# ---- design 1 ----
Figure 1. M2 wires (design 1).
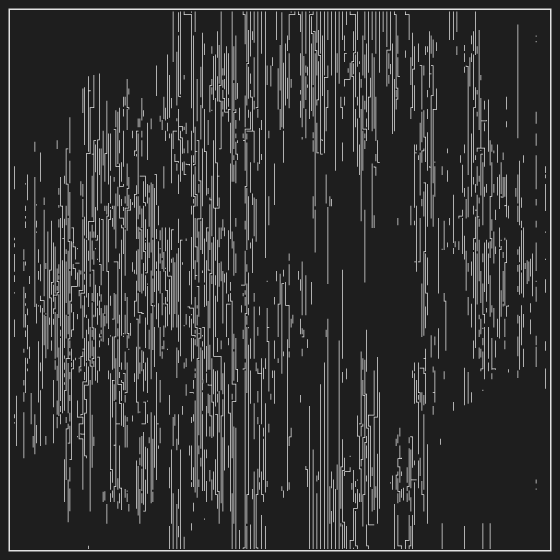

### src/rtl/store_axi_pkg.sv
// Shared types and constants for the store-to-AXI write scheduler.
package store_axi_pkg;

    typedef struct packed {
        logic [31:0] addr;
        logic [3:0]  strb;
        logic [31:0] data;
    } store_entry_t;

    typedef enum logic [1:0] {
        IDLE,
        SEND,
        RESP
    } sched_state_t;

    localparam logic [2:0] F3_SB = 3'b000;
    localparam logic [2:0] F3_SH = 3'b001;
    localparam logic [2:0] F3_SW = 3'b010;

    localparam logic [1:0] AXI_RESP_OKAY  = 2'b00;
    localparam logic [2:0] AXI_SIZE_WORD  = 3'b010;
    localparam logic [1:0] AXI_BURST_INCR = 2'b01;

endpackage

### src/rtl/store_req_fifo.sv
// Synchronous FIFO of aligned store entries; DEPTH must be a power of two so the
// pointers wrap naturally.
module store_req_fifo
    import store_axi_pkg::*;
#(
    parameter int DEPTH = 2
) (
    input  logic         clk,
    input  logic         rst,
    input  logic         push,
    input  store_entry_t push_data,
    input  logic         pop,
    output logic         full,
    output logic         empty,
    output store_entry_t head
);

    localparam int AW = $clog2(DEPTH);

    store_entry_t  mem [DEPTH];
    logic [AW-1:0] wr_ptr;
    logic [AW-1:0] rd_ptr;
    logic [AW:0]   count;
    logic          do_push;
    logic          do_pop;

    assign full    = (count == (AW+1)'(DEPTH));
    assign empty   = (count == '0);
    assign do_push = push & ~full;
    assign do_pop  = pop & ~empty;
    assign head    = mem[rd_ptr];

    always_ff @(posedge clk) begin
        if (do_push) begin
            mem[wr_ptr] <= push_data;
        end
    end

    always_ff @(posedge clk) begin
        if (rst) begin
            wr_ptr <= '0;
            rd_ptr <= '0;
            count  <= '0;
        end else begin
            if (do_push) begin
                wr_ptr <= wr_ptr + 1'b1;
            end
            if (do_pop) begin
                rd_ptr <= rd_ptr + 1'b1;
            end
            case ({do_push, do_pop})
                2'b10:   count <= count + 1'b1;
                2'b01:   count <= count - 1'b1;
                default: count <= count;
            endcase
        end
    end

endmodule

### src/rtl/axi_store_scheduler.sv
// Aligns SB/SH/SW stores, buffers them and issues single-beat AXI4 writes one at a time.
// Define STORE_ERR_CNT_EN to add saturating error / misalign counters.
//
// state | meaning
// IDLE  | waiting for a buffered store; loads head into AW/W registers
// SEND  | AW and W valid, each dropped independently after its handshake
// RESP  | BREADY high, waiting for BVALID; pops the entry on completion
module axi_store_scheduler
    import store_axi_pkg::*;
#(
    parameter int                  DEPTH    = 2,
    parameter int                  ID_WIDTH = 4,
    parameter logic [ID_WIDTH-1:0] AXI_ID   = ID_WIDTH'(1)
) (
    input  logic                clk,
    input  logic                rst,
    input  logic                store_req,
    input  logic [31:0]         store_addr,
    input  logic [2:0]          store_funct3,
    input  logic [31:0]         store_data,
    output logic                store_stall,
    output logic                store_misalign,
    output logic                bus_error,
    output logic                idle,
`ifdef STORE_ERR_CNT_EN
    output logic [7:0]          err_count,
    output logic [7:0]          misalign_count,
`endif
    output logic [ID_WIDTH-1:0] AWID,
    output logic [31:0]         AWADDR,
    output logic [7:0]          AWLEN,
    output logic [2:0]          AWSIZE,
    output logic [1:0]          AWBURST,
    output logic                AWVALID,
    input  logic                AWREADY,
    output logic [31:0]         WDATA,
    output logic [3:0]          WSTRB,
    output logic                WLAST,
    output logic                WVALID,
    input  logic                WREADY,
    input  logic [ID_WIDTH-1:0] BID,
    input  logic [1:0]          BRESP,
    input  logic                BVALID,
    output logic                BREADY
);

    sched_state_t state, state_nxt;
    store_entry_t push_entry;
    store_entry_t head;
    logic         misaligned;
    logic         full;
    logic         empty;
    logic         push;
    logic         pop;
    logic         err_set;

    logic         aw_valid_q, aw_valid_nxt;
    logic         w_valid_q, w_valid_nxt;
    logic         bready_q, bready_nxt;
    logic [31:0]  awaddr_q, awaddr_nxt;
    logic [31:0]  wdata_q, wdata_nxt;
    logic [3:0]   wstrb_q, wstrb_nxt;
    logic         bus_error_q;

    // Response ID is not checked and funct3[2] does not select a store width.
    logic unused_inputs;
    assign unused_inputs = ^{BID, store_funct3[2]};

    assign misaligned = (store_funct3[1:0] == 2'b11)
                      | ((store_funct3[1:0] == F3_SH[1:0]) & store_addr[0])
                      | ((store_funct3[1:0] == F3_SW[1:0]) & (store_addr[1:0] != 2'b00));

    assign store_misalign = store_req & misaligned;
    assign store_stall    = store_req & ~misaligned & full;
    assign push           = store_req & ~misaligned & ~full;

    always_comb begin
        push_entry      = '0;
        push_entry.addr = {store_addr[31:2], 2'b00};
        case (store_funct3[1:0])
            F3_SB[1:0]: begin
                push_entry.strb = 4'b0001 << store_addr[1:0];
                push_entry.data = {24'b0, store_data[7:0]} << {store_addr[1:0], 3'b000};
            end
            F3_SH[1:0]: begin
                push_entry.strb = store_addr[1] ? 4'b1100 : 4'b0011;
                push_entry.data = store_addr[1] ? {store_data[15:0], 16'b0}
                                                : {16'b0, store_data[15:0]};
            end
            default: begin
                push_entry.strb = 4'b1111;
                push_entry.data = store_data;
            end
        endcase
    end

    store_req_fifo #(
        .DEPTH(DEPTH)
    ) u_fifo (
        .clk      (clk),
        .rst      (rst),
        .push     (push),
        .push_data(push_entry),
        .pop      (pop),
        .full     (full),
        .empty    (empty),
        .head     (head)
    );

    always_comb begin
        state_nxt    = state;
        aw_valid_nxt = aw_valid_q;
        w_valid_nxt  = w_valid_q;
        bready_nxt   = bready_q;
        awaddr_nxt   = awaddr_q;
        wdata_nxt    = wdata_q;
        wstrb_nxt    = wstrb_q;
        pop          = 1'b0;
        err_set      = 1'b0;
        case (state)
            IDLE: begin
                if (!empty) begin
                    awaddr_nxt   = head.addr;
                    wdata_nxt    = head.data;
                    wstrb_nxt    = head.strb;
                    aw_valid_nxt = 1'b1;
                    w_valid_nxt  = 1'b1;
                    state_nxt    = SEND;
                end
            end
            SEND: begin
                if (AWREADY) aw_valid_nxt = 1'b0;
                if (WREADY)  w_valid_nxt  = 1'b0;
                // A channel whose valid is already low has completed its handshake.
                if ((!aw_valid_q || AWREADY) && (!w_valid_q || WREADY)) begin
                    bready_nxt = 1'b1;
                    state_nxt  = RESP;
                end
            end
            RESP: begin
                if (BVALID) begin
                    pop        = 1'b1;
                    bready_nxt = 1'b0;
                    err_set    = (BRESP != AXI_RESP_OKAY);
                    state_nxt  = IDLE;
                end
            end
            default: state_nxt = IDLE;
        endcase
    end

    always_ff @(posedge clk) begin
        if (rst) begin
            state       <= IDLE;
            aw_valid_q  <= 1'b0;
            w_valid_q   <= 1'b0;
            bready_q    <= 1'b0;
            awaddr_q    <= '0;
            wdata_q     <= '0;
            wstrb_q     <= '0;
            bus_error_q <= 1'b0;
        end else begin
            state       <= state_nxt;
            aw_valid_q  <= aw_valid_nxt;
            w_valid_q   <= w_valid_nxt;
            bready_q    <= bready_nxt;
            awaddr_q    <= awaddr_nxt;
            wdata_q     <= wdata_nxt;
            wstrb_q     <= wstrb_nxt;
            bus_error_q <= bus_error_q | err_set;
        end
    end

`ifdef STORE_ERR_CNT_EN
    logic [7:0] err_count_q;
    logic [7:0] misalign_count_q;

    always_ff @(posedge clk) begin
        if (rst) begin
            err_count_q      <= '0;
            misalign_count_q <= '0;
        end else begin
            if (err_set && (err_count_q != 8'hFF)) begin
                err_count_q <= err_count_q + 8'd1;
            end
            if (store_misalign && (misalign_count_q != 8'hFF)) begin
                misalign_count_q <= misalign_count_q + 8'd1;
            end
        end
    end

    assign err_count      = err_count_q;
    assign misalign_count = misalign_count_q;
`endif

    assign idle      = empty & (state == IDLE);
    assign bus_error = bus_error_q;
    assign AWID      = AXI_ID;
    assign AWADDR    = awaddr_q;
    assign AWLEN     = 8'd0;
    assign AWSIZE    = AXI_SIZE_WORD;
    assign AWBURST   = AXI_BURST_INCR;
    assign AWVALID   = aw_valid_q;
    assign WDATA     = wdata_q;
    assign WSTRB     = wstrb_q;
    assign WLAST     = 1'b1;
    assign WVALID    = w_valid_q;
    assign BREADY    = bready_q;

endmodule

### config.mk
export PLATFORM = sky130hd
export DESIGN_NAME = axi_store_scheduler
export DESIGN_NICKNAME = d
export VERILOG_FILES = /design/src/rtl/store_axi_pkg.sv /design/src/rtl/store_req_fifo.sv /design/src/rtl/axi_store_scheduler.sv
export SDC_FILE = /design/constraint.sdc
export NUM_CORES = 1
export LEC_CHECK = 0
export ABC_AREA = 1
export CORE_MARGIN = 3
export CORE_UTILIZATION = 47
export CTS_BUF_LIST = sky130_fd_sc_hd__clkbuf_4
export DETAILED_ROUTE_END_ITERATION = 16
export HOLD_SLACK_MARGIN = 0.1
export PLACE_DENSITY = 0.88
export SLEW_MARGIN = 10
export SYNTH_ARGS = -nofsm -noshare
export SYNTH_HDL_FRONTEND = slang
export SYNTH_SLANG_ARGS = --single-unit
### constraint.sdc
create_clock -name clk -period 4.3 [get_ports clk]
set_clock_uncertainty 0.2 [all_clocks]
set_input_delay 0.645 -clock clk [delete_from_list [all_inputs] [get_ports clk]]
set_output_delay 0.645 -clock clk [all_outputs]
set_load 0.01 [all_outputs]
# ---- design 2 ----
## config.mk

```make
export PLATFORM = sky130hd
export DESIGN_NAME = hazard_ctrl
export DESIGN_NICKNAME = d
export VERILOG_FILES = /design/src/rtl/hazard_ctrl.sv
export SDC_FILE = /design/constraint.sdc
export NUM_CORES = 1
export LEC_CHECK = 0
export CAP_MARGIN = 10
export CORE_MARGIN = 3
export CORE_UTILIZATION = 40
export CTS_BUF_LIST = sky130_fd_sc_hd__clkbuf_2
export DETAILED_ROUTE_END_ITERATION = 7
export PLACE_DENSITY = 0.78
export RECOVER_POWER = 100
export SETUP_SLACK_MARGIN = 0.1
export SYNTH_ARGS = -nofsm -noshare
export SYNTH_HDL_FRONTEND = slang
export SYNTH_SLANG_ARGS = --single-unit
export TNS_END_PERCENT = 50
```

## constraint.sdc

```tcl
create_clock -name clk -period 3.6 [get_ports clk]
set_input_delay 0.36 -clock clk [delete_from_list [all_inputs] [get_ports clk]]
set_output_delay 0.36 -clock clk [all_outputs]
set_load 0.01 [all_outputs]
```

## src/rtl/hazard_ctrl.sv

```systemverilog
// Hazard and sequencing controller for the 3-stage core: load-use bubbles,
// redirect flushes and data-memory freezes, plus stall/flush event counters.
module hazard_ctrl #(
  parameter int unsigned LDUSE_CYCLES = 1,
  parameter int unsigned FLUSH_CYCLES = 2
) (
  input  logic        clk,
  input  logic        rst,
  input  logic [4:0]  id_rs1_addr_i,
  input  logic [4:0]  id_rs2_addr_i,
  input  logic        id_use_rs1_i,
  input  logic        id_use_rs2_i,
  input  logic [4:0]  ex_rd_addr_i,
  input  logic        ex_load_i,
  input  logic        ex_redirect_i,
  input  logic        mem_busy_i,
  output logic        pc_stall_o,
  output logic        ifid_stall_o,
  output logic        ifid_flush_o,
  output logic        idex_stall_o,
  output logic        idex_flush_o,
  output logic        pc_redirect_o,
  output logic [31:0] stall_cnt_o,
  output logic [31:0] flush_cnt_o
);

  typedef enum logic [1:0] {
    RUN     = 2'd0,
    LDUSE   = 2'd1,
    FLUSH   = 2'd2,
    MEMWAIT = 2'd3
  } state_e;

  localparam logic [2:0] LDUSE_INIT = 3'(LDUSE_CYCLES - 1);
  localparam logic [2:0] FLUSH_INIT = 3'(FLUSH_CYCLES - 1);

  state_e      state_q, state_d;
  state_e      ret_q, ret_d;
  logic [2:0]  cnt_q, cnt_d;
  logic [31:0] stall_cnt_q, stall_cnt_d;
  logic [31:0] flush_cnt_q, flush_cnt_d;

  logic lu, rs1_hit, rs2_hit;
  logic pc_stall, ifid_stall, ifid_flush, idex_stall, idex_flush, pc_redirect;

  assign rs1_hit = id_use_rs1_i && (id_rs1_addr_i == ex_rd_addr_i);
  assign rs2_hit = id_use_rs2_i && (id_rs2_addr_i == ex_rd_addr_i);
  assign lu      = ex_load_i && (ex_rd_addr_i != 5'd0) && (rs1_hit || rs2_hit);

  always_comb begin
    state_d     = state_q;
    ret_d       = ret_q;
    cnt_d       = cnt_q;
    pc_stall    = 1'b0;
    ifid_stall  = 1'b0;
    ifid_flush  = 1'b0;
    idex_stall  = 1'b0;
    idex_flush  = 1'b0;
    pc_redirect = 1'b0;
    if (mem_busy_i) begin
      // Freeze everything; cnt is held so the interrupted countdown resumes.
      pc_stall   = 1'b1;
      ifid_stall = 1'b1;
      idex_stall = 1'b1;
      if (state_q != MEMWAIT) begin
        ret_d   = state_q;
        state_d = MEMWAIT;
      end
    end else if (ex_redirect_i) begin
      pc_redirect = 1'b1;
      ifid_flush  = 1'b1;
      idex_flush  = 1'b1;
      if (FLUSH_CYCLES > 1) begin
        state_d = FLUSH;
        cnt_d   = FLUSH_INIT;
      end else begin
        state_d = RUN;
      end
    end else begin
      unique case (state_q)
        RUN: begin
          if (lu) begin
            pc_stall   = 1'b1;
            ifid_stall = 1'b1;
            idex_flush = 1'b1;
            if (LDUSE_CYCLES > 1) begin
              state_d = LDUSE;
              cnt_d   = LDUSE_INIT;
            end
          end
        end
        LDUSE: begin
          pc_stall   = 1'b1;
          ifid_stall = 1'b1;
          idex_flush = 1'b1;
          cnt_d      = cnt_q - 3'd1;
          if (cnt_q == 3'd1) state_d = RUN;
        end
        FLUSH: begin
          ifid_flush = 1'b1;
          cnt_d      = cnt_q - 3'd1;
          if (cnt_q == 3'd1) state_d = RUN;
        end
        MEMWAIT: state_d = ret_q;
        default: state_d = RUN;
      endcase
    end
  end

  // Controls are forced low for the whole time reset is held.
  assign pc_stall_o    = pc_stall    && !rst;
  assign ifid_stall_o  = ifid_stall  && !rst;
  assign ifid_flush_o  = ifid_flush  && !rst;
  assign idex_stall_o  = idex_stall  && !rst;
  assign idex_flush_o  = idex_flush  && !rst;
  assign pc_redirect_o = pc_redirect && !rst;

  always_comb begin
    stall_cnt_d = stall_cnt_q + {31'd0, pc_stall_o};
    flush_cnt_d = flush_cnt_q + {31'd0, pc_redirect_o};
  end

  always_ff @(posedge clk or posedge rst) begin
    if (rst) begin
      state_q     <= RUN;
      ret_q       <= RUN;
      cnt_q       <= 3'd0;
      stall_cnt_q <= 32'd0;
      flush_cnt_q <= 32'd0;
    end else begin
      state_q     <= state_d;
      ret_q       <= ret_d;
      cnt_q       <= cnt_d;
      stall_cnt_q <= stall_cnt_d;
      flush_cnt_q <= flush_cnt_d;
    end
  end

  assign stall_cnt_o = stall_cnt_q;
  assign flush_cnt_o = flush_cnt_q;

endmodule

```

# ---- design 3 ----
===== src/rtl/multimode_flipflop_bank_pkg.sv =====
// Shared encodings for the multimode flip-flop bank: operating modes, the SR S=R=1
// resolution policies and a helper that applies a policy to one channel.
package multimode_flipflop_bank_pkg;

    typedef enum logic [1:0] {
        ModeSr = 2'b00,
        ModeJk = 2'b01,
        ModeD  = 2'b10,
        ModeT  = 2'b11
    } mode_e;

    localparam logic [1:0] MODE_SR = 2'b00;
    localparam logic [1:0] MODE_JK = 2'b01;
    localparam logic [1:0] MODE_D  = 2'b10;
    localparam logic [1:0] MODE_T  = 2'b11;

    localparam int unsigned SR_POLICY_HOLD = 0;
    localparam int unsigned SR_POLICY_SET  = 1;
    localparam int unsigned SR_POLICY_CLR  = 2;

    // Unknown policy encodings fall back to hold.
    function automatic logic sr_resolve(input logic q, input int unsigned policy);
        case (policy)
            SR_POLICY_SET: sr_resolve = 1'b1;
            SR_POLICY_CLR: sr_resolve = 1'b0;
            default:       sr_resolve = q;
        endcase
    endfunction

endpackage


===== src/rtl/multimode_flipflop_bank_if.sv =====
// Control/data bundle of the flip-flop bank; the master drives mode and channel
// inputs, the slave (the bank) returns state and error status.
interface multimode_flipflop_bank_if #(
    parameter int unsigned WIDTH = 8,
    parameter int unsigned CNT_W = 8
);
    import multimode_flipflop_bank_pkg::*;

    logic             en;
    mode_e            mode;
    logic [WIDTH-1:0] a;
    logic [WIDTH-1:0] b;
    logic [WIDTH-1:0] q;
    logic [WIDTH-1:0] p;
    logic [WIDTH-1:0] illegal;
    logic             err_any;
    logic [CNT_W-1:0] err_cnt;
    logic             changed;

    modport master (
        output en, mode, a, b,
        input  q, p, illegal, err_any, err_cnt, changed
    );

    modport slave (
        input  en, mode, a, b,
        output q, p, illegal, err_any, err_cnt, changed
    );

endinterface


===== src/rtl/multimode_flipflop_bank_cell.sv =====
// One flip-flop channel: SR/JK/D/T next-state logic, the state register and the
// registered illegal (S=R=1) pulse. Next-state values are exported for the bank's status logic.
module multimode_flipflop_bank_cell
    import multimode_flipflop_bank_pkg::*;
#(
    parameter logic        RESET_BIT = 1'b0,
    parameter int unsigned SR_POLICY = SR_POLICY_HOLD
) (
    input  logic  clk,
    input  logic  rst,
    input  logic  en,
    input  mode_e mode,
    input  logic  a,
    input  logic  b,
    output logic  q,
    output logic  q_next,
    output logic  illegal,
    output logic  illegal_next
);

    logic q_d, q_q;
    logic illegal_d, illegal_q;

    always_comb begin
        q_d       = q_q;
        illegal_d = 1'b0;
        if (en) begin
            unique case (mode)
                ModeSr: begin
                    case ({a, b})
                        2'b10:   q_d = 1'b1;
                        2'b01:   q_d = 1'b0;
                        2'b11: begin
                            q_d       = sr_resolve(q_q, SR_POLICY);
                            illegal_d = 1'b1;
                        end
                        default: q_d = q_q;
                    endcase
                end
                ModeJk: begin
                    case ({a, b})
                        2'b10:   q_d = 1'b1;
                        2'b01:   q_d = 1'b0;
                        2'b11:   q_d = ~q_q;
                        default: q_d = q_q;
                    endcase
                end
                ModeD:  q_d = a;
                ModeT:  q_d = q_q ^ a;
            endcase
        end
    end

    always_ff @(posedge clk) begin
        if (rst) begin
            q_q       <= RESET_BIT;
            illegal_q <= 1'b0;
        end else begin
            q_q       <= q_d;
            illegal_q <= illegal_d;
        end
    end

    assign q            = q_q;
    assign q_next       = q_d;
    assign illegal      = illegal_q;
    assign illegal_next = illegal_d;

endmodule


===== src/rtl/multimode_flipflop_bank.sv =====
// WIDTH-channel multimode (SR/JK/D/T) flip-flop bank with sticky error flag, saturating
// illegal-edge counter and a registered change pulse.
module multimode_flipflop_bank
    import multimode_flipflop_bank_pkg::*;
#(
    parameter int unsigned      WIDTH     = 8,
    parameter logic [WIDTH-1:0] RESET_VAL = '0,
    parameter int unsigned      SR_POLICY = SR_POLICY_HOLD,
    parameter int unsigned      CNT_W     = 8
) (
    input logic                     clk,
    input logic                     rst,
    multimode_flipflop_bank_if.slave bus
);

    logic [WIDTH-1:0] q, q_d, illegal, illegal_d;
    logic             err_any_q;
    logic [CNT_W-1:0] err_cnt_q;
    logic             changed_q;

    for (genvar i = 0; i < WIDTH; i++) begin : g_cell
        multimode_flipflop_bank_cell #(
            .RESET_BIT (RESET_VAL[i]),
            .SR_POLICY (SR_POLICY)
        ) u_cell (
            .clk          (clk),
            .rst          (rst),
            .en           (bus.en),
            .mode         (bus.mode),
            .a            (bus.a[i]),
            .b            (bus.b[i]),
            .q            (q[i]),
            .q_next       (q_d[i]),
            .illegal      (illegal[i]),
            .illegal_next (illegal_d[i])
        );
    end

    // One count per edge with any illegal channel, regardless of how many.
    always_ff @(posedge clk) begin
        if (rst) begin
            err_any_q <= 1'b0;
            err_cnt_q <= '0;
            changed_q <= 1'b0;
        end else begin
            if (|illegal_d) begin
                err_any_q <= 1'b1;
                if (err_cnt_q != {CNT_W{1'b1}}) begin
                    err_cnt_q <= err_cnt_q + CNT_W'(1);
                end
            end
            changed_q <= bus.en && (q_d != q);
        end
    end

    assign bus.q       = q;
    assign bus.p       = ~q;
    assign bus.illegal = illegal;
    assign bus.err_any = err_any_q;
    assign bus.err_cnt = err_cnt_q;
    assign bus.changed = changed_q;

endmodule


===== src/flat_wrapper.sv =====
// flat-port wrapper written by rule: the top's interface ports become plain ports
module multimode_flipflop_bank_flat import multimode_flipflop_bank_pkg::*;
#(
    parameter int unsigned      WIDTH     = 8,
    parameter logic [WIDTH-1:0] RESET_VAL = '0,
    parameter int unsigned      SR_POLICY = SR_POLICY_HOLD,
    parameter int unsigned      CNT_W     = 8
)
  (clk, rst, bus_en, bus_mode, bus_a, bus_b, bus_q, bus_p, bus_illegal, bus_err_any, bus_err_cnt, bus_changed);
  multimode_flipflop_bank_if #(.WIDTH(WIDTH), .CNT_W(CNT_W)) bus_i ();
  input logic clk;
  input logic rst;
  input wire logic [$bits(bus_i.en)-1:0] bus_en;
  input wire logic [$bits(bus_i.mode)-1:0] bus_mode;
  input wire logic [$bits(bus_i.a)-1:0] bus_a;
  input wire logic [$bits(bus_i.b)-1:0] bus_b;
  output wire logic [$bits(bus_i.q)-1:0] bus_q;
  output wire logic [$bits(bus_i.p)-1:0] bus_p;
  output wire logic [$bits(bus_i.illegal)-1:0] bus_illegal;
  output wire logic [$bits(bus_i.err_any)-1:0] bus_err_any;
  output wire logic [$bits(bus_i.err_cnt)-1:0] bus_err_cnt;
  output wire logic [$bits(bus_i.changed)-1:0] bus_changed;
  assign bus_i.en = bus_en;
  assign bus_i.mode = bus_mode;
  assign bus_i.a = bus_a;
  assign bus_i.b = bus_b;
  assign bus_q = bus_i.q;
  assign bus_p = bus_i.p;
  assign bus_illegal = bus_i.illegal;
  assign bus_err_any = bus_i.err_any;
  assign bus_err_cnt = bus_i.err_cnt;
  assign bus_changed = bus_i.changed;
  multimode_flipflop_bank #(.WIDTH(WIDTH), .RESET_VAL(RESET_VAL), .SR_POLICY(SR_POLICY), .CNT_W(CNT_W)) u_core (.clk(clk), .rst(rst), .bus(bus_i));
endmodule

===== config.mk =====
export PLATFORM = sky130hd
export DESIGN_NAME = multimode_flipflop_bank_flat
export DESIGN_NICKNAME = d
export VERILOG_FILES = /design/src/rtl/multimode_flipflop_bank_pkg.sv /design/src/rtl/multimode_flipflop_bank_if.sv /design/src/rtl/multimode_flipflop_bank_cell.sv /design/src/rtl/multimode_flipflop_bank.sv /design/src/flat_wrapper.sv
export SDC_FILE = /design/constraint.sdc
export NUM_CORES = 1
export LEC_CHECK = 0
export ABC_CLOCK_PERIOD_IN_PS = 2300
export CAP_MARGIN = 20
export CORE_MARGIN = 1.5
export CORE_UTILIZATION = 25
export CTS_CLUSTER_DIAMETER = 120
export DETAILED_ROUTE_END_ITERATION = 6
export PLACE_DENSITY = 0.58
export SLEW_MARGIN = 10
export SYNTH_ARGS = -nofsm -noshare
export SYNTH_HDL_FRONTEND = slang
export SYNTH_SLANG_ARGS = --single-unit

===== constraint.sdc =====
create_clock -name clk -period 2.3 [get_ports clk]
set_input_delay 0.46 -clock clk [delete_from_list [all_inputs] [get_ports clk]]
set_output_delay 0.46 -clock clk [all_outputs]
set_load 0.01 [all_outputs]

Figure 2. M2 wires (design 2).
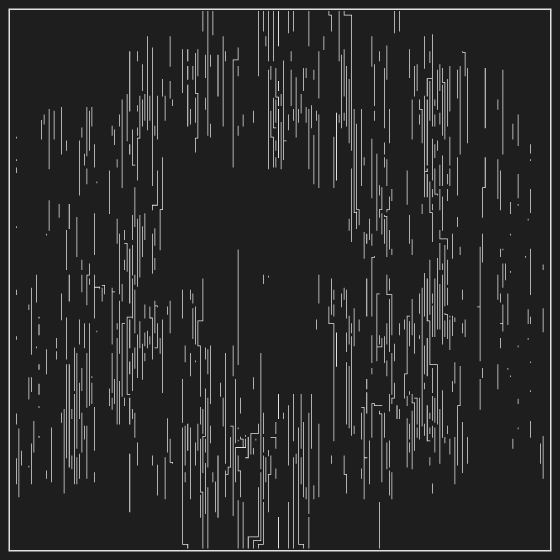
wire length on this layer	3,460 um
main direction	vertical
share of all routed wire	49%
nets with wire on the layer	394
routing usage on met2: 25.5%
via count: 2,679
Routed WL: 7140 um

==> ci_impl_report.md, design 2 <==
## Synthesis and layout report

| Metric | Value |
|---|---|
| Comb gates | `about 220` |
| CORE AREA | `~8300 um2` |
| Overflow after GRT | `0` |
| Setup-failing EPs final | `0` |
| Worst path cell trace | `dlygate4sd3_1, xor2_1, nor4_1, a32oi_1, o21ai_0, ha_1, ha_1, inv_1, nor4_4, nand4b_1, xnor2_1` |
| Total GRT Usage | `15.4%` |
| CP peak stage delay | `approximately 0.6 ns` |
| Final Skew | `between 0.04 and 0.05 ns` |
| Top-count cell post-synth | `dfrtp_1` |
| Final Max Slew Viols | `between 40 and 50` |
| FFs w/ async S/R, synth | `100%` |
| Fin Setup TNS | `0 ns` |
| Filler Cell Count | `730` |
| Status | `finished, violations left` |
| Worst Hold Class | `flop to flop` |
| DRT Pass-1 Iters | `4` |
| Worst setup path start | `ex_rd_addr_i[3]` |
| Non-clk buf share | `approximately a fifth` |
| Failing checks | `capacitance limit, slew limit` |
| Met3 wire length | `around 410 um` |
| Top Family by Delay on Critical Path | `simple AND/OR/NAND/NOR gates` |
| Combinational power | `roughly 0.42 mW` |
| Max-cap violations | `1` |
| Yosys synthesis chip area | `between 3000 and 4000 um2` |
| Chip footprint | `9710 um2` |
| WP depth | `11` |
| WP data required | `3.99 ns` |
| Top Layout Cells | `dlygate4sd3_1 (73), dfrtp_1 (71), xnor2_1 (52)` |
| Synth Flop Type | `dfrtp_1` |
Figure 3. M2 wires (design 3).
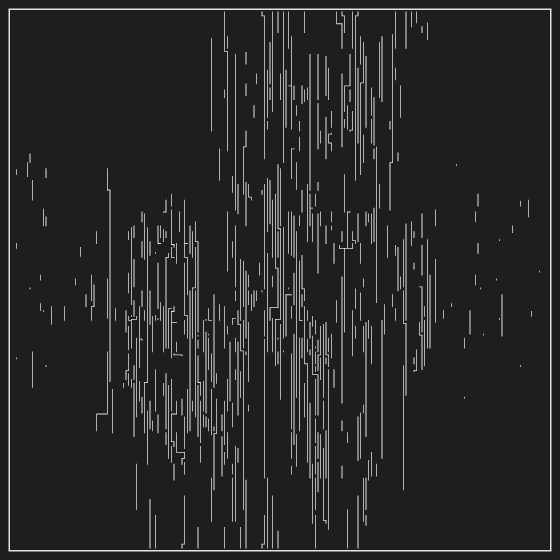
wire length on this layer	2,690 um
longest straight run	33.0 um
share of all routed wire	47%
main direction	vertical

==> ci_impl_report.md, design 3 <==
## Synthesis and layout report

| Metric | Value |
|---|---|
| Non-clock inverters | `23` |
| FF-to-FF Start | `u_core.g_cell[0].u_cell.q` |
| Max-cap violations | `0` |
| Non-clk buf share | `between 20% and 30%` |
| Net Sw Frac | `approximately 30%` |
| Final hold slack | `a little under 0.5 ns` |
| Top logic cell by instance count in the layout | `clkdlybuf4s50_1` |
| Finished Cell Area | `around 2900 um2` |
| CTS hold repair buffers | `0` |
| Fin cells | `419` |
| Tot Pwr | `about 1.2 mW` |
| Top Consumer | `registers` |
| Core Util, Final | `37.2%` |
| Slew @ Worst Pin | `0.438 ns` |
| IO Port Bufs | `approximately 54` |
| Final Max Slew Viols | `0` |
| Status | `completed` |
| Fin Setup TNS | `0 ns` |
| Vias per cell | `between 4 and 5` |
| Post-CTS setup buffers | `0` |
Figure 4. The metal 3 layer (design 1).
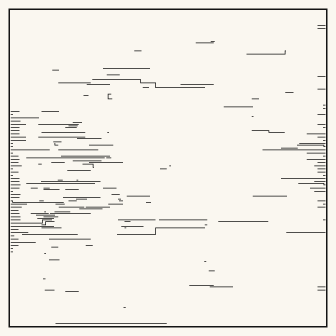
nets with wire on the layer	141
longest straight run	47.2 um

## Picture notes: Figure 1
wire length on this layer	9,390 um
share of all routed wire	52%
routing usage on met2: 35.0%
via count: 5,664
Routed WL: 18,100 um

==> ci_impl_report.md, design 1 <==
## Synthesis and layout report

| Metric | Value |
|---|---|
| Synth Warn # | `0` |
| Worst Path Max Fanout | `19` |
| Final Max Slew Viols | `0` |
| Overflow after GRT | `0` |
| Non-clock inverters | `30` |
| Reg2reg end | `u_fifo.mem[0][41]` |
| Sequential cell fraction of total power | `51.4%` |
| Synth top cells by count | `nand2_1 (163), edfxtp_1 (132), o21ai_0 (81)` |
| Slew margin rel. | `between 20 and 30%` |
| Status | `completed` |
| CP peak stage delay | `0.99 ns` |
| Yosys synthesis chip area | `7790 um2` |
| Psw | `1.07 mW` |
| Area share of fa/ha/maj cells after synthesis | `less than 1%` |
| Post-CTS setup buffers | `0` |
| Top Layout Cells | `nand2_1 (163), clkdlybuf4s50_1 (146), edfxtp_1 (132)` |
| WP data required | `approximately 3.5 ns` |
| RSZ-0062 raised after global routing | `false` |
| Leakage power | `3.72 nW` |
| Max-cap violations | `0` |
| Hold endpoint | `BREADY` |
| CP Class | `input port to output port` |
| Crit start category | `input port` |
| Final hold viol count | `0` |
| Wire per inst | `about 16 um` |
| Combinational power | `slightly above 0.5 mW` |
| Ao+oa area frac | `about an eighth` |
| Signal buffers | `approximately 150` |
| Hold_sp | `BREADY` |
| Synth Flop Type | `edfxtp_1` |

# ---- design 4 ----
<file path="config.mk">
export PLATFORM = sky130hd
export DESIGN_NAME = pts_sr_rx_frame_flat
export DESIGN_NICKNAME = d
export VERILOG_FILES = /design/src/rtl/pts_sr_rx_frame_pkg.sv /design/src/rtl/pts_sr_rx_frame_if.sv /design/src/rtl/flex_stp_sr.sv /design/src/rtl/pts_sr_rx_frame.sv /design/src/flat_wrapper.sv
export SDC_FILE = /design/constraint.sdc
export NUM_CORES = 1
export LEC_CHECK = 0
export CELL_PAD_IN_SITES_DETAIL_PLACEMENT = 1
export CELL_PAD_IN_SITES_GLOBAL_PLACEMENT = 1
export CORE_MARGIN = 1.5
export CORE_UTILIZATION = 41
export CTS_BUF_LIST = sky130_fd_sc_hd__clkbuf_4 sky130_fd_sc_hd__clkbuf_8
export CTS_CLUSTER_SIZE = 8
export DETAILED_ROUTE_END_ITERATION = 6
export HOLD_SLACK_MARGIN = 0.03
export PLACE_DENSITY = 0.95
export SYNTH_ARGS = -nofsm -noshare
export SYNTH_HDL_FRONTEND = slang
export SYNTH_SLANG_ARGS = --single-unit
export TNS_END_PERCENT = 5
</file>
<file path="constraint.sdc">
create_clock -name clk_i -period 2.2 [get_ports clk_i]
set_input_delay 0.33 -clock clk_i [delete_from_list [all_inputs] [get_ports clk_i]]
set_output_delay 0.33 -clock clk_i [all_outputs]
set_load 0.1 [all_outputs]
</file>
<file path="src/rtl/pts_sr_rx_frame_pkg.sv">
// Shared serial-link definitions: receiver state encoding, bit-order constants, default width.
package pts_sr_rx_frame_pkg;

  typedef enum logic [0:0] {
    StIdle  = 1'b0,
    StShift = 1'b1
  } rx_state_e;

  // Bit-order selectors, shared with the transmit path's SHIFT_MSB.
  localparam bit MSB_FIRST = 1'b1;
  localparam bit LSB_FIRST = 1'b0;

  localparam int unsigned DEFAULT_NUM_BITS = 8;

endpackage

</file>
<file path="src/rtl/pts_sr_rx_frame_if.sv">
// Word-side handshake between the receiver (master) and its consumer (slave).
interface pts_sr_rx_frame_if #(
  parameter int unsigned NUM_BITS = pts_sr_rx_frame_pkg::DEFAULT_NUM_BITS
);
  logic [NUM_BITS-1:0]              rx_data;
  logic                             rx_valid;
  logic                             rx_ack;
  logic                             overrun;
  logic                             clear_overrun;
  logic                             busy;
  logic [$clog2(NUM_BITS+1)-1:0]    bit_count;

  modport master (
    output rx_data, rx_valid, overrun, busy, bit_count,
    input  rx_ack, clear_overrun
  );

  modport slave (
    input  rx_data, rx_valid, overrun, busy, bit_count,
    output rx_ack, clear_overrun
  );
endinterface

</file>
<file path="src/rtl/flex_stp_sr.sv">
// Generic serial-to-parallel shift register with selectable bit order.
module flex_stp_sr
  import pts_sr_rx_frame_pkg::*;
#(
  parameter int unsigned NUM_BITS  = DEFAULT_NUM_BITS,
  parameter bit          SHIFT_MSB = MSB_FIRST
) (
  input  logic                clk_i,
  input  logic                rst_i,
  input  logic                shift_enable_i,
  input  logic                clear_i,
  input  logic                serial_in_i,
  // Includes the bit being shifted in this cycle, so a completed word is visible immediately.
  output logic [NUM_BITS-1:0] parallel_out_o
);

  logic [NUM_BITS-1:0] sr_q;
  logic [NUM_BITS-1:0] shifted;

  if (SHIFT_MSB) begin : g_msb
    assign shifted = {sr_q[NUM_BITS-2:0], serial_in_i};
  end else begin : g_lsb
    assign shifted = {serial_in_i, sr_q[NUM_BITS-1:1]};
  end

  // Post-shift view of the register.
  always_comb begin
    parallel_out_o = shift_enable_i ? shifted : sr_q;
  end

  // Shift register state; clear beats shift.
  always_ff @(posedge clk_i) begin
    if (rst_i || clear_i) begin
      sr_q <= '0;
    end else if (shift_enable_i) begin
      sr_q <= shifted;
    end
  end

endmodule

</file>
<file path="src/rtl/pts_sr_rx_frame.sv">
// Serial receiver: assembles words on serial-clock rising edges, hands them off with valid/ack.
module pts_sr_rx_frame
  import pts_sr_rx_frame_pkg::*;
#(
  parameter int unsigned NUM_BITS  = DEFAULT_NUM_BITS,
  parameter bit          SHIFT_MSB = MSB_FIRST
) (
  input  logic               clk_i,
  input  logic               rst_i,
  input  logic               rising_edge_i,
  input  logic               rx_enable_i,
  input  logic               abort_i,
  input  logic               serial_in_i,
  pts_sr_rx_frame_if.master  rx_if
);

  localparam int unsigned    CntW    = $clog2(NUM_BITS + 1);
  localparam logic [CntW-1:0] LastIdx = CntW'(NUM_BITS - 1);

  rx_state_e           state_q, state_d;
  logic [CntW-1:0]     cnt_q, cnt_d;
  logic [NUM_BITS-1:0] data_q, data_d;
  logic                valid_q, valid_d;
  logic                ovr_q, ovr_d;
  logic                sample, discard, complete;
  logic [NUM_BITS-1:0] word;

  // Abort wins over a coincident serial edge.
  assign sample  = rx_enable_i & rising_edge_i & ~abort_i;
  assign discard = abort_i | ~rx_enable_i;

  flex_stp_sr #(
    .NUM_BITS  (NUM_BITS),
    .SHIFT_MSB (SHIFT_MSB)
  ) u_sr (
    .clk_i          (clk_i),
    .rst_i          (rst_i),
    .shift_enable_i (sample),
    .clear_i        (discard),
    .serial_in_i    (serial_in_i),
    .parallel_out_o (word)
  );

  // Bit-count FSM: explicit last-bit compare, no reliance on counter wrap.
  always_comb begin
    state_d  = state_q;
    cnt_d    = cnt_q;
    complete = 1'b0;
    if (discard) begin
      state_d = StIdle;
      cnt_d   = '0;
    end else if (sample) begin
      unique case (state_q)
        StIdle: begin
          state_d = StShift;
          cnt_d   = CntW'(1);
        end
        StShift: begin
          if (cnt_q == LastIdx) begin
            complete = 1'b1;
            state_d  = StIdle;
            cnt_d    = '0;
          end else begin
            cnt_d = cnt_q + CntW'(1);
          end
        end
        default: begin
          state_d = StIdle;
          cnt_d   = '0;
        end
      endcase
    end
  end

  // Holding register, valid/ack handshake and sticky overrun (set beats clear).
  always_comb begin
    data_d  = data_q;
    valid_d = valid_q & ~rx_if.rx_ack;
    ovr_d   = ovr_q & ~rx_if.clear_overrun;
    if (complete) begin
      if (!valid_q || rx_if.rx_ack) begin
        data_d  = word;
        valid_d = 1'b1;
      end else begin
        ovr_d = 1'b1;
      end
    end
  end

  // State registers.
  always_ff @(posedge clk_i) begin
    if (rst_i) begin
      state_q <= StIdle;
      cnt_q   <= '0;
      data_q  <= '0;
      valid_q <= 1'b0;
      ovr_q   <= 1'b0;
    end else begin
      state_q <= state_d;
      cnt_q   <= cnt_d;
      data_q  <= data_d;
      valid_q <= valid_d;
      ovr_q   <= ovr_d;
    end
  end

  assign rx_if.rx_data   = data_q;
  assign rx_if.rx_valid  = valid_q;
  assign rx_if.overrun   = ovr_q;
  assign rx_if.bit_count = cnt_q;
  assign rx_if.busy      = (state_q == StShift);

endmodule

</file>
<file path="src/flat_wrapper.sv">
// flat-port wrapper written by rule: the top's interface ports become plain ports
module pts_sr_rx_frame_flat import pts_sr_rx_frame_pkg::*;
#(
  parameter int unsigned NUM_BITS  = DEFAULT_NUM_BITS,
  parameter bit          SHIFT_MSB = MSB_FIRST
)
  (clk_i, rst_i, rising_edge_i, rx_enable_i, abort_i, serial_in_i, rx_if_rx_data, rx_if_rx_valid, rx_if_overrun, rx_if_busy, rx_if_bit_count, rx_if_rx_ack, rx_if_clear_overrun);
  pts_sr_rx_frame_if #(.NUM_BITS(NUM_BITS)) rx_if_i ();
  input  logic clk_i;
  input  logic rst_i;
  input  logic rising_edge_i;
  input  logic rx_enable_i;
  input  logic abort_i;
  input  logic serial_in_i;
  output wire logic [$bits(rx_if_i.rx_data)-1:0] rx_if_rx_data;
  output wire logic [$bits(rx_if_i.rx_valid)-1:0] rx_if_rx_valid;
  output wire logic [$bits(rx_if_i.overrun)-1:0] rx_if_overrun;
  output wire logic [$bits(rx_if_i.busy)-1:0] rx_if_busy;
  output wire logic [$bits(rx_if_i.bit_count)-1:0] rx_if_bit_count;
  input wire logic [$bits(rx_if_i.rx_ack)-1:0] rx_if_rx_ack;
  input wire logic [$bits(rx_if_i.clear_overrun)-1:0] rx_if_clear_overrun;
  assign rx_if_rx_data = rx_if_i.rx_data;
  assign rx_if_rx_valid = rx_if_i.rx_valid;
  assign rx_if_overrun = rx_if_i.overrun;
  assign rx_if_busy = rx_if_i.busy;
  assign rx_if_bit_count = rx_if_i.bit_count;
  assign rx_if_i.rx_ack = rx_if_rx_ack;
  assign rx_if_i.clear_overrun = rx_if_clear_overrun;
  pts_sr_rx_frame #(.NUM_BITS(NUM_BITS), .SHIFT_MSB(SHIFT_MSB)) u_core (.clk_i(clk_i), .rst_i(rst_i), .rising_edge_i(rising_edge_i), .rx_enable_i(rx_enable_i), .abort_i(abort_i), .serial_in_i(serial_in_i), .rx_if(rx_if_i));
endmodule
</file>
# ---- design 5 ----
[config.mk]
export PLATFORM = sky130hd
export DESIGN_NAME = repetition_block_corrector
export DESIGN_NICKNAME = d
export VERILOG_FILES = /design/src/rtl/repetition_block_corrector.sv
export SDC_FILE = /design/constraint.sdc
export NUM_CORES = 1
export LEC_CHECK = 0
export CAP_MARGIN = 30
export CORE_MARGIN = 8
export CORE_UTILIZATION = 39
export CTS_BUF_LIST = sky130_fd_sc_hd__clkbuf_4
export DETAILED_ROUTE_END_ITERATION = 16
export PLACE_DENSITY = 0.87
export SYNTH_ARGS = -nofsm -noshare
export SYNTH_HDL_FRONTEND = slang
export SYNTH_SLANG_ARGS = --single-unit
[constraint.sdc]
create_clock -name clock -period 1.4 [get_ports clock]
set_clock_uncertainty 0.05 [all_clocks]
set_input_delay 0.21 -clock clock [delete_from_list [all_inputs] [get_ports clock]]
set_output_delay 0.21 -clock clock [all_outputs]
set_load 0.02 [all_outputs]
[src/rtl/repetition_block_corrector.sv]
// Majority-vote corrector for repetition-coded blocks behind a single
// valid/ready output register.
//
// Optional counters: define REPETITION_BLOCK_CORRECTOR_COUNTERS_EN.
//
// Ports:
//   clock, reset        rising-edge clock, async active-high reset
//   block_valid/ready   input block handshake
//   block               REPETITION copies, copy i at [i*DATA_WIDTH +: DATA_WIDTH]
//   data_valid/ready    output word handshake
//   data                corrected word
//   data_corrected      a minority was outvoted on some bit
//   data_uncorrectable  some bit tied (even REPETITION only)
//   clear               sync clear of counters         (counters build)
//   corrected_count     accepted blocks with corrected (counters build)
//   uncorrectable_count accepted blocks with a tie     (counters build)
module repetition_block_corrector #(
  parameter int DATA_WIDTH    = 8,
  parameter int REPETITION    = 3,
  parameter int COUNTER_WIDTH = 16
) (
  input  logic                             clock,
  input  logic                             reset,
  input  logic                             block_valid,
  input  logic [REPETITION*DATA_WIDTH-1:0] block,
  output logic                             block_ready,
  output logic                             data_valid,
  output logic [DATA_WIDTH-1:0]            data,
  output logic                             data_corrected,
  output logic                             data_uncorrectable,
  input  logic                             data_ready
`ifdef REPETITION_BLOCK_CORRECTOR_COUNTERS_EN
  ,
  input  logic                             clear,
  output logic [COUNTER_WIDTH-1:0]         corrected_count,
  output logic [COUNTER_WIDTH-1:0]         uncorrectable_count
`endif
);

  localparam int  OnesW = $clog2(REPETITION + 1);
  localparam int  Half  = REPETITION / 2;
  localparam bit  Even  = (REPETITION % 2) == 0;

  localparam logic [OnesW-1:0] HalfV = OnesW'(Half);
  localparam logic [OnesW-1:0] AllV  = OnesW'(REPETITION);

  if (REPETITION < 2 || COUNTER_WIDTH < 1 || DATA_WIDTH < 1) begin : g_bad_param
    $error("repetition_block_corrector: invalid parameters");
  end

  logic [OnesW-1:0]      ones [DATA_WIDTH];
  logic [DATA_WIDTH-1:0] vote;
  logic [DATA_WIDTH-1:0] tie;
  logic [DATA_WIDTH-1:0] disagree;
  logic                  vote_corrected;
  logic                  vote_uncorrectable;
  logic                  accept;

  // Population count of each bit position across all copies.
  always_comb begin
    for (int b = 0; b < DATA_WIDTH; b++) begin
      ones[b] = '0;
      for (int i = 0; i < REPETITION; i++) begin
        ones[b] = ones[b] + OnesW'(block[i*DATA_WIDTH+b]);
      end
    end
  end

  // Strict majority wins; an exact half split (even only) falls back
  // to copy 0 and is flagged as a tie.
  always_comb begin
    vote     = '0;
    tie      = '0;
    disagree = '0;
    for (int b = 0; b < DATA_WIDTH; b++) begin
      disagree[b] = (ones[b] != '0) && (ones[b] != AllV);
      if (ones[b] > HalfV) begin
        vote[b] = 1'b1;
      end else if (Even && ones[b] == HalfV) begin
        vote[b] = block[b];
        tie[b]  = 1'b1;
      end else begin
        vote[b] = 1'b0;
      end
    end
  end

  assign vote_corrected     = |(disagree & ~tie);
  assign vote_uncorrectable = |tie;

  // Output register: hold while stalled, reload or drain otherwise.
  logic                  data_valid_q, data_valid_d;
  logic [DATA_WIDTH-1:0] data_q, data_d;
  logic                  corrected_q, corrected_d;
  logic                  uncorrectable_q, uncorrectable_d;

  assign block_ready = ~data_valid_q | data_ready;
  assign accept      = block_valid & block_ready;

  always_comb begin
    data_valid_d    = data_valid_q;
    data_d          = data_q;
    corrected_d     = corrected_q;
    uncorrectable_d = uncorrectable_q;
    if (accept) begin
      data_valid_d    = 1'b1;
      data_d          = vote;
      corrected_d     = vote_corrected;
      uncorrectable_d = vote_uncorrectable;
    end else if (data_ready) begin
      data_valid_d    = 1'b0;
    end
  end

  always_ff @(posedge clock or posedge reset) begin
    if (reset) begin
      data_valid_q    <= 1'b0;
      data_q          <= '0;
      corrected_q     <= 1'b0;
      uncorrectable_q <= 1'b0;
    end else begin
      data_valid_q    <= data_valid_d;
      data_q          <= data_d;
      corrected_q     <= corrected_d;
      uncorrectable_q <= uncorrectable_d;
    end
  end

  assign data_valid         = data_valid_q;
  assign data               = data_q;
  assign data_corrected     = corrected_q;
  assign data_uncorrectable = uncorrectable_q;

`ifdef REPETITION_BLOCK_CORRECTOR_COUNTERS_EN
  localparam logic [COUNTER_WIDTH-1:0] CntMax = '1;

  logic [COUNTER_WIDTH-1:0] corr_cnt_q, corr_cnt_d;
  logic [COUNTER_WIDTH-1:0] unc_cnt_q, unc_cnt_d;

  // Saturating counters; clear overrides a same-cycle increment.
  always_comb begin
    corr_cnt_d = corr_cnt_q;
    unc_cnt_d  = unc_cnt_q;
    if (clear) begin
      corr_cnt_d = '0;
      unc_cnt_d  = '0;
    end else if (accept) begin
      if (vote_corrected && corr_cnt_q != CntMax) begin
        corr_cnt_d = corr_cnt_q + 1'b1;
      end
      if (vote_uncorrectable && unc_cnt_q != CntMax) begin
        unc_cnt_d = unc_cnt_q + 1'b1;
      end
    end
  end

  always_ff @(posedge clock or posedge reset) begin
    if (reset) begin
      corr_cnt_q <= '0;
      unc_cnt_q  <= '0;
    end else begin
      corr_cnt_q <= corr_cnt_d;
      unc_cnt_q  <= unc_cnt_d;
    end
  end

  assign corrected_count     = corr_cnt_q;
  assign uncorrectable_count = unc_cnt_q;
`endif

endmodule

# ---- design 6 ----
--- src/rtl/bloonpop_scheduler.sv ---
// -----------------------------------------------------------------------------
// bloonpop_scheduler
//
// Tracks a small pool of balloon-pop sprite animations. Game logic posts pop
// events, and each event takes the lowest free slot. Every active slot ages by
// one on each frame_start and retires when its lifetime runs out. For each
// pixel, the lowest-index active slot that covers DrawX/DrawY owns that pixel.
// The block then drives sprite-relative coordinates to the pop-sprite renderer.
//
// Ports (all logic in the vga_clk domain):
//   vga_clk      - pixel clock, rising edge
//   reset_n      - asynchronous active-low reset
//   pop_valid    - pop event request
//   pop_x/pop_y  - top-left corner of the new pop sprite
//   pop_ready    - a free slot exists (combinational from the registered mask)
//   frame_start  - one-cycle pulse at the start of each frame
//   DrawX/DrawY  - current pixel coordinates
//   sprite_hit   - registered: the pixel lies inside an active pop
//   RelativeXP/YP- registered: pixel offset inside the owning sprite, 0 on miss
//   active_mask  - one bit per slot, set while the slot is active
//   drop_count   - saturating count of pop_valid cycles refused for lack of a slot
// -----------------------------------------------------------------------------
module bloonpop_scheduler #(
    parameter int NSLOTS      = 4,
    parameter int LIFE_FRAMES = 8,
    parameter int SPRITE_DIM  = 32
) (
    input  logic              vga_clk,
    input  logic              reset_n,
    input  logic              pop_valid,
    input  logic [9:0]        pop_x,
    input  logic [9:0]        pop_y,
    output logic              pop_ready,
    input  logic              frame_start,
    input  logic [9:0]        DrawX,
    input  logic [9:0]        DrawY,
    output logic              sprite_hit,
    output logic [9:0]        RelativeXP,
    output logic [9:0]        RelativeYP,
    output logic [NSLOTS-1:0] active_mask,
    output logic [7:0]        drop_count
);

    // Per-slot state
    logic [NSLOTS-1:0] active_q;
    logic [9:0]        x_q    [NSLOTS];
    logic [9:0]        y_q    [NSLOTS];
    logic [7:0]        life_q [NSLOTS];

    logic [7:0]        drop_q;
    logic              hit_q;
    logic [9:0]        relx_q;
    logic [9:0]        rely_q;

    // Combinational helpers
    logic [NSLOTS-1:0] alloc_onehot;
    logic              alloc_found;
    logic              accept;
    logic [NSLOTS-1:0] slot_hit;
    logic              hit_d;
    logic [9:0]        relx_d;
    logic [9:0]        rely_d;

    // pop_ready depends only on the registered mask, never on same-cycle
    // retirement, so a slot freed by this frame_start cannot be reused this edge.
    assign pop_ready = |(~active_q);
    assign accept    = pop_valid && pop_ready;

    // Lowest-index inactive slot, taken from the pre-edge mask.
    always_comb begin
        // NOTE: every signal assigned in always_comb gets a default first so no
        // path leaves it unassigned, which would infer a latch.
        alloc_onehot = '0;
        alloc_found  = 1'b0;
        for (int i = 0; i < NSLOTS; i++) begin
            if (!active_q[i] && !alloc_found) begin
                alloc_onehot[i] = 1'b1;
                alloc_found     = 1'b1;
            end
        end
    end

    // Per-slot coverage test. The bounds are 11 bits wide, so a sprite near the
    // right/bottom edge cannot wrap around to cover low coordinates.
    always_comb begin
        slot_hit = '0;
        for (int i = 0; i < NSLOTS; i++) begin
            slot_hit[i] = active_q[i]
                && ({1'b0, DrawX} >= {1'b0, x_q[i]})
                && ({1'b0, DrawX} <  ({1'b0, x_q[i]} + 11'(SPRITE_DIM)))
                && ({1'b0, DrawY} >= {1'b0, y_q[i]})
                && ({1'b0, DrawY} <  ({1'b0, y_q[i]} + 11'(SPRITE_DIM)));
        end
    end

    // Priority pick: the lowest-index covering slot owns the pixel.
    always_comb begin
        hit_d  = 1'b0;
        relx_d = '0;
        rely_d = '0;
        for (int i = 0; i < NSLOTS; i++) begin
            if (slot_hit[i] && !hit_d) begin
                hit_d  = 1'b1;
                relx_d = DrawX - x_q[i];
                rely_d = DrawY - y_q[i];
            end
        end
    end

    // NOTE: sequential state uses non-blocking assignments so all registers
    // update from the same pre-edge values, whatever order they are written in.
    always_ff @(posedge vga_clk or negedge reset_n) begin
        if (!reset_n) begin
            // NOTE: the slot arrays are reset as well. They are only a few
            // flops, and a clean state makes mid-frame resets deterministic.
            active_q <= '0;
            for (int i = 0; i < NSLOTS; i++) begin
                x_q[i]    <= '0;
                y_q[i]    <= '0;
                life_q[i] <= '0;
            end
            drop_q <= '0;
            hit_q  <= 1'b0;
            relx_q <= '0;
            rely_q <= '0;
        end else begin
            for (int i = 0; i < NSLOTS; i++) begin
                if (accept && alloc_onehot[i]) begin
                    // The target was inactive before the edge, so it is never
                    // aged on its allocation edge.
                    active_q[i] <= 1'b1;
                    x_q[i]      <= pop_x;
                    y_q[i]      <= pop_y;
                    life_q[i]   <= 8'(LIFE_FRAMES);
                end else if (frame_start && active_q[i]) begin
                    life_q[i] <= life_q[i] - 8'd1;
                    if (life_q[i] == 8'd1) begin
                        active_q[i] <= 1'b0;
                    end
                end
            end

            if (pop_valid && !pop_ready && (drop_q != 8'hFF)) begin
                drop_q <= drop_q + 8'd1;
            end

            hit_q  <= hit_d;
            relx_q <= relx_d;
            rely_q <= rely_d;
        end
    end

    assign active_mask = active_q;
    assign drop_count  = drop_q;
    assign sprite_hit  = hit_q;
    assign RelativeXP  = relx_q;
    assign RelativeYP  = rely_q;

endmodule

--- config.mk ---
export PLATFORM = sky130hd
export DESIGN_NAME = bloonpop_scheduler
export DESIGN_NICKNAME = d
export VERILOG_FILES = /design/src/rtl/bloonpop_scheduler.sv
export SDC_FILE = /design/constraint.sdc
export NUM_CORES = 1
export LEC_CHECK = 0
export CORE_MARGIN = 2
export CORE_UTILIZATION = 30
export CTS_BUF_LIST = sky130_fd_sc_hd__clkbuf_2 sky130_fd_sc_hd__clkbuf_4 sky130_fd_sc_hd__clkbuf_8
export DETAILED_ROUTE_END_ITERATION = 8
export DONT_BUFFER_PORTS = 1
export SLEW_MARGIN = 5
export SYNTH_ARGS = -nofsm -noshare
export SYNTH_HDL_FRONTEND = slang
export SYNTH_SLANG_ARGS = --single-unit
--- constraint.sdc ---
create_clock -name vga_clk -period 4.9 [get_ports vga_clk]
set_input_delay 0.98 -clock vga_clk [delete_from_list [all_inputs] [get_ports vga_clk]]
set_output_delay 0.98 -clock vga_clk [all_outputs]
set_load 0.01 [all_outputs]
# ---- design 7 ----
$ cat src/rtl/mux_scan_pkg.sv
// Shared types and default sizing for the mux scan sequencer.
package mux_scan_pkg;

    typedef enum logic [1:0] {
        IDLE = 2'd0,
        SCAN = 2'd1,
        HOLD = 2'd2
    } state_t;

    localparam int N_CH_DEF  = 32;
    localparam int SEL_W_DEF = 5;

endpackage

$ cat src/rtl/mux_scan_sequencer.sv
// Walks a 32:1 mux select through every channel and assembles the samples into one word.
// Optional MUX_SCAN_SETTLE_EN: two cycles per channel (drive, then sample) for slow mux outputs.
module mux_scan_sequencer
    import mux_scan_pkg::*;
#(
    parameter int N_CH  = N_CH_DEF,
    parameter int SEL_W = SEL_W_DEF
) (
    input  logic             clk,
    input  logic             rst,
    input  logic             start,
    input  logic             continuous,
    input  logic             stop,
    output logic [SEL_W-1:0] mux_sel,
    input  logic             mux_y,
    output logic [N_CH-1:0]  word_out,
    output logic             word_valid,
    input  logic             word_ready,
    output logic             busy
);

    localparam logic [SEL_W-1:0] LAST_CH = SEL_W'(N_CH - 1);

    state_t           r_state;
    logic [SEL_W-1:0] r_ch;
    logic [N_CH-1:0]  r_word;
    logic             r_valid;
    logic             r_cont;
    logic             w_sample;

`ifdef MUX_SCAN_SETTLE_EN
    // r_phase=0 is the settle cycle for the current select, r_phase=1 samples it.
    logic r_phase;
    assign w_sample = r_phase;
`else
    assign w_sample = 1'b1;
`endif

    always_ff @(posedge clk) begin
        if (rst) begin
            r_state <= IDLE;
            r_ch    <= '0;
            r_word  <= '0;
            r_valid <= 1'b0;
            r_cont  <= 1'b0;
`ifdef MUX_SCAN_SETTLE_EN
            r_phase <= 1'b0;
`endif
        end else if (stop) begin
            // Partial word is left in place but never flagged valid.
            r_state <= IDLE;
            r_ch    <= '0;
            r_valid <= 1'b0;
            r_cont  <= 1'b0;
`ifdef MUX_SCAN_SETTLE_EN
            r_phase <= 1'b0;
`endif
        end else begin
            case (r_state)
                IDLE: begin
                    r_ch <= '0;
                    if (start) begin
                        r_cont  <= continuous;
                        r_state <= SCAN;
                        r_word  <= '0;
`ifdef MUX_SCAN_SETTLE_EN
                        r_phase <= 1'b0;
`endif
                    end
                end
                SCAN: begin
`ifdef MUX_SCAN_SETTLE_EN
                    r_phase <= ~r_phase;
`endif
                    if (w_sample) begin
                        r_word[r_ch] <= mux_y;
                        if (r_ch == LAST_CH) begin
                            r_state <= HOLD;
                            r_valid <= 1'b1;
                        end else begin
                            r_ch <= r_ch + 1'b1;
                        end
                    end
                end
                HOLD: begin
                    if (word_ready) begin
                        r_valid <= 1'b0;
                        r_ch    <= '0;
                        if (r_cont) begin
                            r_state <= SCAN;
                            r_word  <= '0;
`ifdef MUX_SCAN_SETTLE_EN
                            r_phase <= 1'b0;
`endif
                        end else begin
                            r_state <= IDLE;
                        end
                    end
                end
                default: begin
                    r_state <= IDLE;
                    r_ch    <= '0;
                    r_valid <= 1'b0;
                end
            endcase
        end
    end

    assign mux_sel    = r_ch;
    assign word_out   = r_word;
    assign word_valid = r_valid;
    assign busy       = (r_state == SCAN) || (r_state == HOLD);

endmodule
$ cat config.mk
export PLATFORM = sky130hd
export DESIGN_NAME = mux_scan_sequencer
export DESIGN_NICKNAME = d
export VERILOG_FILES = /design/src/rtl/mux_scan_pkg.sv /design/src/rtl/mux_scan_sequencer.sv
export SDC_FILE = /design/constraint.sdc
export NUM_CORES = 1
export LEC_CHECK = 0
export ABC_AREA = 1
export CORE_UTILIZATION = 36
export CTS_CLUSTER_DIAMETER = 120
export CTS_CLUSTER_SIZE = 24
export DETAILED_ROUTE_END_ITERATION = 7
export RECOVER_POWER = 100
export SKIP_CTS_REPAIR_TIMING = 1
export SLEW_MARGIN = 20
export SYNTH_ARGS = -nofsm -noshare
export SYNTH_HDL_FRONTEND = slang
export SYNTH_SLANG_ARGS = --single-unit
$ cat constraint.sdc
create_clock -name clk -period 2.2 [get_ports clk]
set_clock_uncertainty 0.05 [all_clocks]
set_input_delay 0.22 -clock clk [delete_from_list [all_inputs] [get_ports clk]]
set_output_delay 0.22 -clock clk [all_outputs]
set_load 0.02 [all_outputs]
# ---- design 8 ----
[src/rtl/branch_resolve.sv]
// Branch/jump resolve stage: one output register, zero test,
// taken decision, redirect pulse and a squash window after taken.
module branch_resolve #(
  parameter int WIDTH       = 32,
  parameter int FLUSH_SLOTS = 2
) (
  input  logic             clk,
  input  logic             reset_n,
  input  logic             in_valid,
  output logic             in_ready,
  input  logic             is_branch,
  input  logic             branch_on_zero,
  input  logic             is_jump,
  input  logic [WIDTH-1:0] operand,
  input  logic [31:0]      target,
  output logic             out_valid,
  input  logic             out_ready,
  output logic             out_taken,
  output logic             out_zero,
  output logic [WIDTH-1:0] out_operand,
  output logic             redirect,
  output logic [31:0]      redirect_pc,
  output logic             flush
);

  typedef enum logic {
    S_IDLE,
    S_FLUSH
  } state_t;

  localparam logic [2:0] SLOTS = 3'(FLUSH_SLOTS);

  state_t           state_q, state_d;
  logic [2:0]       cnt_q, cnt_d;
  logic             vld_q, br_q, bz_q, jp_q;
  logic [WIDTH-1:0] op_q;
  logic [31:0]      tg_q;
  logic             redir_q;
  logic [31:0]      rpc_q;

  logic accept, xfer, zero, taken;
  logic taken_xfer, sq, load;

  assign in_ready   = ~vld_q | out_ready;
  assign accept     = in_valid & in_ready;
  assign xfer       = vld_q & out_ready;
  assign zero       = ~|op_q;
  assign taken      = vld_q &
                      (jp_q | (br_q & (zero == bz_q)));
  assign taken_xfer = taken & out_ready;
  assign sq         = (state_q == S_FLUSH) | taken_xfer;
  assign load       = accept & ~sq;

  assign out_valid   = vld_q;
  assign out_taken   = taken;
  assign out_zero    = vld_q & zero;
  assign out_operand = op_q;
  assign redirect    = redir_q;
  assign redirect_pc = rpc_q;
  assign flush       = (state_q == S_FLUSH);

  // Output register: load unsquashed accepts, clear on transfer.
  always_ff @(posedge clk or negedge reset_n) begin
    if (!reset_n) begin
      vld_q <= 1'b0;
      br_q  <= 1'b0;
      bz_q  <= 1'b0;
      jp_q  <= 1'b0;
      op_q  <= '0;
      tg_q  <= '0;
    end else begin
      if (load) begin
        vld_q <= 1'b1;
        br_q  <= is_branch;
        bz_q  <= branch_on_zero;
        jp_q  <= is_jump;
        op_q  <= operand;
        tg_q  <= target;
      end else if (xfer) begin
        vld_q <= 1'b0;
      end
    end
  end

  // One-cycle redirect pulse after a taken instruction leaves.
  always_ff @(posedge clk or negedge reset_n) begin
    if (!reset_n) begin
      redir_q <= 1'b0;
      rpc_q   <= '0;
    end else begin
      redir_q <= taken_xfer;
      if (taken_xfer) begin
        rpc_q <= tg_q;
      end
    end
  end

  // Squash FSM state and slot counter.
  always_ff @(posedge clk or negedge reset_n) begin
    if (!reset_n) begin
      state_q <= S_IDLE;
      cnt_q   <= '0;
    end else begin
      state_q <= state_d;
      cnt_q   <= cnt_d;
    end
  end

  // Open the window on taken transfer; each accept uses a slot.
  always_comb begin
    state_d = state_q;
    cnt_d   = cnt_q;
    priority case (1'b1)
      taken_xfer: begin
        cnt_d   = SLOTS - 3'(accept);
        state_d = (cnt_d != 3'd0) ? S_FLUSH : S_IDLE;
      end
      (state_q == S_FLUSH) && accept: begin
        cnt_d = cnt_q - 3'd1;
        if (cnt_q == 3'd1) begin
          state_d = S_IDLE;
        end
      end
      default: begin
      end
    endcase
  end

endmodule

[config.mk]
export PLATFORM = sky130hd
export DESIGN_NAME = branch_resolve
export DESIGN_NICKNAME = d
export VERILOG_FILES = /design/src/rtl/branch_resolve.sv
export SDC_FILE = /design/constraint.sdc
export NUM_CORES = 1
export LEC_CHECK = 0
export CORE_MARGIN = 1.5
export CORE_UTILIZATION = 35
export DETAILED_ROUTE_END_ITERATION = 8
export GPL_TIMING_DRIVEN = 1
export PLACE_DENSITY = 0.67
export SYNTH_ARGS = -nofsm -noshare
export SYNTH_HDL_FRONTEND = slang
export SYNTH_SLANG_ARGS = --single-unit
[constraint.sdc]
create_clock -name clk -period 6.6 [get_ports clk]
set_input_delay 0.99 -clock clk [delete_from_list [all_inputs] [get_ports clk]]
set_output_delay 0.99 -clock clk [all_outputs]
set_load 0.02 [all_outputs]
Figure 5. Wiring heat map (design 4).
Bar = 20 um. The die is cut into 10 by 10 equal tiles; dark purple is low, yellow is high, scaled to the fullest tile. Values are wire area over tile area, all layers added.
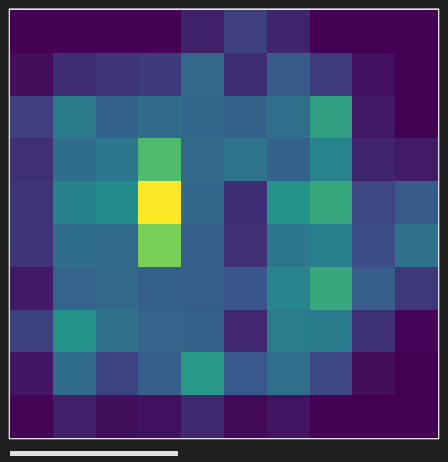
densest ninth of the die	centre
mean over tiles	0.13
emptiest ninth of the die	north-east
Total GRT Usage: 19.5%
Routed WL: 2170 um
wire per inst: 14.9 um
via count: 787

Figure 6. The clock network (design 4).
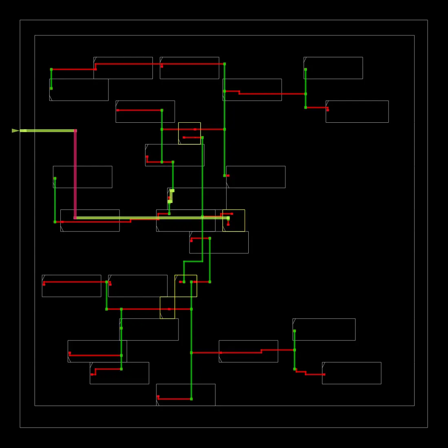
Clk power: 0.195 mW
CTS Sinks: 23
flop count: 23

==> ci_impl_report.md, design 4 <==
## Synthesis and layout report

| Metric | Value |
|---|---|
| Status | `completed` |
| Initial antenna violation count | `0` |
| Top Consumer | `registers` |
| Setup-failing EPs final | `0` |
| Largest net degree at the start of global routing | `17` |
| Worst setup path start | `rising_edge_i` |
| Synth Warn # | `0` |
| Net Sw Frac | `roughly a quarter` |
| Clock share of power | `around 30%` |
| Final hold slack | `around 0.5 ns` |
| Reg2reg end | `u_core.rx_if.rx_data[7]` |
| Ys flops | `23` |
| Hold_sp | `u_core.rx_if.bit_count[1]` |
| Final nets | `approximately 130` |
| Comb power frac | `~7.2%` |
| Tap cell count | `28` |
| CTS hold repair buffers | `0` |
| CP peak stage delay | `about 0.63 ns` |
| Seq area share | `39.2%` |
| Synth unique cells | `25` |
| Psw | `between 0.15 and 0.2 mW` |
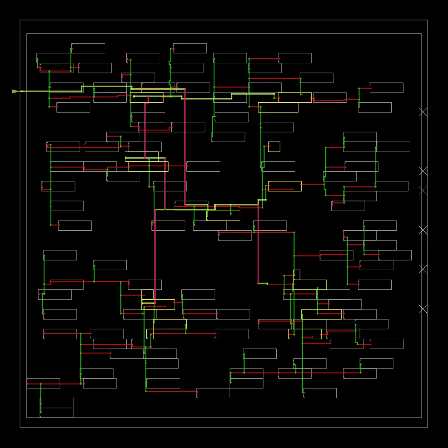
Figure 7: design 8, the clock network.
Final Skew: 0.00422 ns
number of clock buffers in the layout: 9
Clk power: 0.605 mW

==> ci_impl_report.md, design 8 <==
## Synthesis and layout report

| Metric | Value |
|---|---|
| Final min period | `about 3.7 ns` |
| Seq area share | `~43%` |
| Ys flops | `about 110` |
| Yosys xor share | `less than 1%` |
| Tcrit/Tclk final | `a little under three fifths` |
| Synth unique cells | `29` |
| Post-Synthesis Cell Area | `roughly 4200 um2` |
| Status | `finished, violations left` |
| Final hold viol count | `0` |
| Number of enable flip-flop cells | `0` |
| Worst EP arrival | `just under 4 ns` |
| Failing checks | `DRC` |
| Top logic cell by instance count in the layout | `clkdlybuf4s50_1` |
| Fin cells | `563` |
| Top sig layer | `met4` |
| Synth Flop Type | `dfrtp_1` |
| Tap cell count | `143` |
| Tot Pwr | `3.13 mW` |
| Synth top cells by count | `dfrtp_1 (105), mux2_2 (81), mux2_1 (16)` |
| Ys cells | `roughly 270` |
| Signal buffers | `roughly 140` |
| Remaining DRCs | `6` |
| FFs w/ async S/R, synth | `100%` |
| Routing usage on met2 | `24.6%` |
| Largest area contributor in the netlist | `dfrtp_1` |
| Maximum clock rate | `274 MHz` |
| Number of core rows | `39` |
| Comb area leader | `multiplexers` |
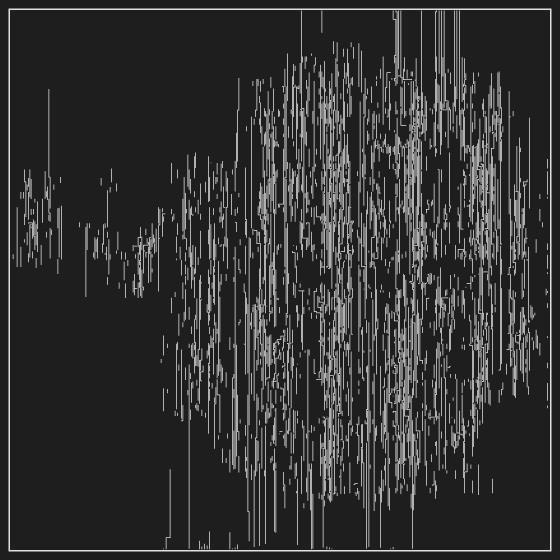
Figure 8: design 6, M2 wires.
nets with wire on the layer	1,163
wire length on this layer	14,100 um
share of all routed wire	45%
longest straight run	80.9 um
Routed WL: 31,400 um
via count: 9,103

==> ci_impl_report.md, design 6 <==
## Synthesis and layout report

| Metric | Value |
|---|---|
| Status | `completed` |
| Fin cells | `1,737` |
| WP depth | `13` |
| Top Family by Delay on Critical Path | `simple AND/OR/NAND/NOR gates` |
| Worst setup path start | `y_q[25]` |
| Top Consumer | `combinational logic` |
| Max-cap violations | `0` |
| Flop count | `approximately 150` |
| Setup-failing EPs final | `0` |
| Final worst slack | `around 0.97 ns` |
| Area share of fa/ha/maj cells after synthesis | `17.2%` |
| Met1 global-route usage | `22.6%` |
| Non-clock inverters | `between 100 and 150` |
| Leakage power | `around 5.3 nW` |
| Met3 wire length | `1930 um` |
| Final min period | `approximately 3.9 ns` |
| Worst Hold Class | `input port to asynchronous set/reset pin` |
| Slew @ Worst Pin | `~1.1 ns` |
| R2R cell count | `13` |
| WP data required | `around 5.3 ns` |
| IR drop worst, VDD | `approximately 230 uV` |
| Comb. cell area | `around 6800 um2` |
| P&R area growth vs syn | `8.81%` |
| Synth top cells by count | `dfrtp_1 (145), nand2_1 (144), ha_1 (137)` |
| Top-count cell post-synth | `dfrtp_1` |
| Die height | `195 um` |
| Ao+oa area frac | `18.0%` |
| Synth Net Count | `approximately 1,500` |
| CORE AREA | `35,700 um2` |
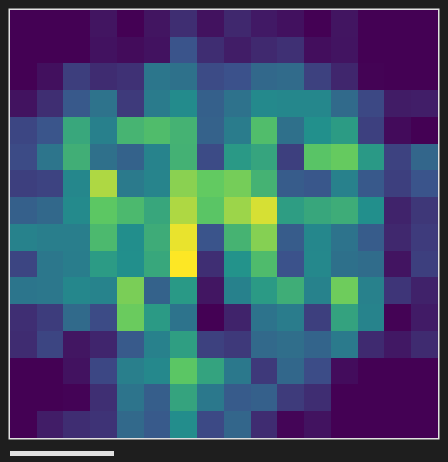
Figure 9: design 7, wiring heat map.
Bar = 20 um. The die is cut into 16 by 16 equal tiles; dark purple is low, yellow is high, scaled to the fullest tile. Values are wire area over tile area, all layers added.
mean over tiles	0.13
nearly empty tiles	15%
tiles over half the peak	20%
fullest tile	0.43
densest ninth of the die	centre

Figure 10. Met1 routing (design 7).
Supply wires on this layer in grey.
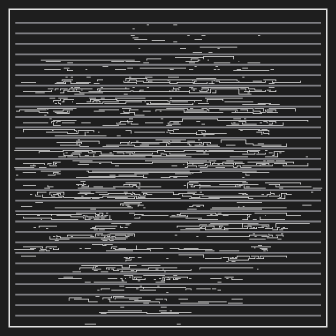
nets with wire on the layer	338
main direction	horizontal
Routed WL: 5610 um
via count: 2,276
met1 global-route usage: 23.7%

==> ci_impl_report.md, design 7 <==
## Synthesis and layout report

| Metric | Value |
|---|---|
| Slew margin rel. | `roughly 65%` |
| P&R area growth vs syn | `25.1%` |
| Status | `completed` |
| Flop count | `41` |
| H-tree depth | `2` |
| FFs w/ async S/R, synth | `0%` |
| CORE AREA | `~6000 um2` |
| Filler Cell Count | `640` |
| Placed insts | `roughly 440` |
| Synth unique cells | `21` |
| Biggest Area Class | `multi-input combinational cells` |
| Vias per cell | `just over 5` |
| Maximum clock rate | `just under 500 MHz` |
| Top sig layer | `met4` |
| Setup WS pre-CTS | `roughly 0.36 ns` |
| Routability cong. | `approximately 0.87` |
| Finished Cell Area | `between 2000 and 3000 um2` |
| Yosys xor share | `0%` |
| Tap cell count | `75` |
Figure 11. M2 wires (design 5).
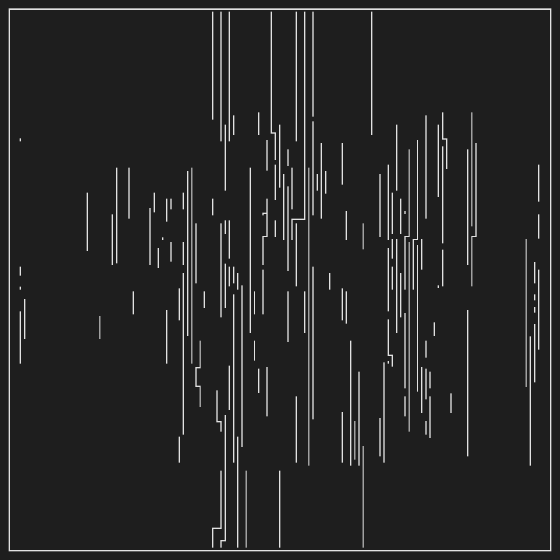
nets with wire on the layer	128
share of all routed wire	51%

==> ci_impl_report.md, design 5 <==
## Synthesis and layout report

| Metric | Value |
|---|---|
| Net Sw Frac | `between 30% and 40%` |
| CTS buffer count | `3` |
| Clock transition at path regs | `0.06 ns` |
| CORE AREA | `roughly 1700 um2` |
| Maximum clock rate | `~730 MHz` |
| Synth top cells by count | `dfrtp_1 (10), inv_1 (9), fa_1 (8), ha_1 (8), mux2_4 (8)` |
| Maximum clock path buffer count | `2` |
| Busiest layer in global routing | `met2` |
| CP peak stage delay | `roughly 0.45 ns` |
| First-pass GRT wire length | `~3100 um` |
| Status | `completed` |
| Final min period | `1.36 ns` |
| Largest area contributor in the netlist | `dfrtp_1` |
| FP Util | `~42%` |
| Top-count cell post-synth | `dfrtp_1` |
| FFs w/ async S/R, synth | `100%` |
| Clock share of power | `19.6%` |
| WP buf/inv | `2` |
| CP Capture Type | `output port` |
| Top Family by Delay on Critical Path | `buffers and inverters` |
| Met1 global-route usage | `about an eighth` |
| Comb area leader | `adder cells` |
| Ys flops | `10` |
| Number of clock buffers in the layout | `3` |

# ---- design 9 ----
Figure 12. The clock network (design 9).
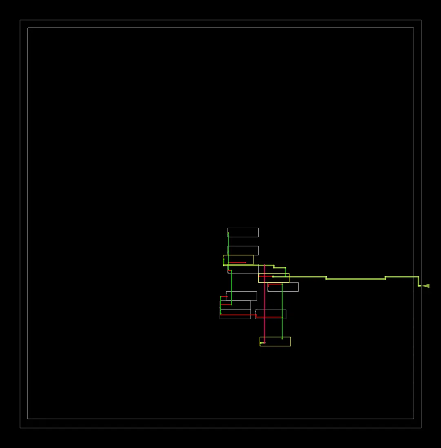

`src/rtl/data_mem_arbiter.sv`:
```
// Two-port arbiter in front of the single-port synchronous data memory, with a bounded ownership lock for atomics.
// Build option DMEM_ARB_RR_EN: round-robin tie-break when defined, fixed port0 priority otherwise.
`timescale 1ns/1ps
module data_mem_arbiter #(
    parameter int DATA_W   = 32,
    parameter int ADDR_W   = 32,
    parameter int LOCK_MAX = 16
) (
    input  logic              clk_i,
    input  logic              rst_i,
    input  logic              p0_req_i,
    input  logic              p0_we_i,
    input  logic              p0_lock_i,
    input  logic [ADDR_W-1:0] p0_addr_i,
    input  logic [DATA_W-1:0] p0_wdata_i,
    output logic              p0_gnt_o,
    output logic              p0_rvalid_o,
    output logic [DATA_W-1:0] p0_rdata_o,
    input  logic              p1_req_i,
    input  logic              p1_we_i,
    input  logic              p1_lock_i,
    input  logic [ADDR_W-1:0] p1_addr_i,
    input  logic [DATA_W-1:0] p1_wdata_i,
    output logic              p1_gnt_o,
    output logic              p1_rvalid_o,
    output logic [DATA_W-1:0] p1_rdata_o,
    output logic              mem_req_o,
    output logic              mem_we_o,
    output logic [ADDR_W-1:0] mem_addr_o,
    output logic [DATA_W-1:0] mem_wdata_o,
    input  logic [DATA_W-1:0] mem_rdata_i
);
    // state | meaning
    // IDLE  | no lock held; arbitrate between both ports
    // OWN0  | port0 holds the lock; port1 stalls
    // OWN1  | port1 holds the lock; port0 stalls
    localparam int CNT_W = (LOCK_MAX > 1) ? $clog2(LOCK_MAX) : 1;
    localparam logic [CNT_W-1:0] CNT_LAST = CNT_W'(LOCK_MAX - 1);

    typedef enum logic [1:0] {
        IDLE = 2'd0,
        OWN0 = 2'd1,
        OWN1 = 2'd2
    } state_t;

    state_t           state, state_nxt;
    logic [CNT_W-1:0] lock_cnt, lock_cnt_nxt;
    logic             rsp_valid, rsp_tag;
    logic             tie_p1;

`ifdef DMEM_ARB_RR_EN
    logic rr_last, rr_last_nxt;
    assign tie_p1 = ~rr_last;
`else
    assign tie_p1 = 1'b0;
`endif

    always_ff @(posedge clk_i or posedge rst_i) begin
        if (rst_i) begin
            state     <= IDLE;
            lock_cnt  <= '0;
            rsp_valid <= 1'b0;
            rsp_tag   <= 1'b0;
`ifdef DMEM_ARB_RR_EN
            rr_last   <= 1'b1;
`endif
        end else begin
            state     <= state_nxt;
            lock_cnt  <= lock_cnt_nxt;
            rsp_valid <= mem_req_o;
            rsp_tag   <= p1_gnt_o;
`ifdef DMEM_ARB_RR_EN
            rr_last   <= rr_last_nxt;
`endif
        end
    end

    always_comb begin
        state_nxt    = state;
        lock_cnt_nxt = lock_cnt;
`ifdef DMEM_ARB_RR_EN
        rr_last_nxt  = rr_last;
`endif
        case (state)
            IDLE: begin
                if (p0_gnt_o && p0_lock_i) begin
                    state_nxt    = OWN0;
                    lock_cnt_nxt = '0;
                end else if (p1_gnt_o && p1_lock_i) begin
                    state_nxt    = OWN1;
                    lock_cnt_nxt = '0;
                end
`ifdef DMEM_ARB_RR_EN
                if (p0_req_i && p1_req_i)
                    rr_last_nxt = p1_gnt_o;
`endif
            end
            OWN0: begin
                lock_cnt_nxt = lock_cnt + CNT_W'(1);
                // Forced release hands the next tie to the port that was stalled.
                if (lock_cnt == CNT_LAST) begin
                    state_nxt = IDLE;
`ifdef DMEM_ARB_RR_EN
                    rr_last_nxt = 1'b0;
`endif
                end else if (!p0_lock_i && (p0_gnt_o || !p0_req_i)) begin
                    state_nxt = IDLE;
                end
            end
            OWN1: begin
                lock_cnt_nxt = lock_cnt + CNT_W'(1);
                if (lock_cnt == CNT_LAST) begin
                    state_nxt = IDLE;
`ifdef DMEM_ARB_RR_EN
                    rr_last_nxt = 1'b1;
`endif
                end else if (!p1_lock_i && (p1_gnt_o || !p1_req_i)) begin
                    state_nxt = IDLE;
                end
            end
            default: state_nxt = IDLE;
        endcase
    end

    // Grants are held low while reset is asserted so nothing reaches memory.
    always_comb begin
        p0_gnt_o = 1'b0;
        p1_gnt_o = 1'b0;
        if (!rst_i) begin
            case (state)
                IDLE: begin
                    if (p0_req_i && p1_req_i) begin
                        p0_gnt_o = ~tie_p1;
                        p1_gnt_o = tie_p1;
                    end else begin
                        p0_gnt_o = p0_req_i;
                        p1_gnt_o = p1_req_i;
                    end
                end
                OWN0:    p0_gnt_o = p0_req_i;
                OWN1:    p1_gnt_o = p1_req_i;
                default: ;
            endcase
        end
    end

    assign mem_req_o = p0_gnt_o | p1_gnt_o;

    always_comb begin
        mem_we_o    = 1'b0;
        mem_addr_o  = '0;
        mem_wdata_o = '0;
        if (p0_gnt_o) begin
            mem_we_o    = p0_we_i;
            mem_addr_o  = p0_addr_i;
            mem_wdata_o = p0_wdata_i;
        end else if (p1_gnt_o) begin
            mem_we_o    = p1_we_i;
            mem_addr_o  = p1_addr_i;
            mem_wdata_o = p1_wdata_i;
        end
    end

    assign p0_rvalid_o = rsp_valid & ~rsp_tag;
    assign p1_rvalid_o = rsp_valid & rsp_tag;
    assign p0_rdata_o  = p0_rvalid_o ? mem_rdata_i : '0;
    assign p1_rdata_o  = p1_rvalid_o ? mem_rdata_i : '0;

endmodule

```
`config.mk`:
```
export PLATFORM = sky130hd
export DESIGN_NAME = data_mem_arbiter
export DESIGN_NICKNAME = d
export VERILOG_FILES = /design/src/rtl/data_mem_arbiter.sv
export SDC_FILE = /design/constraint.sdc
export NUM_CORES = 1
export LEC_CHECK = 0
export ABC_AREA = 1
export CAP_MARGIN = 20
export CORE_AREA = 2 2 118 120
export CTS_CLUSTER_SIZE = 14
export DETAILED_ROUTE_END_ITERATION = 8
export DIE_AREA = 0 0 120 122
export GPL_ROUTABILITY_DRIVEN = 0
export PLACE_DENSITY = 0.63
export SLEW_MARGIN = 20
export SYNTH_ARGS = -nofsm -noshare
export SYNTH_HDL_FRONTEND = slang
export SYNTH_SLANG_ARGS = --single-unit
```
`constraint.sdc`:
```
create_clock -name clk_i -period 1.9 [get_ports clk_i]
set_input_delay 0.38 -clock clk_i [delete_from_list [all_inputs] [get_ports clk_i]]
set_output_delay 0.38 -clock clk_i [all_outputs]
set_load 0.05 [all_outputs]
```
# ---- design 10 ----
--- config.mk ---
export PLATFORM = sky130hd
export DESIGN_NAME = count_display_driver_flat
export DESIGN_NICKNAME = d
export VERILOG_FILES = /design/src/rtl/count_display_pkg.sv /design/src/rtl/count_display_driver_if.sv /design/src/rtl/count_display_driver_seg7_decoder.sv /design/src/rtl/count_display_driver.sv /design/src/flat_wrapper.sv
export SDC_FILE = /design/constraint.sdc
export NUM_CORES = 1
export LEC_CHECK = 0
export ABC_AREA = 1
export CAP_MARGIN = 10
export CORE_MARGIN = 2
export CORE_UTILIZATION = 50
export DETAILED_ROUTE_END_ITERATION = 10
export HOLD_SLACK_MARGIN = 0.1
export PLACE_DENSITY = 0.7
export SYNTH_ARGS = -nofsm -noshare
export SYNTH_HDL_FRONTEND = slang
export SYNTH_SLANG_ARGS = --single-unit
export TNS_END_PERCENT = 20
--- constraint.sdc ---
create_clock -name clk -period 3.33 [get_ports clk]
set_clock_uncertainty 0.05 [all_clocks]
set_input_delay 0.999 -clock clk [delete_from_list [all_inputs] [get_ports clk]]
set_output_delay 0.999 -clock clk [all_outputs]
set_load 0.005 [all_outputs]
--- src/rtl/count_display_pkg.sv ---
// Shared constants and types for the two-digit multiplexed count display.
package count_display_pkg;

    localparam logic [6:0] SEG_BLANK  = 7'h7F;
    localparam logic [1:0] ANODE_OFF  = 2'b11;
    localparam logic [1:0] ANODE_ONES = 2'b10;
    localparam logic [1:0] ANODE_TENS = 2'b01;

    // Active-low {g,f,e,d,c,b,a} patterns; entry 0 is the rightmost element.
    localparam logic [9:0][6:0] SEG_TABLE = {
        7'b0010000,  // 9
        7'b0000000,  // 8
        7'b1111000,  // 7
        7'b0000010,  // 6
        7'b0010010,  // 5
        7'b0011001,  // 4
        7'b0110000,  // 3
        7'b0100100,  // 2
        7'b1111001,  // 1
        7'b1000000   // 0
    };

    typedef enum logic {
        SLOT_ONES = 1'b0,
        SLOT_TENS = 1'b1
    } slot_e;

endpackage

--- src/rtl/count_display_driver_if.sv ---
// Bundles the counter input and the display/wrap outputs of the driver.
interface count_display_driver_if;

    logic [3:0] count;
    logic [6:0] seg;
    logic       dp;
    logic [1:0] an;
    logic       wrap_event;
    logic       wrap_dir;

    modport master (
        output count,
        input  seg,
        input  dp,
        input  an,
        input  wrap_event,
        input  wrap_dir
    );

    modport slave (
        input  count,
        output seg,
        output dp,
        output an,
        output wrap_event,
        output wrap_dir
    );

endinterface

--- src/rtl/count_display_driver_seg7_decoder.sv ---
// Combinational BCD digit to active-low 7-segment pattern; non-decimal codes blank.
module seg7_decoder
    import count_display_pkg::*;
(
    input  logic [3:0] digit_i,
    output logic [6:0] seg_o
);

    always_comb begin
        seg_o = SEG_BLANK;
        if (digit_i < 4'd10) begin
            seg_o = SEG_TABLE[digit_i];
        end
    end

endmodule

--- src/rtl/count_display_driver.sv ---
// Shows a 4-bit count as two multiplexed decimal digits and flashes the decimal
// point for a number of frames after the count wraps.
module count_display_driver
    import count_display_pkg::*;
#(
    parameter int REFRESH_DIV       = 50000,
    parameter int WRAP_FLASH_FRAMES = 8
) (
    input  logic                   clk,
    input  logic                   reset,
    count_display_driver_if.slave  bus
);

    localparam int TICK_W = (REFRESH_DIV > 2) ? $clog2(REFRESH_DIV) : 1;

    logic [TICK_W-1:0] tick_cnt_q, tick_cnt_d;
    slot_e             slot_q, slot_d;
    logic [3:0]        snap_q, snap_d;
    logic [3:0]        prev_q;
    logic              prev_valid_q;
    logic [7:0]        flash_q, flash_d;
    logic [6:0]        seg_q, seg_d;
    logic              dp_q, dp_d;
    logic [1:0]        an_q, an_d;
    logic              wrap_event_q, wrap_event_d;
    logic              wrap_dir_q, wrap_dir_d;

    logic       tick, boundary, up_wrap, down_wrap, snap_tens;
    logic [3:0] ones, dec_digit;
    logic [6:0] dec_seg;

    assign snap_tens = (snap_q >= 4'd10);
    assign ones      = snap_tens ? (snap_q - 4'd10) : snap_q;
    // The tens digit can only ever be 1, so it shares the decoder with the ones digit.
    assign dec_digit = (slot_q == SLOT_TENS) ? 4'd1 : ones;

    seg7_decoder u_dec (
        .digit_i (dec_digit),
        .seg_o   (dec_seg)
    );

    always_comb begin
        tick         = (tick_cnt_q == TICK_W'(REFRESH_DIV - 1));
        boundary     = tick && (slot_q == SLOT_TENS);
        tick_cnt_d   = tick ? '0 : tick_cnt_q + 1'b1;
        slot_d       = slot_q;
        if (tick) begin
            slot_d = (slot_q == SLOT_ONES) ? SLOT_TENS : SLOT_ONES;
        end
        snap_d       = boundary ? bus.count : snap_q;

        up_wrap      = prev_valid_q && (prev_q == 4'hF) && (bus.count == 4'h0);
        down_wrap    = prev_valid_q && (prev_q == 4'h0) && (bus.count == 4'hF);
        wrap_event_d = up_wrap || down_wrap;
        wrap_dir_d   = wrap_event_d ? up_wrap : wrap_dir_q;

        // A wrap landing on a frame boundary reloads rather than decrements.
        flash_d      = flash_q;
        if (wrap_event_d) begin
            flash_d = 8'(WRAP_FLASH_FRAMES);
        end else if (boundary && (flash_q != 8'd0)) begin
            flash_d = flash_q - 8'd1;
        end

        an_d  = ANODE_OFF;
        seg_d = SEG_BLANK;
        dp_d  = 1'b1;
        if (slot_q == SLOT_ONES) begin
            an_d  = ANODE_ONES;
            seg_d = dec_seg;
            dp_d  = (flash_q == 8'd0);
        end else if (snap_tens) begin
            an_d  = ANODE_TENS;
            seg_d = dec_seg;
        end
    end

    always_ff @(posedge clk) begin
        if (reset) begin
            tick_cnt_q   <= '0;
            slot_q       <= SLOT_ONES;
            snap_q       <= 4'd0;
            prev_valid_q <= 1'b0;
            flash_q      <= 8'd0;
            seg_q        <= SEG_BLANK;
            dp_q         <= 1'b1;
            an_q         <= ANODE_OFF;
            wrap_event_q <= 1'b0;
            wrap_dir_q   <= 1'b0;
        end else begin
            tick_cnt_q   <= tick_cnt_d;
            slot_q       <= slot_d;
            snap_q       <= snap_d;
            prev_valid_q <= 1'b1;
            flash_q      <= flash_d;
            seg_q        <= seg_d;
            dp_q         <= dp_d;
            an_q         <= an_d;
            wrap_event_q <= wrap_event_d;
            wrap_dir_q   <= wrap_dir_d;
        end
    end

    // Previous-count sample is pure data; prev_valid gates its use after reset.
    always_ff @(posedge clk) begin
        prev_q <= bus.count;
    end

    assign bus.seg        = seg_q;
    assign bus.dp         = dp_q;
    assign bus.an         = an_q;
    assign bus.wrap_event = wrap_event_q;
    assign bus.wrap_dir   = wrap_dir_q;

endmodule

--- src/flat_wrapper.sv ---
// flat-port wrapper written by rule: the top's interface ports become plain ports
module count_display_driver_flat import count_display_pkg::*;
#(
    parameter int REFRESH_DIV       = 50000,
    parameter int WRAP_FLASH_FRAMES = 8
)
  (clk, reset, bus_count, bus_seg, bus_dp, bus_an, bus_wrap_event, bus_wrap_dir);
  count_display_driver_if bus_i ();
  input  logic clk;
  input  logic reset;
  input wire logic [$bits(bus_i.count)-1:0] bus_count;
  output wire logic [$bits(bus_i.seg)-1:0] bus_seg;
  output wire logic [$bits(bus_i.dp)-1:0] bus_dp;
  output wire logic [$bits(bus_i.an)-1:0] bus_an;
  output wire logic [$bits(bus_i.wrap_event)-1:0] bus_wrap_event;
  output wire logic [$bits(bus_i.wrap_dir)-1:0] bus_wrap_dir;
  assign bus_i.count = bus_count;
  assign bus_seg = bus_i.seg;
  assign bus_dp = bus_i.dp;
  assign bus_an = bus_i.an;
  assign bus_wrap_event = bus_i.wrap_event;
  assign bus_wrap_dir = bus_i.wrap_dir;
  count_display_driver #(.REFRESH_DIV(REFRESH_DIV), .WRAP_FLASH_FRAMES(WRAP_FLASH_FRAMES)) u_core (.clk(clk), .reset(reset), .bus(bus_i));
endmodule
# ---- design 11 ----
`config.mk`:
```
export PLATFORM = sky130hd
export DESIGN_NAME = pl_exe_mdu
export DESIGN_NICKNAME = d
export VERILOG_FILES = /design/src/rtl/pl_exe_mdu_pkg.sv /design/src/rtl/pl_exe_mdu_step.sv /design/src/rtl/pl_exe_mdu.sv
export SDC_FILE = /design/constraint.sdc
export NUM_CORES = 1
export LEC_CHECK = 0
export CELL_PAD_IN_SITES_DETAIL_PLACEMENT = 1
export CELL_PAD_IN_SITES_GLOBAL_PLACEMENT = 1
export CORE_ASPECT_RATIO = 2
export CORE_MARGIN = 4
export CORE_UTILIZATION = 49
export CTS_BUF_LIST = sky130_fd_sc_hd__clkbuf_2 sky130_fd_sc_hd__clkbuf_4 sky130_fd_sc_hd__clkbuf_8
export CTS_CLUSTER_SIZE = 20
export DETAILED_ROUTE_END_ITERATION = 10
export PLACE_DENSITY_LB_ADDON = 0.05
export SLEW_MARGIN = 20
export SYNTH_ARGS = -nofsm -noshare
export SYNTH_HDL_FRONTEND = slang
export SYNTH_SLANG_ARGS = --single-unit
```
`constraint.sdc`:
```
create_clock -name clk -period 6.29 [get_ports clk]
set_input_delay 0.629 -clock clk [delete_from_list [all_inputs] [get_ports clk]]
set_output_delay 0.629 -clock clk [all_outputs]
set_load 0.02 [all_outputs]
```
`src/rtl/pl_exe_mdu_pkg.sv`:
```
// Shared definitions for the E-stage multiply/divide unit.
// Holds the operation encodings, the iteration count and the FSM state encoding.
package pl_exe_mdu_pkg;

   localparam int DATA_W = 32;
   localparam int ITER   = 32;
   localparam int CNT_W  = $clog2(ITER);

   typedef enum logic [2:0] {
      MOP_MUL    = 3'd0,
      MOP_MULH   = 3'd1,
      MOP_MULHSU = 3'd2,
      MOP_MULHU  = 3'd3,
      MOP_DIV    = 3'd4,
      MOP_DIVU   = 3'd5,
      MOP_REM    = 3'd6,
      MOP_REMU   = 3'd7
   } mop_e;

   typedef enum logic [1:0] {
      S_IDLE = 2'd0,
      S_BUSY = 2'd1,
      S_DONE = 2'd2
   } state_e;

   function automatic logic [DATA_W-1:0] abs_val(input logic [DATA_W-1:0] x,
                                                 input logic              is_neg);
      return is_neg ? -x : x;
   endfunction

endpackage

```
`src/rtl/pl_exe_mdu_step.sv`:
```
// One iteration of the MDU datapath on unsigned magnitudes.
// i_div=0: shift-add multiply step; i_div=1: restoring divide step on remainder:quotient.
module pl_mdu_step
   import pl_exe_mdu_pkg::*;
(
   input  logic        i_div,
   input  logic [63:0] i_acc,
   input  logic [31:0] i_b,
   output logic [63:0] o_acc
);

   logic [32:0] w_sum;
   logic [32:0] w_rem;
   logic [31:0] w_diff;
   logic        w_ge;

   always_comb begin
      w_sum  = {1'b0, i_acc[63:32]} + (i_acc[0] ? {1'b0, i_b} : 33'd0);
      // The shifted partial remainder needs 33 bits before the trial subtract.
      w_rem  = i_acc[63:31];
      w_ge   = (w_rem >= {1'b0, i_b});
      w_diff = w_rem[31:0] - i_b;
      if (i_div) begin
         o_acc = w_ge ? {w_diff, i_acc[30:0], 1'b1}
                      : {w_rem[31:0], i_acc[30:0], 1'b0};
      end else begin
         o_acc = {w_sum, i_acc[31:1]};
      end
   end

endmodule

```
`src/rtl/pl_exe_mdu.sv`:
```
// Iterative RV32M multiply/divide unit for the E stage: 32 iterations on magnitudes,
// sign fix-up and special-case mapping on completion, pipeline stall while busy.
module pl_exe_mdu
   import pl_exe_mdu_pkg::*;
(
   input  logic        clk,
   input  logic        clrn,
   input  logic        start,
   input  logic [2:0]  mop,
   input  logic [31:0] ea,
   input  logic [31:0] eb,
   input  logic        kill,
   output logic        stall,
   output logic        done,
   output logic [31:0] result
);

   state_e           r_state;
   state_e           w_next;
   logic [CNT_W-1:0] r_cnt;
   logic [63:0]      r_acc;
   logic [31:0]      r_opnd;
   mop_e             r_mop;
   logic             r_sa;
   logic             r_sb;

   logic             w_accept;
   logic             w_op_div;
   logic             w_sa;
   logic             w_sb;
   logic [63:0]      w_step;
   logic [63:0]      w_prod;
   logic [31:0]      w_q;
   logic [31:0]      w_r;

   function automatic logic [63:0] neg64_if(input logic [63:0] x, input logic n);
      return n ? -x : x;
   endfunction

   function automatic logic [31:0] neg32_if(input logic [31:0] x, input logic n);
      return n ? -x : x;
   endfunction

   assign w_accept = (r_state == S_IDLE) && start && !kill;
   assign w_op_div = mop[2];
   assign w_sa     = ea[31] && (mop != MOP_MULHU) && (mop != MOP_DIVU) && (mop != MOP_REMU);
   assign w_sb     = eb[31] && ((mop == MOP_MUL) || (mop == MOP_MULH) ||
                                (mop == MOP_DIV) || (mop == MOP_REM));

   pl_mdu_step u_step (
      .i_div (r_mop[2]),
      .i_acc (r_acc),
      .i_b   (r_opnd),
      .o_acc (w_step)
   );

   always_comb begin
      w_next = r_state;
      if (kill) begin
         w_next = S_IDLE;
      end else begin
         case (r_state)
            S_IDLE:  if (start) w_next = S_BUSY;
            S_BUSY:  if (r_cnt == CNT_W'(ITER - 1)) w_next = S_DONE;
            S_DONE:  w_next = S_IDLE;
            default: w_next = S_IDLE;
         endcase
      end
   end

   // Multiply keeps |ea| as the addend and |eb| in the low half; divide keeps |eb|
   // as the divisor and |ea| as the initial quotient bits.
   always_ff @(posedge clk or negedge clrn) begin
      if (!clrn) begin
         r_state <= S_IDLE;
         r_cnt   <= '0;
         r_acc   <= '0;
         r_opnd  <= '0;
         r_mop   <= MOP_MUL;
         r_sa    <= 1'b0;
         r_sb    <= 1'b0;
      end else begin
         r_state <= w_next;
         if (w_accept) begin
            r_mop  <= mop_e'(mop);
            r_sa   <= w_sa;
            r_sb   <= w_sb;
            r_cnt  <= '0;
            r_opnd <= w_op_div ? abs_val(eb, w_sb) : abs_val(ea, w_sa);
            r_acc  <= {32'd0, (w_op_div ? abs_val(ea, w_sa) : abs_val(eb, w_sb))};
         end else if (r_state == S_BUSY) begin
            r_acc <= w_step;
            r_cnt <= r_cnt + CNT_W'(1);
         end
      end
   end

   // Divide by zero yields an all-ones quotient; the remainder path already returns ea.
   always_comb begin
      w_prod = neg64_if(r_acc, r_sa ^ r_sb);
      w_q    = (r_opnd == 32'd0) ? 32'hFFFF_FFFF : neg32_if(r_acc[31:0], r_sa ^ r_sb);
      w_r    = neg32_if(r_acc[63:32], r_sa);
      result = 32'd0;
      if (r_state == S_DONE) begin
         case (r_mop)
            MOP_MUL:                          result = w_prod[31:0];
            MOP_MULH, MOP_MULHSU, MOP_MULHU:  result = w_prod[63:32];
            MOP_DIV, MOP_DIVU:                result = w_q;
            default:                          result = w_r;
         endcase
      end
   end

   assign stall = clrn && (w_accept || (r_state == S_BUSY));
   assign done  = (r_state == S_DONE);

endmodule

```
# ---- design 12 ----
File: config.mk
export PLATFORM = sky130hd
export DESIGN_NAME = efuse_seq_ctrl
export DESIGN_NICKNAME = d
export VERILOG_FILES = /design/src/rtl/efuse_seq_ctrl.sv
export SDC_FILE = /design/constraint.sdc
export NUM_CORES = 1
export LEC_CHECK = 0
export CORE_AREA = 2 2 106 108
export CTS_BUF_LIST = sky130_fd_sc_hd__clkbuf_8
export CTS_CLUSTER_DIAMETER = 100
export DETAILED_ROUTE_END_ITERATION = 8
export DIE_AREA = 0 0 108 110
export PLACE_DENSITY = 0.74
export SYNTH_ARGS = -nofsm -noshare
export SYNTH_HDL_FRONTEND = slang
export SYNTH_SLANG_ARGS = --single-unit
File: constraint.sdc
create_clock -name clk -period 3.25 [get_ports clk]
set_clock_uncertainty 0.05 [all_clocks]
set_input_delay 0.325 -clock clk [delete_from_list [all_inputs] [get_ports clk]]
set_output_delay 0.325 -clock clk [all_outputs]
set_load 0.01 [all_outputs]
File: src/rtl/efuse_seq_ctrl.sv
// eFuse program/read sequencer: power-switch ramp, per-bit SCLK/PGM strobes, serial read-back.
// Optional EFUSE_VERIFY_EN chains a read after programming and flags read-back mismatches.
module efuse_seq_ctrl #(
   parameter int FUSE_BITS = 32,
   parameter int PWR_CYC   = 8
) (
   input  logic                 clk,
   input  logic                 rst,
   input  logic                 start,
   input  logic [1:0]           mode,
   input  logic [3:0]           tckhp,
   input  logic [FUSE_BITS-1:0] prog,
   input  logic                 dout,
   output logic                 en,
   output logic                 rampena,
   output logic                 short,
   output logic                 csb,
   output logic                 pgm,
   output logic                 sclk,
   output logic                 busy,
   output logic                 done,
   output logic [FUSE_BITS-1:0] rd_data,
   output logic                 verify_err
);

   localparam int BW   = (FUSE_BITS > 1) ? $clog2(FUSE_BITS) : 1;
   localparam int TMAX = (PWR_CYC > 15) ? PWR_CYC : 15;
   localparam int TW   = $clog2(TMAX + 1);
   localparam logic [BW-1:0] LAST   = BW'(FUSE_BITS - 1);
   localparam logic [TW-1:0] PWR_LD = TW'(PWR_CYC - 1);

   typedef enum logic [3:0] {
      IDLE, PWR_UP, RAMP, CS_SETUP, BIT_HI, BIT_LO, PWR_DN, RD_SETUP, RD_HI, RD_LO
   } state_e;

   state_e               state_q, state_d;
   logic                 start_q;
   logic [BW-1:0]        bit_q, bit_d;
   logic [TW-1:0]        timer_q, timer_d;
   logic [FUSE_BITS-1:0] prog_q, prog_d;
   logic [3:0]           t_q, t_d;
   logic [FUSE_BITS-1:0] rd_data_q, rd_data_d;
   logic en_q, en_d, rampena_q, rampena_d, short_q, short_d, csb_q, csb_d;
   logic pgm_q, pgm_d, sclk_q, sclk_d, busy_q, busy_d, done_q, done_d;
   logic accept;
`ifdef EFUSE_VERIFY_EN
   logic ver_q, ver_d, verify_err_q, verify_err_d;
`endif

   always_comb begin
      state_d   = state_q;
      bit_d     = bit_q;
      timer_d   = timer_q;
      prog_d    = prog_q;
      t_d       = t_q;
      rd_data_d = rd_data_q;
`ifdef EFUSE_VERIFY_EN
      ver_d        = ver_q;
      verify_err_d = verify_err_q;
`endif
      accept = start & ~start_q & ~busy_q & ((mode == 2'b01) | (mode == 2'b10));
      case (state_q)
         IDLE: if (accept) begin
            prog_d  = prog;
            t_d     = (tckhp == 4'd0) ? 4'd1 : tckhp;
            bit_d   = '0;
            timer_d = PWR_LD;
            state_d = (mode == 2'b01) ? PWR_UP : RD_SETUP;
`ifdef EFUSE_VERIFY_EN
            ver_d   = (mode == 2'b01);
`endif
         end
         PWR_UP: if (timer_q == '0) begin
            state_d = RAMP;
            timer_d = PWR_LD;
         end else timer_d = timer_q - 1'b1;
         RAMP: if (timer_q == '0) state_d = CS_SETUP;
               else timer_d = timer_q - 1'b1;
         CS_SETUP: begin
            state_d = BIT_HI;
            timer_d = TW'(t_q) - 1'b1;
         end
         BIT_HI: if (timer_q == '0) state_d = BIT_LO;
                 else timer_d = timer_q - 1'b1;
         BIT_LO: if (bit_q == LAST) begin
            state_d = PWR_DN;
            timer_d = PWR_LD;
         end else begin
            bit_d   = bit_q + 1'b1;
            timer_d = TW'(t_q) - 1'b1;
            state_d = BIT_HI;
         end
         PWR_DN: if (timer_q == '0) begin
`ifdef EFUSE_VERIFY_EN
            state_d = RD_SETUP;
            bit_d   = '0;
`else
            state_d = IDLE;
`endif
         end else timer_d = timer_q - 1'b1;
         RD_SETUP: state_d = RD_HI;
         RD_HI: begin
            rd_data_d[bit_q] = dout;
            state_d = RD_LO;
         end
         RD_LO: if (bit_q == LAST) begin
            state_d = IDLE;
`ifdef EFUSE_VERIFY_EN
            // last bit landed on RD_HI->RD_LO, so rd_data_q is complete here
            if (ver_q) verify_err_d = (rd_data_q != prog_q);
`endif
         end else begin
            bit_d   = bit_q + 1'b1;
            state_d = RD_HI;
         end
         default: state_d = IDLE;
      endcase

      // Outputs decode the next state so every pin comes straight from a flop.
      en_d      = (state_d == PWR_UP) | (state_d == RAMP) | (state_d == CS_SETUP) |
                  (state_d == BIT_HI) | (state_d == BIT_LO) | (state_d == PWR_DN);
      short_d   = ~en_d;
      rampena_d = (state_d == RAMP) | (state_d == CS_SETUP) |
                  (state_d == BIT_HI) | (state_d == BIT_LO);
      csb_d     = ~((state_d == CS_SETUP) | (state_d == BIT_HI) | (state_d == BIT_LO) |
                    (state_d == RD_SETUP) | (state_d == RD_HI)  | (state_d == RD_LO));
      sclk_d    = (state_d == BIT_HI) | (state_d == RD_HI);
      pgm_d     = (state_d == BIT_HI) & prog_q[bit_d];
      busy_d    = (state_d != IDLE);
      done_d    = (state_q != IDLE) & (state_d == IDLE);
   end

   always_ff @(posedge clk) begin
      if (!rst) begin
         state_q   <= IDLE;
         start_q   <= 1'b0;
         bit_q     <= '0;
         timer_q   <= '0;
         prog_q    <= '0;
         t_q       <= 4'd1;
         rd_data_q <= '0;
         en_q      <= 1'b0;
         rampena_q <= 1'b0;
         short_q   <= 1'b1;
         csb_q     <= 1'b1;
         pgm_q     <= 1'b0;
         sclk_q    <= 1'b0;
         busy_q    <= 1'b0;
         done_q    <= 1'b0;
`ifdef EFUSE_VERIFY_EN
         ver_q        <= 1'b0;
         verify_err_q <= 1'b0;
`endif
      end else begin
         state_q   <= state_d;
         start_q   <= start;
         bit_q     <= bit_d;
         timer_q   <= timer_d;
         prog_q    <= prog_d;
         t_q       <= t_d;
         rd_data_q <= rd_data_d;
         en_q      <= en_d;
         rampena_q <= rampena_d;
         short_q   <= short_d;
         csb_q     <= csb_d;
         pgm_q     <= pgm_d;
         sclk_q    <= sclk_d;
         busy_q    <= busy_d;
         done_q    <= done_d;
`ifdef EFUSE_VERIFY_EN
         ver_q        <= ver_d;
         verify_err_q <= verify_err_d;
`endif
      end
   end

   assign en      = en_q;
   assign rampena = rampena_q;
   assign short   = short_q;
   assign csb     = csb_q;
   assign pgm     = pgm_q;
   assign sclk    = sclk_q;
   assign busy    = busy_q;
   assign done    = done_q;
   assign rd_data = rd_data_q;
`ifdef EFUSE_VERIFY_EN
   assign verify_err = verify_err_q;
`else
   assign verify_err = 1'b0;
`endif

endmodule

Figure 13. The metal 3 layer (design 10).
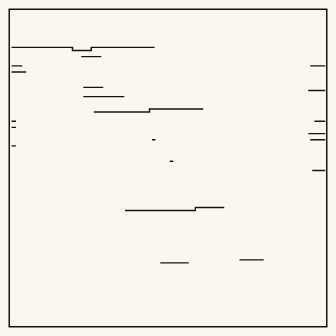
share of all routed wire	3.5%
nets with wire on the layer	18
main direction	horizontal
wire length on this layer	133 um
longest straight run	15.4 um

==> ci_impl_report.md, design 10 <==
## Synthesis and layout report

| Metric | Value |
|---|---|
| Status | `completed` |
| Finished Cell Area | `~2500 um2` |
| Combinational power | `0.0397 mW` |
| Signal buffers | `17` |
| Final hold viol count | `0` |
| Worst setup path start | `reset` |
| Final hold slack | `~0.40 ns` |
| CORE AREA | `between 4000 and 5000 um2` |
| Clock share of power | `a little over a third` |
| Worst Hold Class | `flop to flop` |
| Met3 wire length | `about 130 um` |
| Sequential cell fraction of total power | `59.7%` |
| Worst Setup EP | `u_core.bus.seg[1]` |
| P&R area growth vs syn | `13.8%` |
| ANT cells | `0` |
| Worst Path Max Fanout | `9` |
| Leakage power | `0.999 nW` |
| Comb/total area | `43.5%` |
| CTS resizes | `0` |
| Initial antenna violation count | `0` |
| H-tree depth | `2` |
| Simple share | `31.4%` |
| Net Sw Frac | `approximately a quarter` |
| Syn Inst Count | `291` |
| Hold_sp | `u_core.tick_cnt_q[0]` |
| Core Util, Final | `60.3%` |
| Crit start category | `input port` |
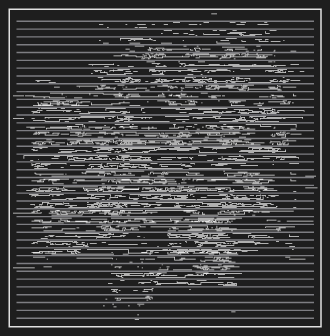
Figure 14: design 12, met1 routing.
Supply wires on this layer in grey.
share of all routed wire	44%
main direction	horizontal
nets with wire on the layer	661
longest straight run	38.6 um
wire length on this layer	5,090 um
Routed WL: 11,700 um
via count: 4,627
met1 global-route usage: 25.4%

==> ci_impl_report.md, design 12 <==
## Synthesis and layout report

| Metric | Value |
|---|---|
| Status | `completed` |
| Fin cells | `about 830` |
| Top Family by Delay on Critical Path | `simple AND/OR/NAND/NOR gates` |
| Crit start category | `input port` |
| Routability cong. | `0.910` |
| FP Util | `43.3%` |
| Syn Inst Count | `612` |
| CP peak stage delay | `between 0.4 and 0.5 ns` |
| Synth unique cells | `between 60 and 70` |
| Number of clock buffers in the layout | `9` |
| Clk power | `slightly below 0.8 mW` |
| Die X | `108 um` |
| Comb gates | `between 400 and 500` |
| Register area share after synthesis | `around 39%` |
| Synth top cells by count | `nand2_1 (158), dfxtp_1 (90), a21oi_1 (80)` |
| CP Capture Type | `flop` |
| Synth Flop Type | `dfxtp_1` |
| Hold endpoint | `rd_data[20]` |
| Largest net degree at the start of global routing | `48` |
| Simple share | `about 27%` |
| Yosys synthesis chip area | `between 4000 and 5000 um2` |
| Met3 wire length | `approximately 750 um` |
| Seq area share | `30.7%` |
| Worst path cell trace | `clkdlybuf4s50_1, inv_1, ha_1, nor4b_4, a22oi_2, a221o_2, buf_4, nand2_1, a32oi_1, and4_1, or4b_1, a311oi_1` |
| Final hold viol count | `0` |
| Share of cells above drive strength 1 | `a little over 9%` |
| Clock share of power | `between 20% and 30%` |
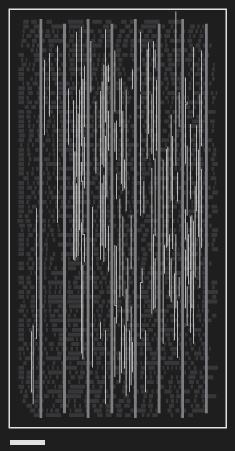
Figure 15: design 11, signal wires on met4.
Bar = 20 um. Supply wires on this layer in grey. Cells faint in the background.
nets with wire on the layer	92
wire length on this layer	4,950 um
longest straight run	111 um
share of all routed wire	9.3%
main direction	vertical
Routed WL: 53,200 um
via count: 14,200

Figure 16. Met1 routing (design 11).
Supply wires on this layer in grey.
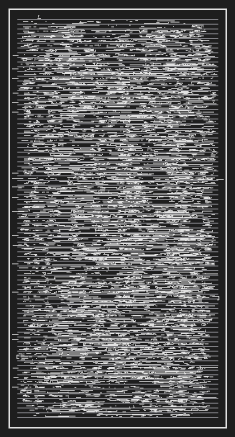
main direction	horizontal
wire length on this layer	19,000 um
share of all routed wire	36%
nets with wire on the layer	1,788

==> ci_impl_report.md, design 11 <==
## Synthesis and layout report

| Metric | Value |
|---|---|
| Status | `completed` |
| Comb area leader | `AND-OR/OR-AND gates` |
| Yosys xor share | `about 14%` |
| Wl on met1 | `19,000 um` |
| Met3 usage | `about 5.3%` |
| DRT iter0 DRCs | `between 900 and 1,000` |
| Flop count | `108` |
| FP Util | `roughly 50%` |
| Fin cells | `approximately 2,100` |
| Routing usage on met2 | `a little over three fifths` |
| Maximum clock path buffer count | `2` |
| Worst setup path start | `r_opnd[29]` |
| Final nets | `approximately 1,900` |
| Number of core rows | `between 80 and 90` |
| Non-clk buf share | `about 8.5%` |
| CP Class | `flop to output port` |
| CTS buffer count | `9` |
| Tool warnings | `28` |
| Comb. cell area | `around 9700 um2` |
| Post-Synthesis Cell Area | `~13,000 um2` |
Figure 17. The metal 3 layer (design 9).
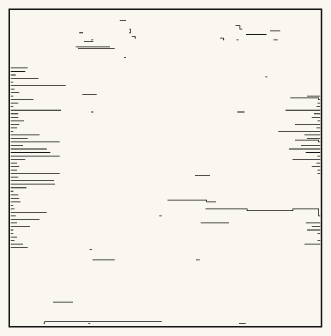
wire length on this layer	678 um
nets with wire on the layer	104
share of all routed wire	4.7%
met3 usage: 3.46%
Routed WL: 14,400 um
via count: 3,743

Figure 18. Met1 routing (design 9).
Supply wires on this layer in grey.
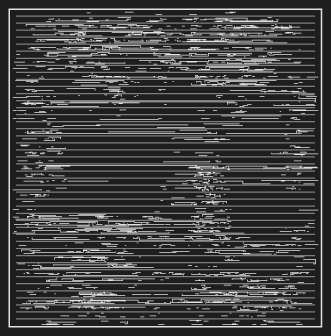
longest straight run	73.1 um
nets with wire on the layer	711
wire length on this layer	5,380 um
main direction	horizontal
met1 global-route usage: 20.9%

## Picture notes: Figure 12
Final Skew: 0.00356 ns
flop count: 8
number of clock buffers in the layout: 3
CTS buffer count: 3
Latency at later pin: 0.23 ns

==> ci_impl_report.md, design 9 <==
## Synthesis and layout report

| Metric | Value |
|---|---|
| Status | `finished, violations left` |
| Routing usage on met2 | `33.5%` |
| Internal power | `~3.4 mW` |
| Setup-failing EPs final | `slightly below 70` |
| Filler Cell Count | `roughly 1,200` |
| Psw | `between 3 and 4 mW` |
| DRT iter0 DRCs | `102` |
| Final hold viol count | `0` |
| Leakage power | `about 3.3 nW` |
| Largest cells by area | `nand2_1 (30%), o21ai_0 (14%), nor2_1 (13%)` |
| Slew margin rel. | `between 80% and 90%` |
| CP Class | `flop to output port` |
| Final worst slack | `-0.322 ns` |
| Synth unique cells | `20` |
| Sequential cell fraction of total power | `3.7%` |
| Failing checks | `setup timing` |
| Top sig layer | `met4` |
| Ports | `between 300 and 400` |
| CP peak stage delay | `about 0.40 ns` |
| R2R cell count | `12` |
| Vias per cell | `4.23` |
| Largest net degree at the start of global routing | `37` |

==> notes/layouts.md <==
Pictures saved along the way, in no particular order.

The clock network.
(a)
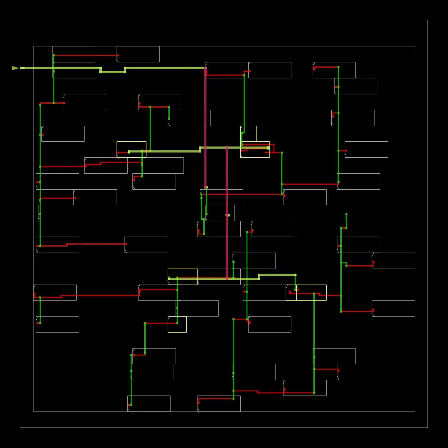
(b)
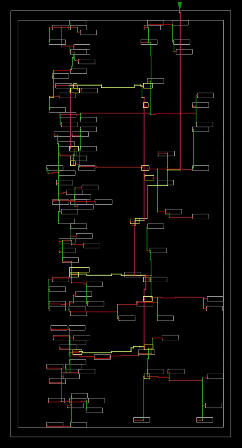
(c)
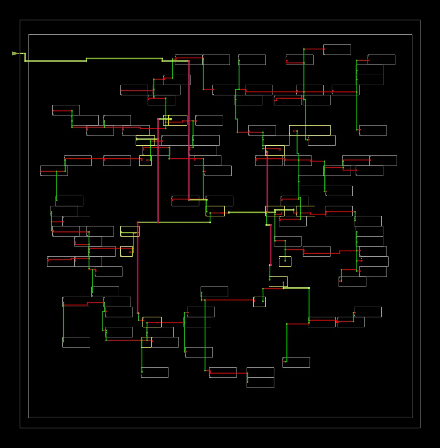
The one with the fewest sequential cells is (a).
- design 10 = (a)
- design 11 = (b)
- design 12 = (c)


# ---- design 13 ----
## src/rtl/operand_fwd_ctrl_pkg.sv

```systemverilog
// fwd_pkg: shared definitions for the EX-stage operand forwarding controller.
//   - FWD_REG_AW / FWD_SEL_W : default register-index and mux-select widths
//   - sel_e                  : operand mux select encoding (5 sources)
//   - trk_t                  : in-flight tracker entry {valid, rd, wr} (MEM stage)
//   - trk_ld_t               : tracker entry plus load flag (EX stage)
//   - is_producer / is_fwd   : helpers shared by the controller and its sub-module
`timescale 1ns/1ps
package fwd_pkg;

  localparam int unsigned FWD_REG_AW = 4;
  localparam int unsigned FWD_SEL_W  = 3;

  typedef enum logic [FWD_SEL_W-1:0] {
    SEL_RF    = 3'b000,
    SEL_EXMEM = 3'b001,
    SEL_ZERO  = 3'b010,
    SEL_MEMWB = 3'b011,
    SEL_IMM   = 3'b100
  } sel_e;

  typedef struct packed {
    logic                  valid;
    logic [FWD_REG_AW-1:0] rd;
    logic                  wr;
  } trk_t;

  typedef struct packed {
    trk_t ent;
    logic load;
  } trk_ld_t;

  // r0 is hardwired zero, so a write to it never produces a forwardable value.
  function automatic logic is_producer(input trk_t e);
    return e.valid & e.wr & (e.rd != '0);
  endfunction

  function automatic logic is_fwd(input sel_e s);
    return (s == SEL_EXMEM) || (s == SEL_MEMWB);
  endfunction

endpackage

```

## src/rtl/operand_fwd_ctrl_if.sv

```systemverilog
// operand_fwd_ctrl_if: ID-stage request / EX-stage select bundle.
//   master : pipeline side, drives id_* and flush, observes stall and ex_*
//   slave  : forwarding controller side
//   id_valid, id_rs1, id_rs2, id_rd, id_wr_en, id_is_load, id_use_imm, flush
//   stall (combinational), ex_valid, ex_sel_a, ex_sel_b (registered)
// Optional (OPERAND_FWD_STATS_EN): stall_cnt[15:0], fwd_cnt[15:0].
`timescale 1ns/1ps
interface operand_fwd_ctrl_if #(
  parameter int unsigned REG_AW = fwd_pkg::FWD_REG_AW,
  parameter int unsigned SEL_W  = fwd_pkg::FWD_SEL_W
) ();

  logic              id_valid;
  logic [REG_AW-1:0] id_rs1;
  logic [REG_AW-1:0] id_rs2;
  logic [REG_AW-1:0] id_rd;
  logic              id_wr_en;
  logic              id_is_load;
  logic              id_use_imm;
  logic              flush;
  logic              stall;
  logic              ex_valid;
  logic [SEL_W-1:0]  ex_sel_a;
  logic [SEL_W-1:0]  ex_sel_b;
`ifdef OPERAND_FWD_STATS_EN
  logic [15:0]       stall_cnt;
  logic [15:0]       fwd_cnt;
`endif

  modport master (
    output id_valid, id_rs1, id_rs2, id_rd, id_wr_en, id_is_load, id_use_imm, flush,
`ifdef OPERAND_FWD_STATS_EN
    input  stall_cnt, fwd_cnt,
`endif
    input  stall, ex_valid, ex_sel_a, ex_sel_b
  );

  modport slave (
    input  id_valid, id_rs1, id_rs2, id_rd, id_wr_en, id_is_load, id_use_imm, flush,
`ifdef OPERAND_FWD_STATS_EN
    output stall_cnt, fwd_cnt,
`endif
    output stall, ex_valid, ex_sel_a, ex_sel_b
  );

endinterface

```

## src/rtl/operand_fwd_ctrl_src_sel.sv

```systemverilog
// fwd_src_sel: combinational source-vs-tracker compare for one operand.
//   rs       : ID-stage source register index
//   p1, p2   : tracker entries for the instructions in EX and MEM
//   sel      : mux select (RF / EXMEM / ZERO / MEMWB); immediate handled by parent
//   load_hit : rs (non-zero) matches a load producer in EX -> load-use hazard
`timescale 1ns/1ps
module fwd_src_sel
  import fwd_pkg::*;
(
  input  logic [FWD_REG_AW-1:0] rs,
  input  trk_ld_t               p1,
  input  trk_t                  p2,
  output sel_e                  sel,
  output logic                  load_hit
);

  logic p1_match;
  logic p2_match;

  always_comb begin
    p1_match = is_producer(p1.ent) && (p1.ent.rd == rs);
    p2_match = is_producer(p2) && (p2.rd == rs);
    load_hit = p1_match && p1.load && (rs != '0);

    // Newest producer wins; a load in EX cannot forward yet, so it falls
    // through (the parent stalls in that case).
    sel = SEL_RF;
    if (rs == '0)
      sel = SEL_ZERO;
    else if (p1_match && !p1.load)
      sel = SEL_EXMEM;
    else if (p2_match)
      sel = SEL_MEMWB;
  end

endmodule

```

## src/rtl/operand_fwd_ctrl.sv

```systemverilog
// operand_fwd_ctrl: forwarding and load-use hazard controller for the EX-stage
// 16-bit five-input operand mux.
//   clk   : rising-edge clock
//   rst_n : asynchronous active-low reset
//   bus   : operand_fwd_ctrl_if.slave (ID request in, stall and EX selects out)
// Tracks the two older in-flight instructions (P1 = EX, P2 = MEM), compares
// them with the ID sources and registers the mux selects for EX (latency 1).
// A load in EX feeding an ID source stalls for one cycle and injects a bubble.
// Optional build macro OPERAND_FWD_STATS_EN adds saturating stall/forward
// counters on the interface. REG_AW / SEL_W must match the fwd_pkg widths.
`timescale 1ns/1ps
module operand_fwd_ctrl
  import fwd_pkg::*;
#(
  parameter int unsigned REG_AW = FWD_REG_AW,
  parameter int unsigned SEL_W  = FWD_SEL_W
) (
  input logic               clk,
  input logic               rst_n,
  operand_fwd_ctrl_if.slave bus
);

  logic [REG_AW-1:0] rs1;
  logic [REG_AW-1:0] rs2;
  trk_ld_t           p1;
  trk_t              p2;
  sel_e              sel_a;
  sel_e              sel_b_raw;
  sel_e              sel_b;
  logic              hit_a;
  logic              hit_b;
  logic              stall_c;
  logic              kill;

  logic              ex_valid_q;
  logic [SEL_W-1:0]  sel_a_q;
  logic [SEL_W-1:0]  sel_b_q;

  assign rs1 = bus.id_rs1;
  assign rs2 = bus.id_rs2;

  fwd_src_sel u_sel_a (
    .rs       (rs1),
    .p1       (p1),
    .p2       (p2),
    .sel      (sel_a),
    .load_hit (hit_a)
  );

  fwd_src_sel u_sel_b (
    .rs       (rs2),
    .p1       (p1),
    .p2       (p2),
    .sel      (sel_b_raw),
    .load_hit (hit_b)
  );

  // Reset clears P1.valid, which alone forces stall low while rst_n is held.
  always_comb begin
    sel_b   = bus.id_use_imm ? SEL_IMM : sel_b_raw;
    stall_c = bus.id_valid & ~bus.flush & (hit_a | (hit_b & ~bus.id_use_imm));
    kill    = bus.flush | stall_c;
  end

  always_ff @(posedge clk or negedge rst_n) begin
    if (!rst_n) begin
      p1         <= '0;
      p2         <= '0;
      ex_valid_q <= 1'b0;
      sel_a_q    <= '0;
      sel_b_q    <= '0;
    end else begin
      p2 <= p1.ent;
      if (kill) begin
        p1         <= '0;
        ex_valid_q <= 1'b0;
        sel_a_q    <= '0;
        sel_b_q    <= '0;
      end else begin
        p1.ent.valid <= bus.id_valid;
        p1.ent.rd    <= bus.id_rd;
        p1.ent.wr    <= bus.id_wr_en;
        p1.load      <= bus.id_is_load;
        ex_valid_q   <= bus.id_valid;
        sel_a_q      <= sel_a;
        sel_b_q      <= sel_b;
      end
    end
  end

  assign bus.stall    = stall_c;
  assign bus.ex_valid = ex_valid_q;
  assign bus.ex_sel_a = sel_a_q;
  assign bus.ex_sel_b = sel_b_q;

`ifdef OPERAND_FWD_STATS_EN
  logic [15:0] stall_cnt_q;
  logic [15:0] fwd_cnt_q;
  logic        fwd_load;

  // One count per cycle, however many operands forward.
  assign fwd_load = ~kill & (is_fwd(sel_a) | is_fwd(sel_b));

  always_ff @(posedge clk or negedge rst_n) begin
    if (!rst_n) begin
      stall_cnt_q <= '0;
      fwd_cnt_q   <= '0;
    end else begin
      if (stall_c && (stall_cnt_q != '1))
        stall_cnt_q <= stall_cnt_q + 16'd1;
      if (fwd_load && (fwd_cnt_q != '1))
        fwd_cnt_q <= fwd_cnt_q + 16'd1;
    end
  end

  assign bus.stall_cnt = stall_cnt_q;
  assign bus.fwd_cnt   = fwd_cnt_q;
`endif

endmodule

```

## src/flat_wrapper.sv

```systemverilog
// flat-port wrapper written by rule: the top's interface ports become plain ports
module operand_fwd_ctrl_flat import fwd_pkg::*;
#(
  parameter int unsigned REG_AW = FWD_REG_AW,
  parameter int unsigned SEL_W  = FWD_SEL_W
)
  (clk, rst_n, bus_id_valid, bus_id_rs1, bus_id_rs2, bus_id_rd, bus_id_wr_en, bus_id_is_load, bus_id_use_imm, bus_flush, bus_stall, bus_ex_valid, bus_ex_sel_a, bus_ex_sel_b);
  operand_fwd_ctrl_if #(.REG_AW(REG_AW), .SEL_W(SEL_W)) bus_i ();
  input logic clk;
  input logic rst_n;
  input wire logic [$bits(bus_i.id_valid)-1:0] bus_id_valid;
  input wire logic [$bits(bus_i.id_rs1)-1:0] bus_id_rs1;
  input wire logic [$bits(bus_i.id_rs2)-1:0] bus_id_rs2;
  input wire logic [$bits(bus_i.id_rd)-1:0] bus_id_rd;
  input wire logic [$bits(bus_i.id_wr_en)-1:0] bus_id_wr_en;
  input wire logic [$bits(bus_i.id_is_load)-1:0] bus_id_is_load;
  input wire logic [$bits(bus_i.id_use_imm)-1:0] bus_id_use_imm;
  input wire logic [$bits(bus_i.flush)-1:0] bus_flush;
  output wire logic [$bits(bus_i.stall)-1:0] bus_stall;
  output wire logic [$bits(bus_i.ex_valid)-1:0] bus_ex_valid;
  output wire logic [$bits(bus_i.ex_sel_a)-1:0] bus_ex_sel_a;
  output wire logic [$bits(bus_i.ex_sel_b)-1:0] bus_ex_sel_b;
  assign bus_i.id_valid = bus_id_valid;
  assign bus_i.id_rs1 = bus_id_rs1;
  assign bus_i.id_rs2 = bus_id_rs2;
  assign bus_i.id_rd = bus_id_rd;
  assign bus_i.id_wr_en = bus_id_wr_en;
  assign bus_i.id_is_load = bus_id_is_load;
  assign bus_i.id_use_imm = bus_id_use_imm;
  assign bus_i.flush = bus_flush;
  assign bus_stall = bus_i.stall;
  assign bus_ex_valid = bus_i.ex_valid;
  assign bus_ex_sel_a = bus_i.ex_sel_a;
  assign bus_ex_sel_b = bus_i.ex_sel_b;
  operand_fwd_ctrl #(.REG_AW(REG_AW), .SEL_W(SEL_W)) u_core (.clk(clk), .rst_n(rst_n), .bus(bus_i));
endmodule
```

## config.mk

```make
export PLATFORM = sky130hd
export DESIGN_NAME = operand_fwd_ctrl_flat
export DESIGN_NICKNAME = d
export VERILOG_FILES = /design/src/rtl/operand_fwd_ctrl_pkg.sv /design/src/rtl/operand_fwd_ctrl_if.sv /design/src/rtl/operand_fwd_ctrl_src_sel.sv /design/src/rtl/operand_fwd_ctrl.sv /design/src/flat_wrapper.sv
export SDC_FILE = /design/constraint.sdc
export NUM_CORES = 1
export LEC_CHECK = 0
export CAP_MARGIN = 20
export CORE_MARGIN = 1
export CORE_UTILIZATION = 40
export CTS_BUF_LIST = sky130_fd_sc_hd__clkbuf_16
export DETAILED_ROUTE_END_ITERATION = 10
export MAX_ROUTING_LAYER = met4
export PLACE_DENSITY = 0.8
export SLEW_MARGIN = 30
export SYNTH_ARGS = -nofsm -noshare
export SYNTH_HDL_FRONTEND = slang
export SYNTH_SLANG_ARGS = --single-unit
```

## constraint.sdc

```tcl
create_clock -name clk -period 5.2 [get_ports clk]
set_clock_uncertainty 0.15 [all_clocks]
set_input_delay 1.04 -clock clk [delete_from_list [all_inputs] [get_ports clk]]
set_output_delay 1.04 -clock clk [all_outputs]
set_load 0.03 [all_outputs]
```

Figure 19. Met1 routing (design 13).
Supply wires on this layer in grey.
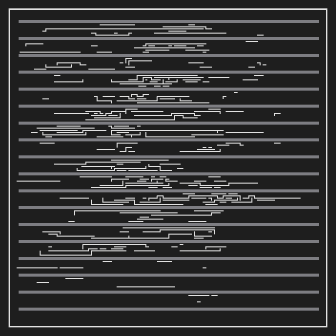
main direction	horizontal
share of all routed wire	42%
wire length on this layer	864 um
nets with wire on the layer	103
met1 global-route usage: 20.9%
Routed WL: 2050 um

Figure 20. M2 wires (design 13).
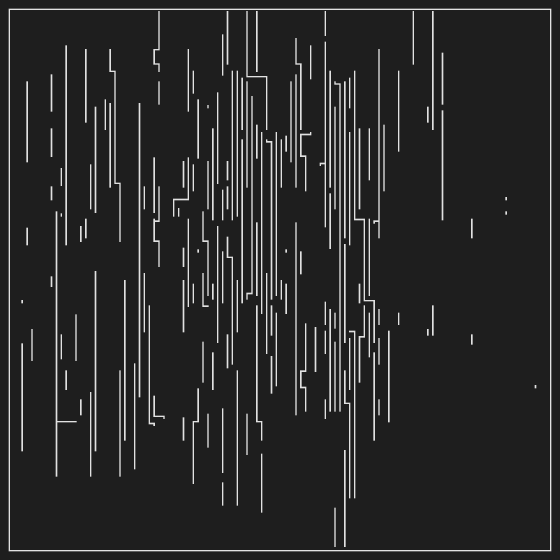
share of all routed wire	51%
longest straight run	30.8 um
wire length on this layer	1,050 um

==> ci_impl_report.md <==
## Synthesis and layout report

| Metric | Value |
|---|---|
| Status | `completed` |
| CP Class | `input port to output port` |
| Top logic cell by instance count in the layout | `clkdlybuf4s50_1` |
| Filler Cell Count | `about 190` |
| CTS Root Cell | `clkbuf_16` |
| Chip footprint | `between 2000 and 3000 um2` |
| Vias per cell | `between 5 and 6` |
| Tap cell count | `28` |
| Final min period | `4.26 ns` |
| Finished Cell Area | `1310 um2` |
| Worst setup path start | `bus_id_rs2[3]` |
| Worst hold path cell count | `0` |
| Clock share of power | `43.4%` |
| Synth top cells by count | `dfrtp_1 (18), xnor2_1 (8), xor2_1 (8)` |
| Signal buffers | `26` |
| Largest net degree at the start of global routing | `19` |
| Wl on met1 | `around 860 um` |
| Die X | `between 50 and 60 um` |
| Combinational power | `slightly below 0.05 mW` |
| Maximum clock rate | `235 MHz` |
| Top sig layer | `met4` |
| Initial antenna violation count | `0` |
| Antenna viol nets, final | `0` |
| Largest cells by area | `dfrtp_1 (47%), nor3b_2 (9.2%), xnor2_1 (7.3%)` |
| MUX area fraction | `0%` |
| Core Util, Final | `58.4%` |
Figure 21. The metal 3 layer (design 13).
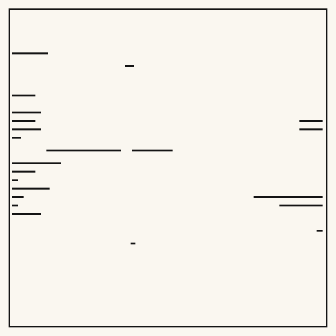
main direction	horizontal
share of all routed wire	4.4%
wire length on this layer	90.8 um
longest straight run	11.7 um



==> gallery <==
The clock network.
picture 1
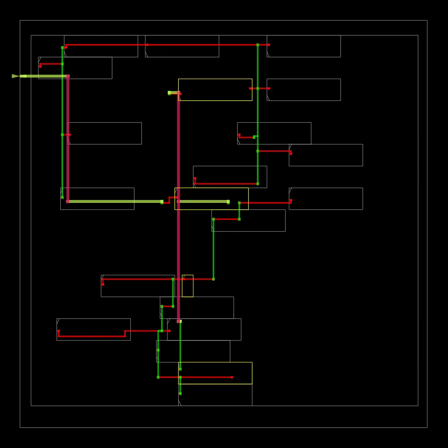
picture 2
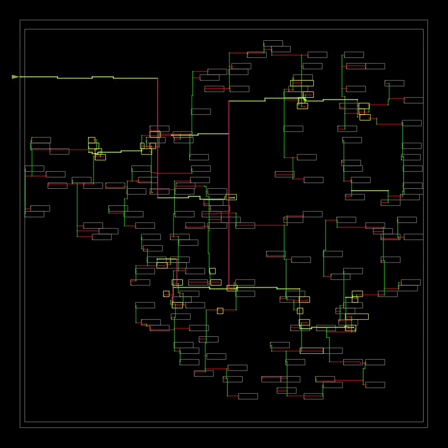
picture 3
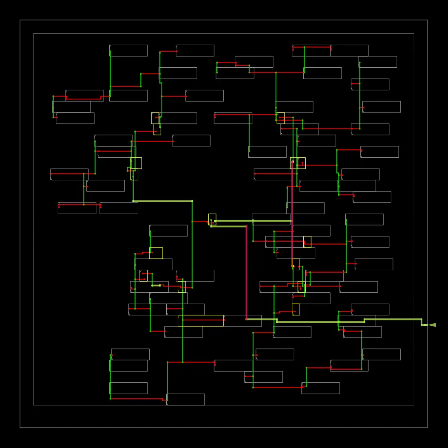
picture 4
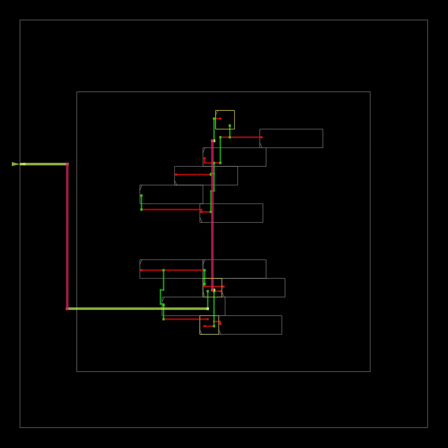
picture 5
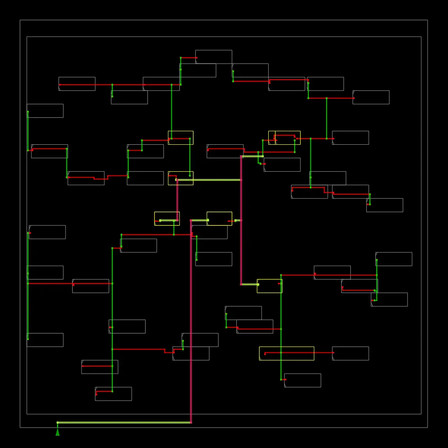
picture 6
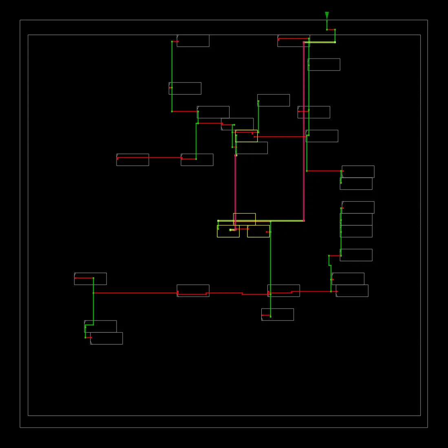
- picture 1 = design 13
- picture 4 = design 5
- picture 2 = design 6
- picture 5 = design 7
- picture 6 = design 3
- picture 3 = design 2
The one with the fewest sequential cells is picture 4.


==> notes/layouts.md <==
Pictures saved along the way, in no particular order.

Signal wires on met4.
panel A
Bar = 20 um. Supply wires on this layer in grey. Cells faint in the background.
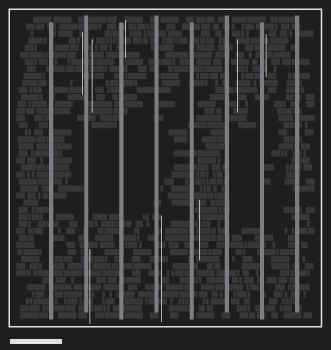
panel B
Bar = 50 um. Supply wires on this layer in grey. Cells faint in the background.
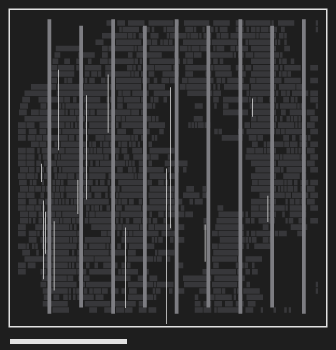
panel C
Bar = 50 um. Supply wires on this layer in grey. Cells faint in the background.
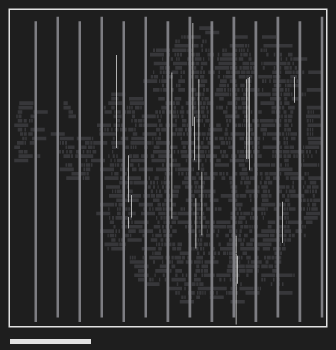
panel D
Bar = 20 um. Supply wires on this layer in grey. Cells faint in the background.
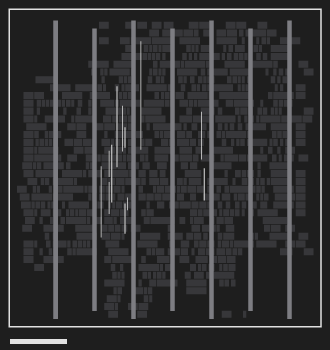
Design 9 is panel A.
Design 12 is panel D.
Design 1 is panel B.
Design 6 is panel C.
The one with the largest die is panel C.

Key to panel B:
main direction	vertical
nets with wire on the layer	13

Power figures rest on the tool's default switching activity, not on a simulated workload.
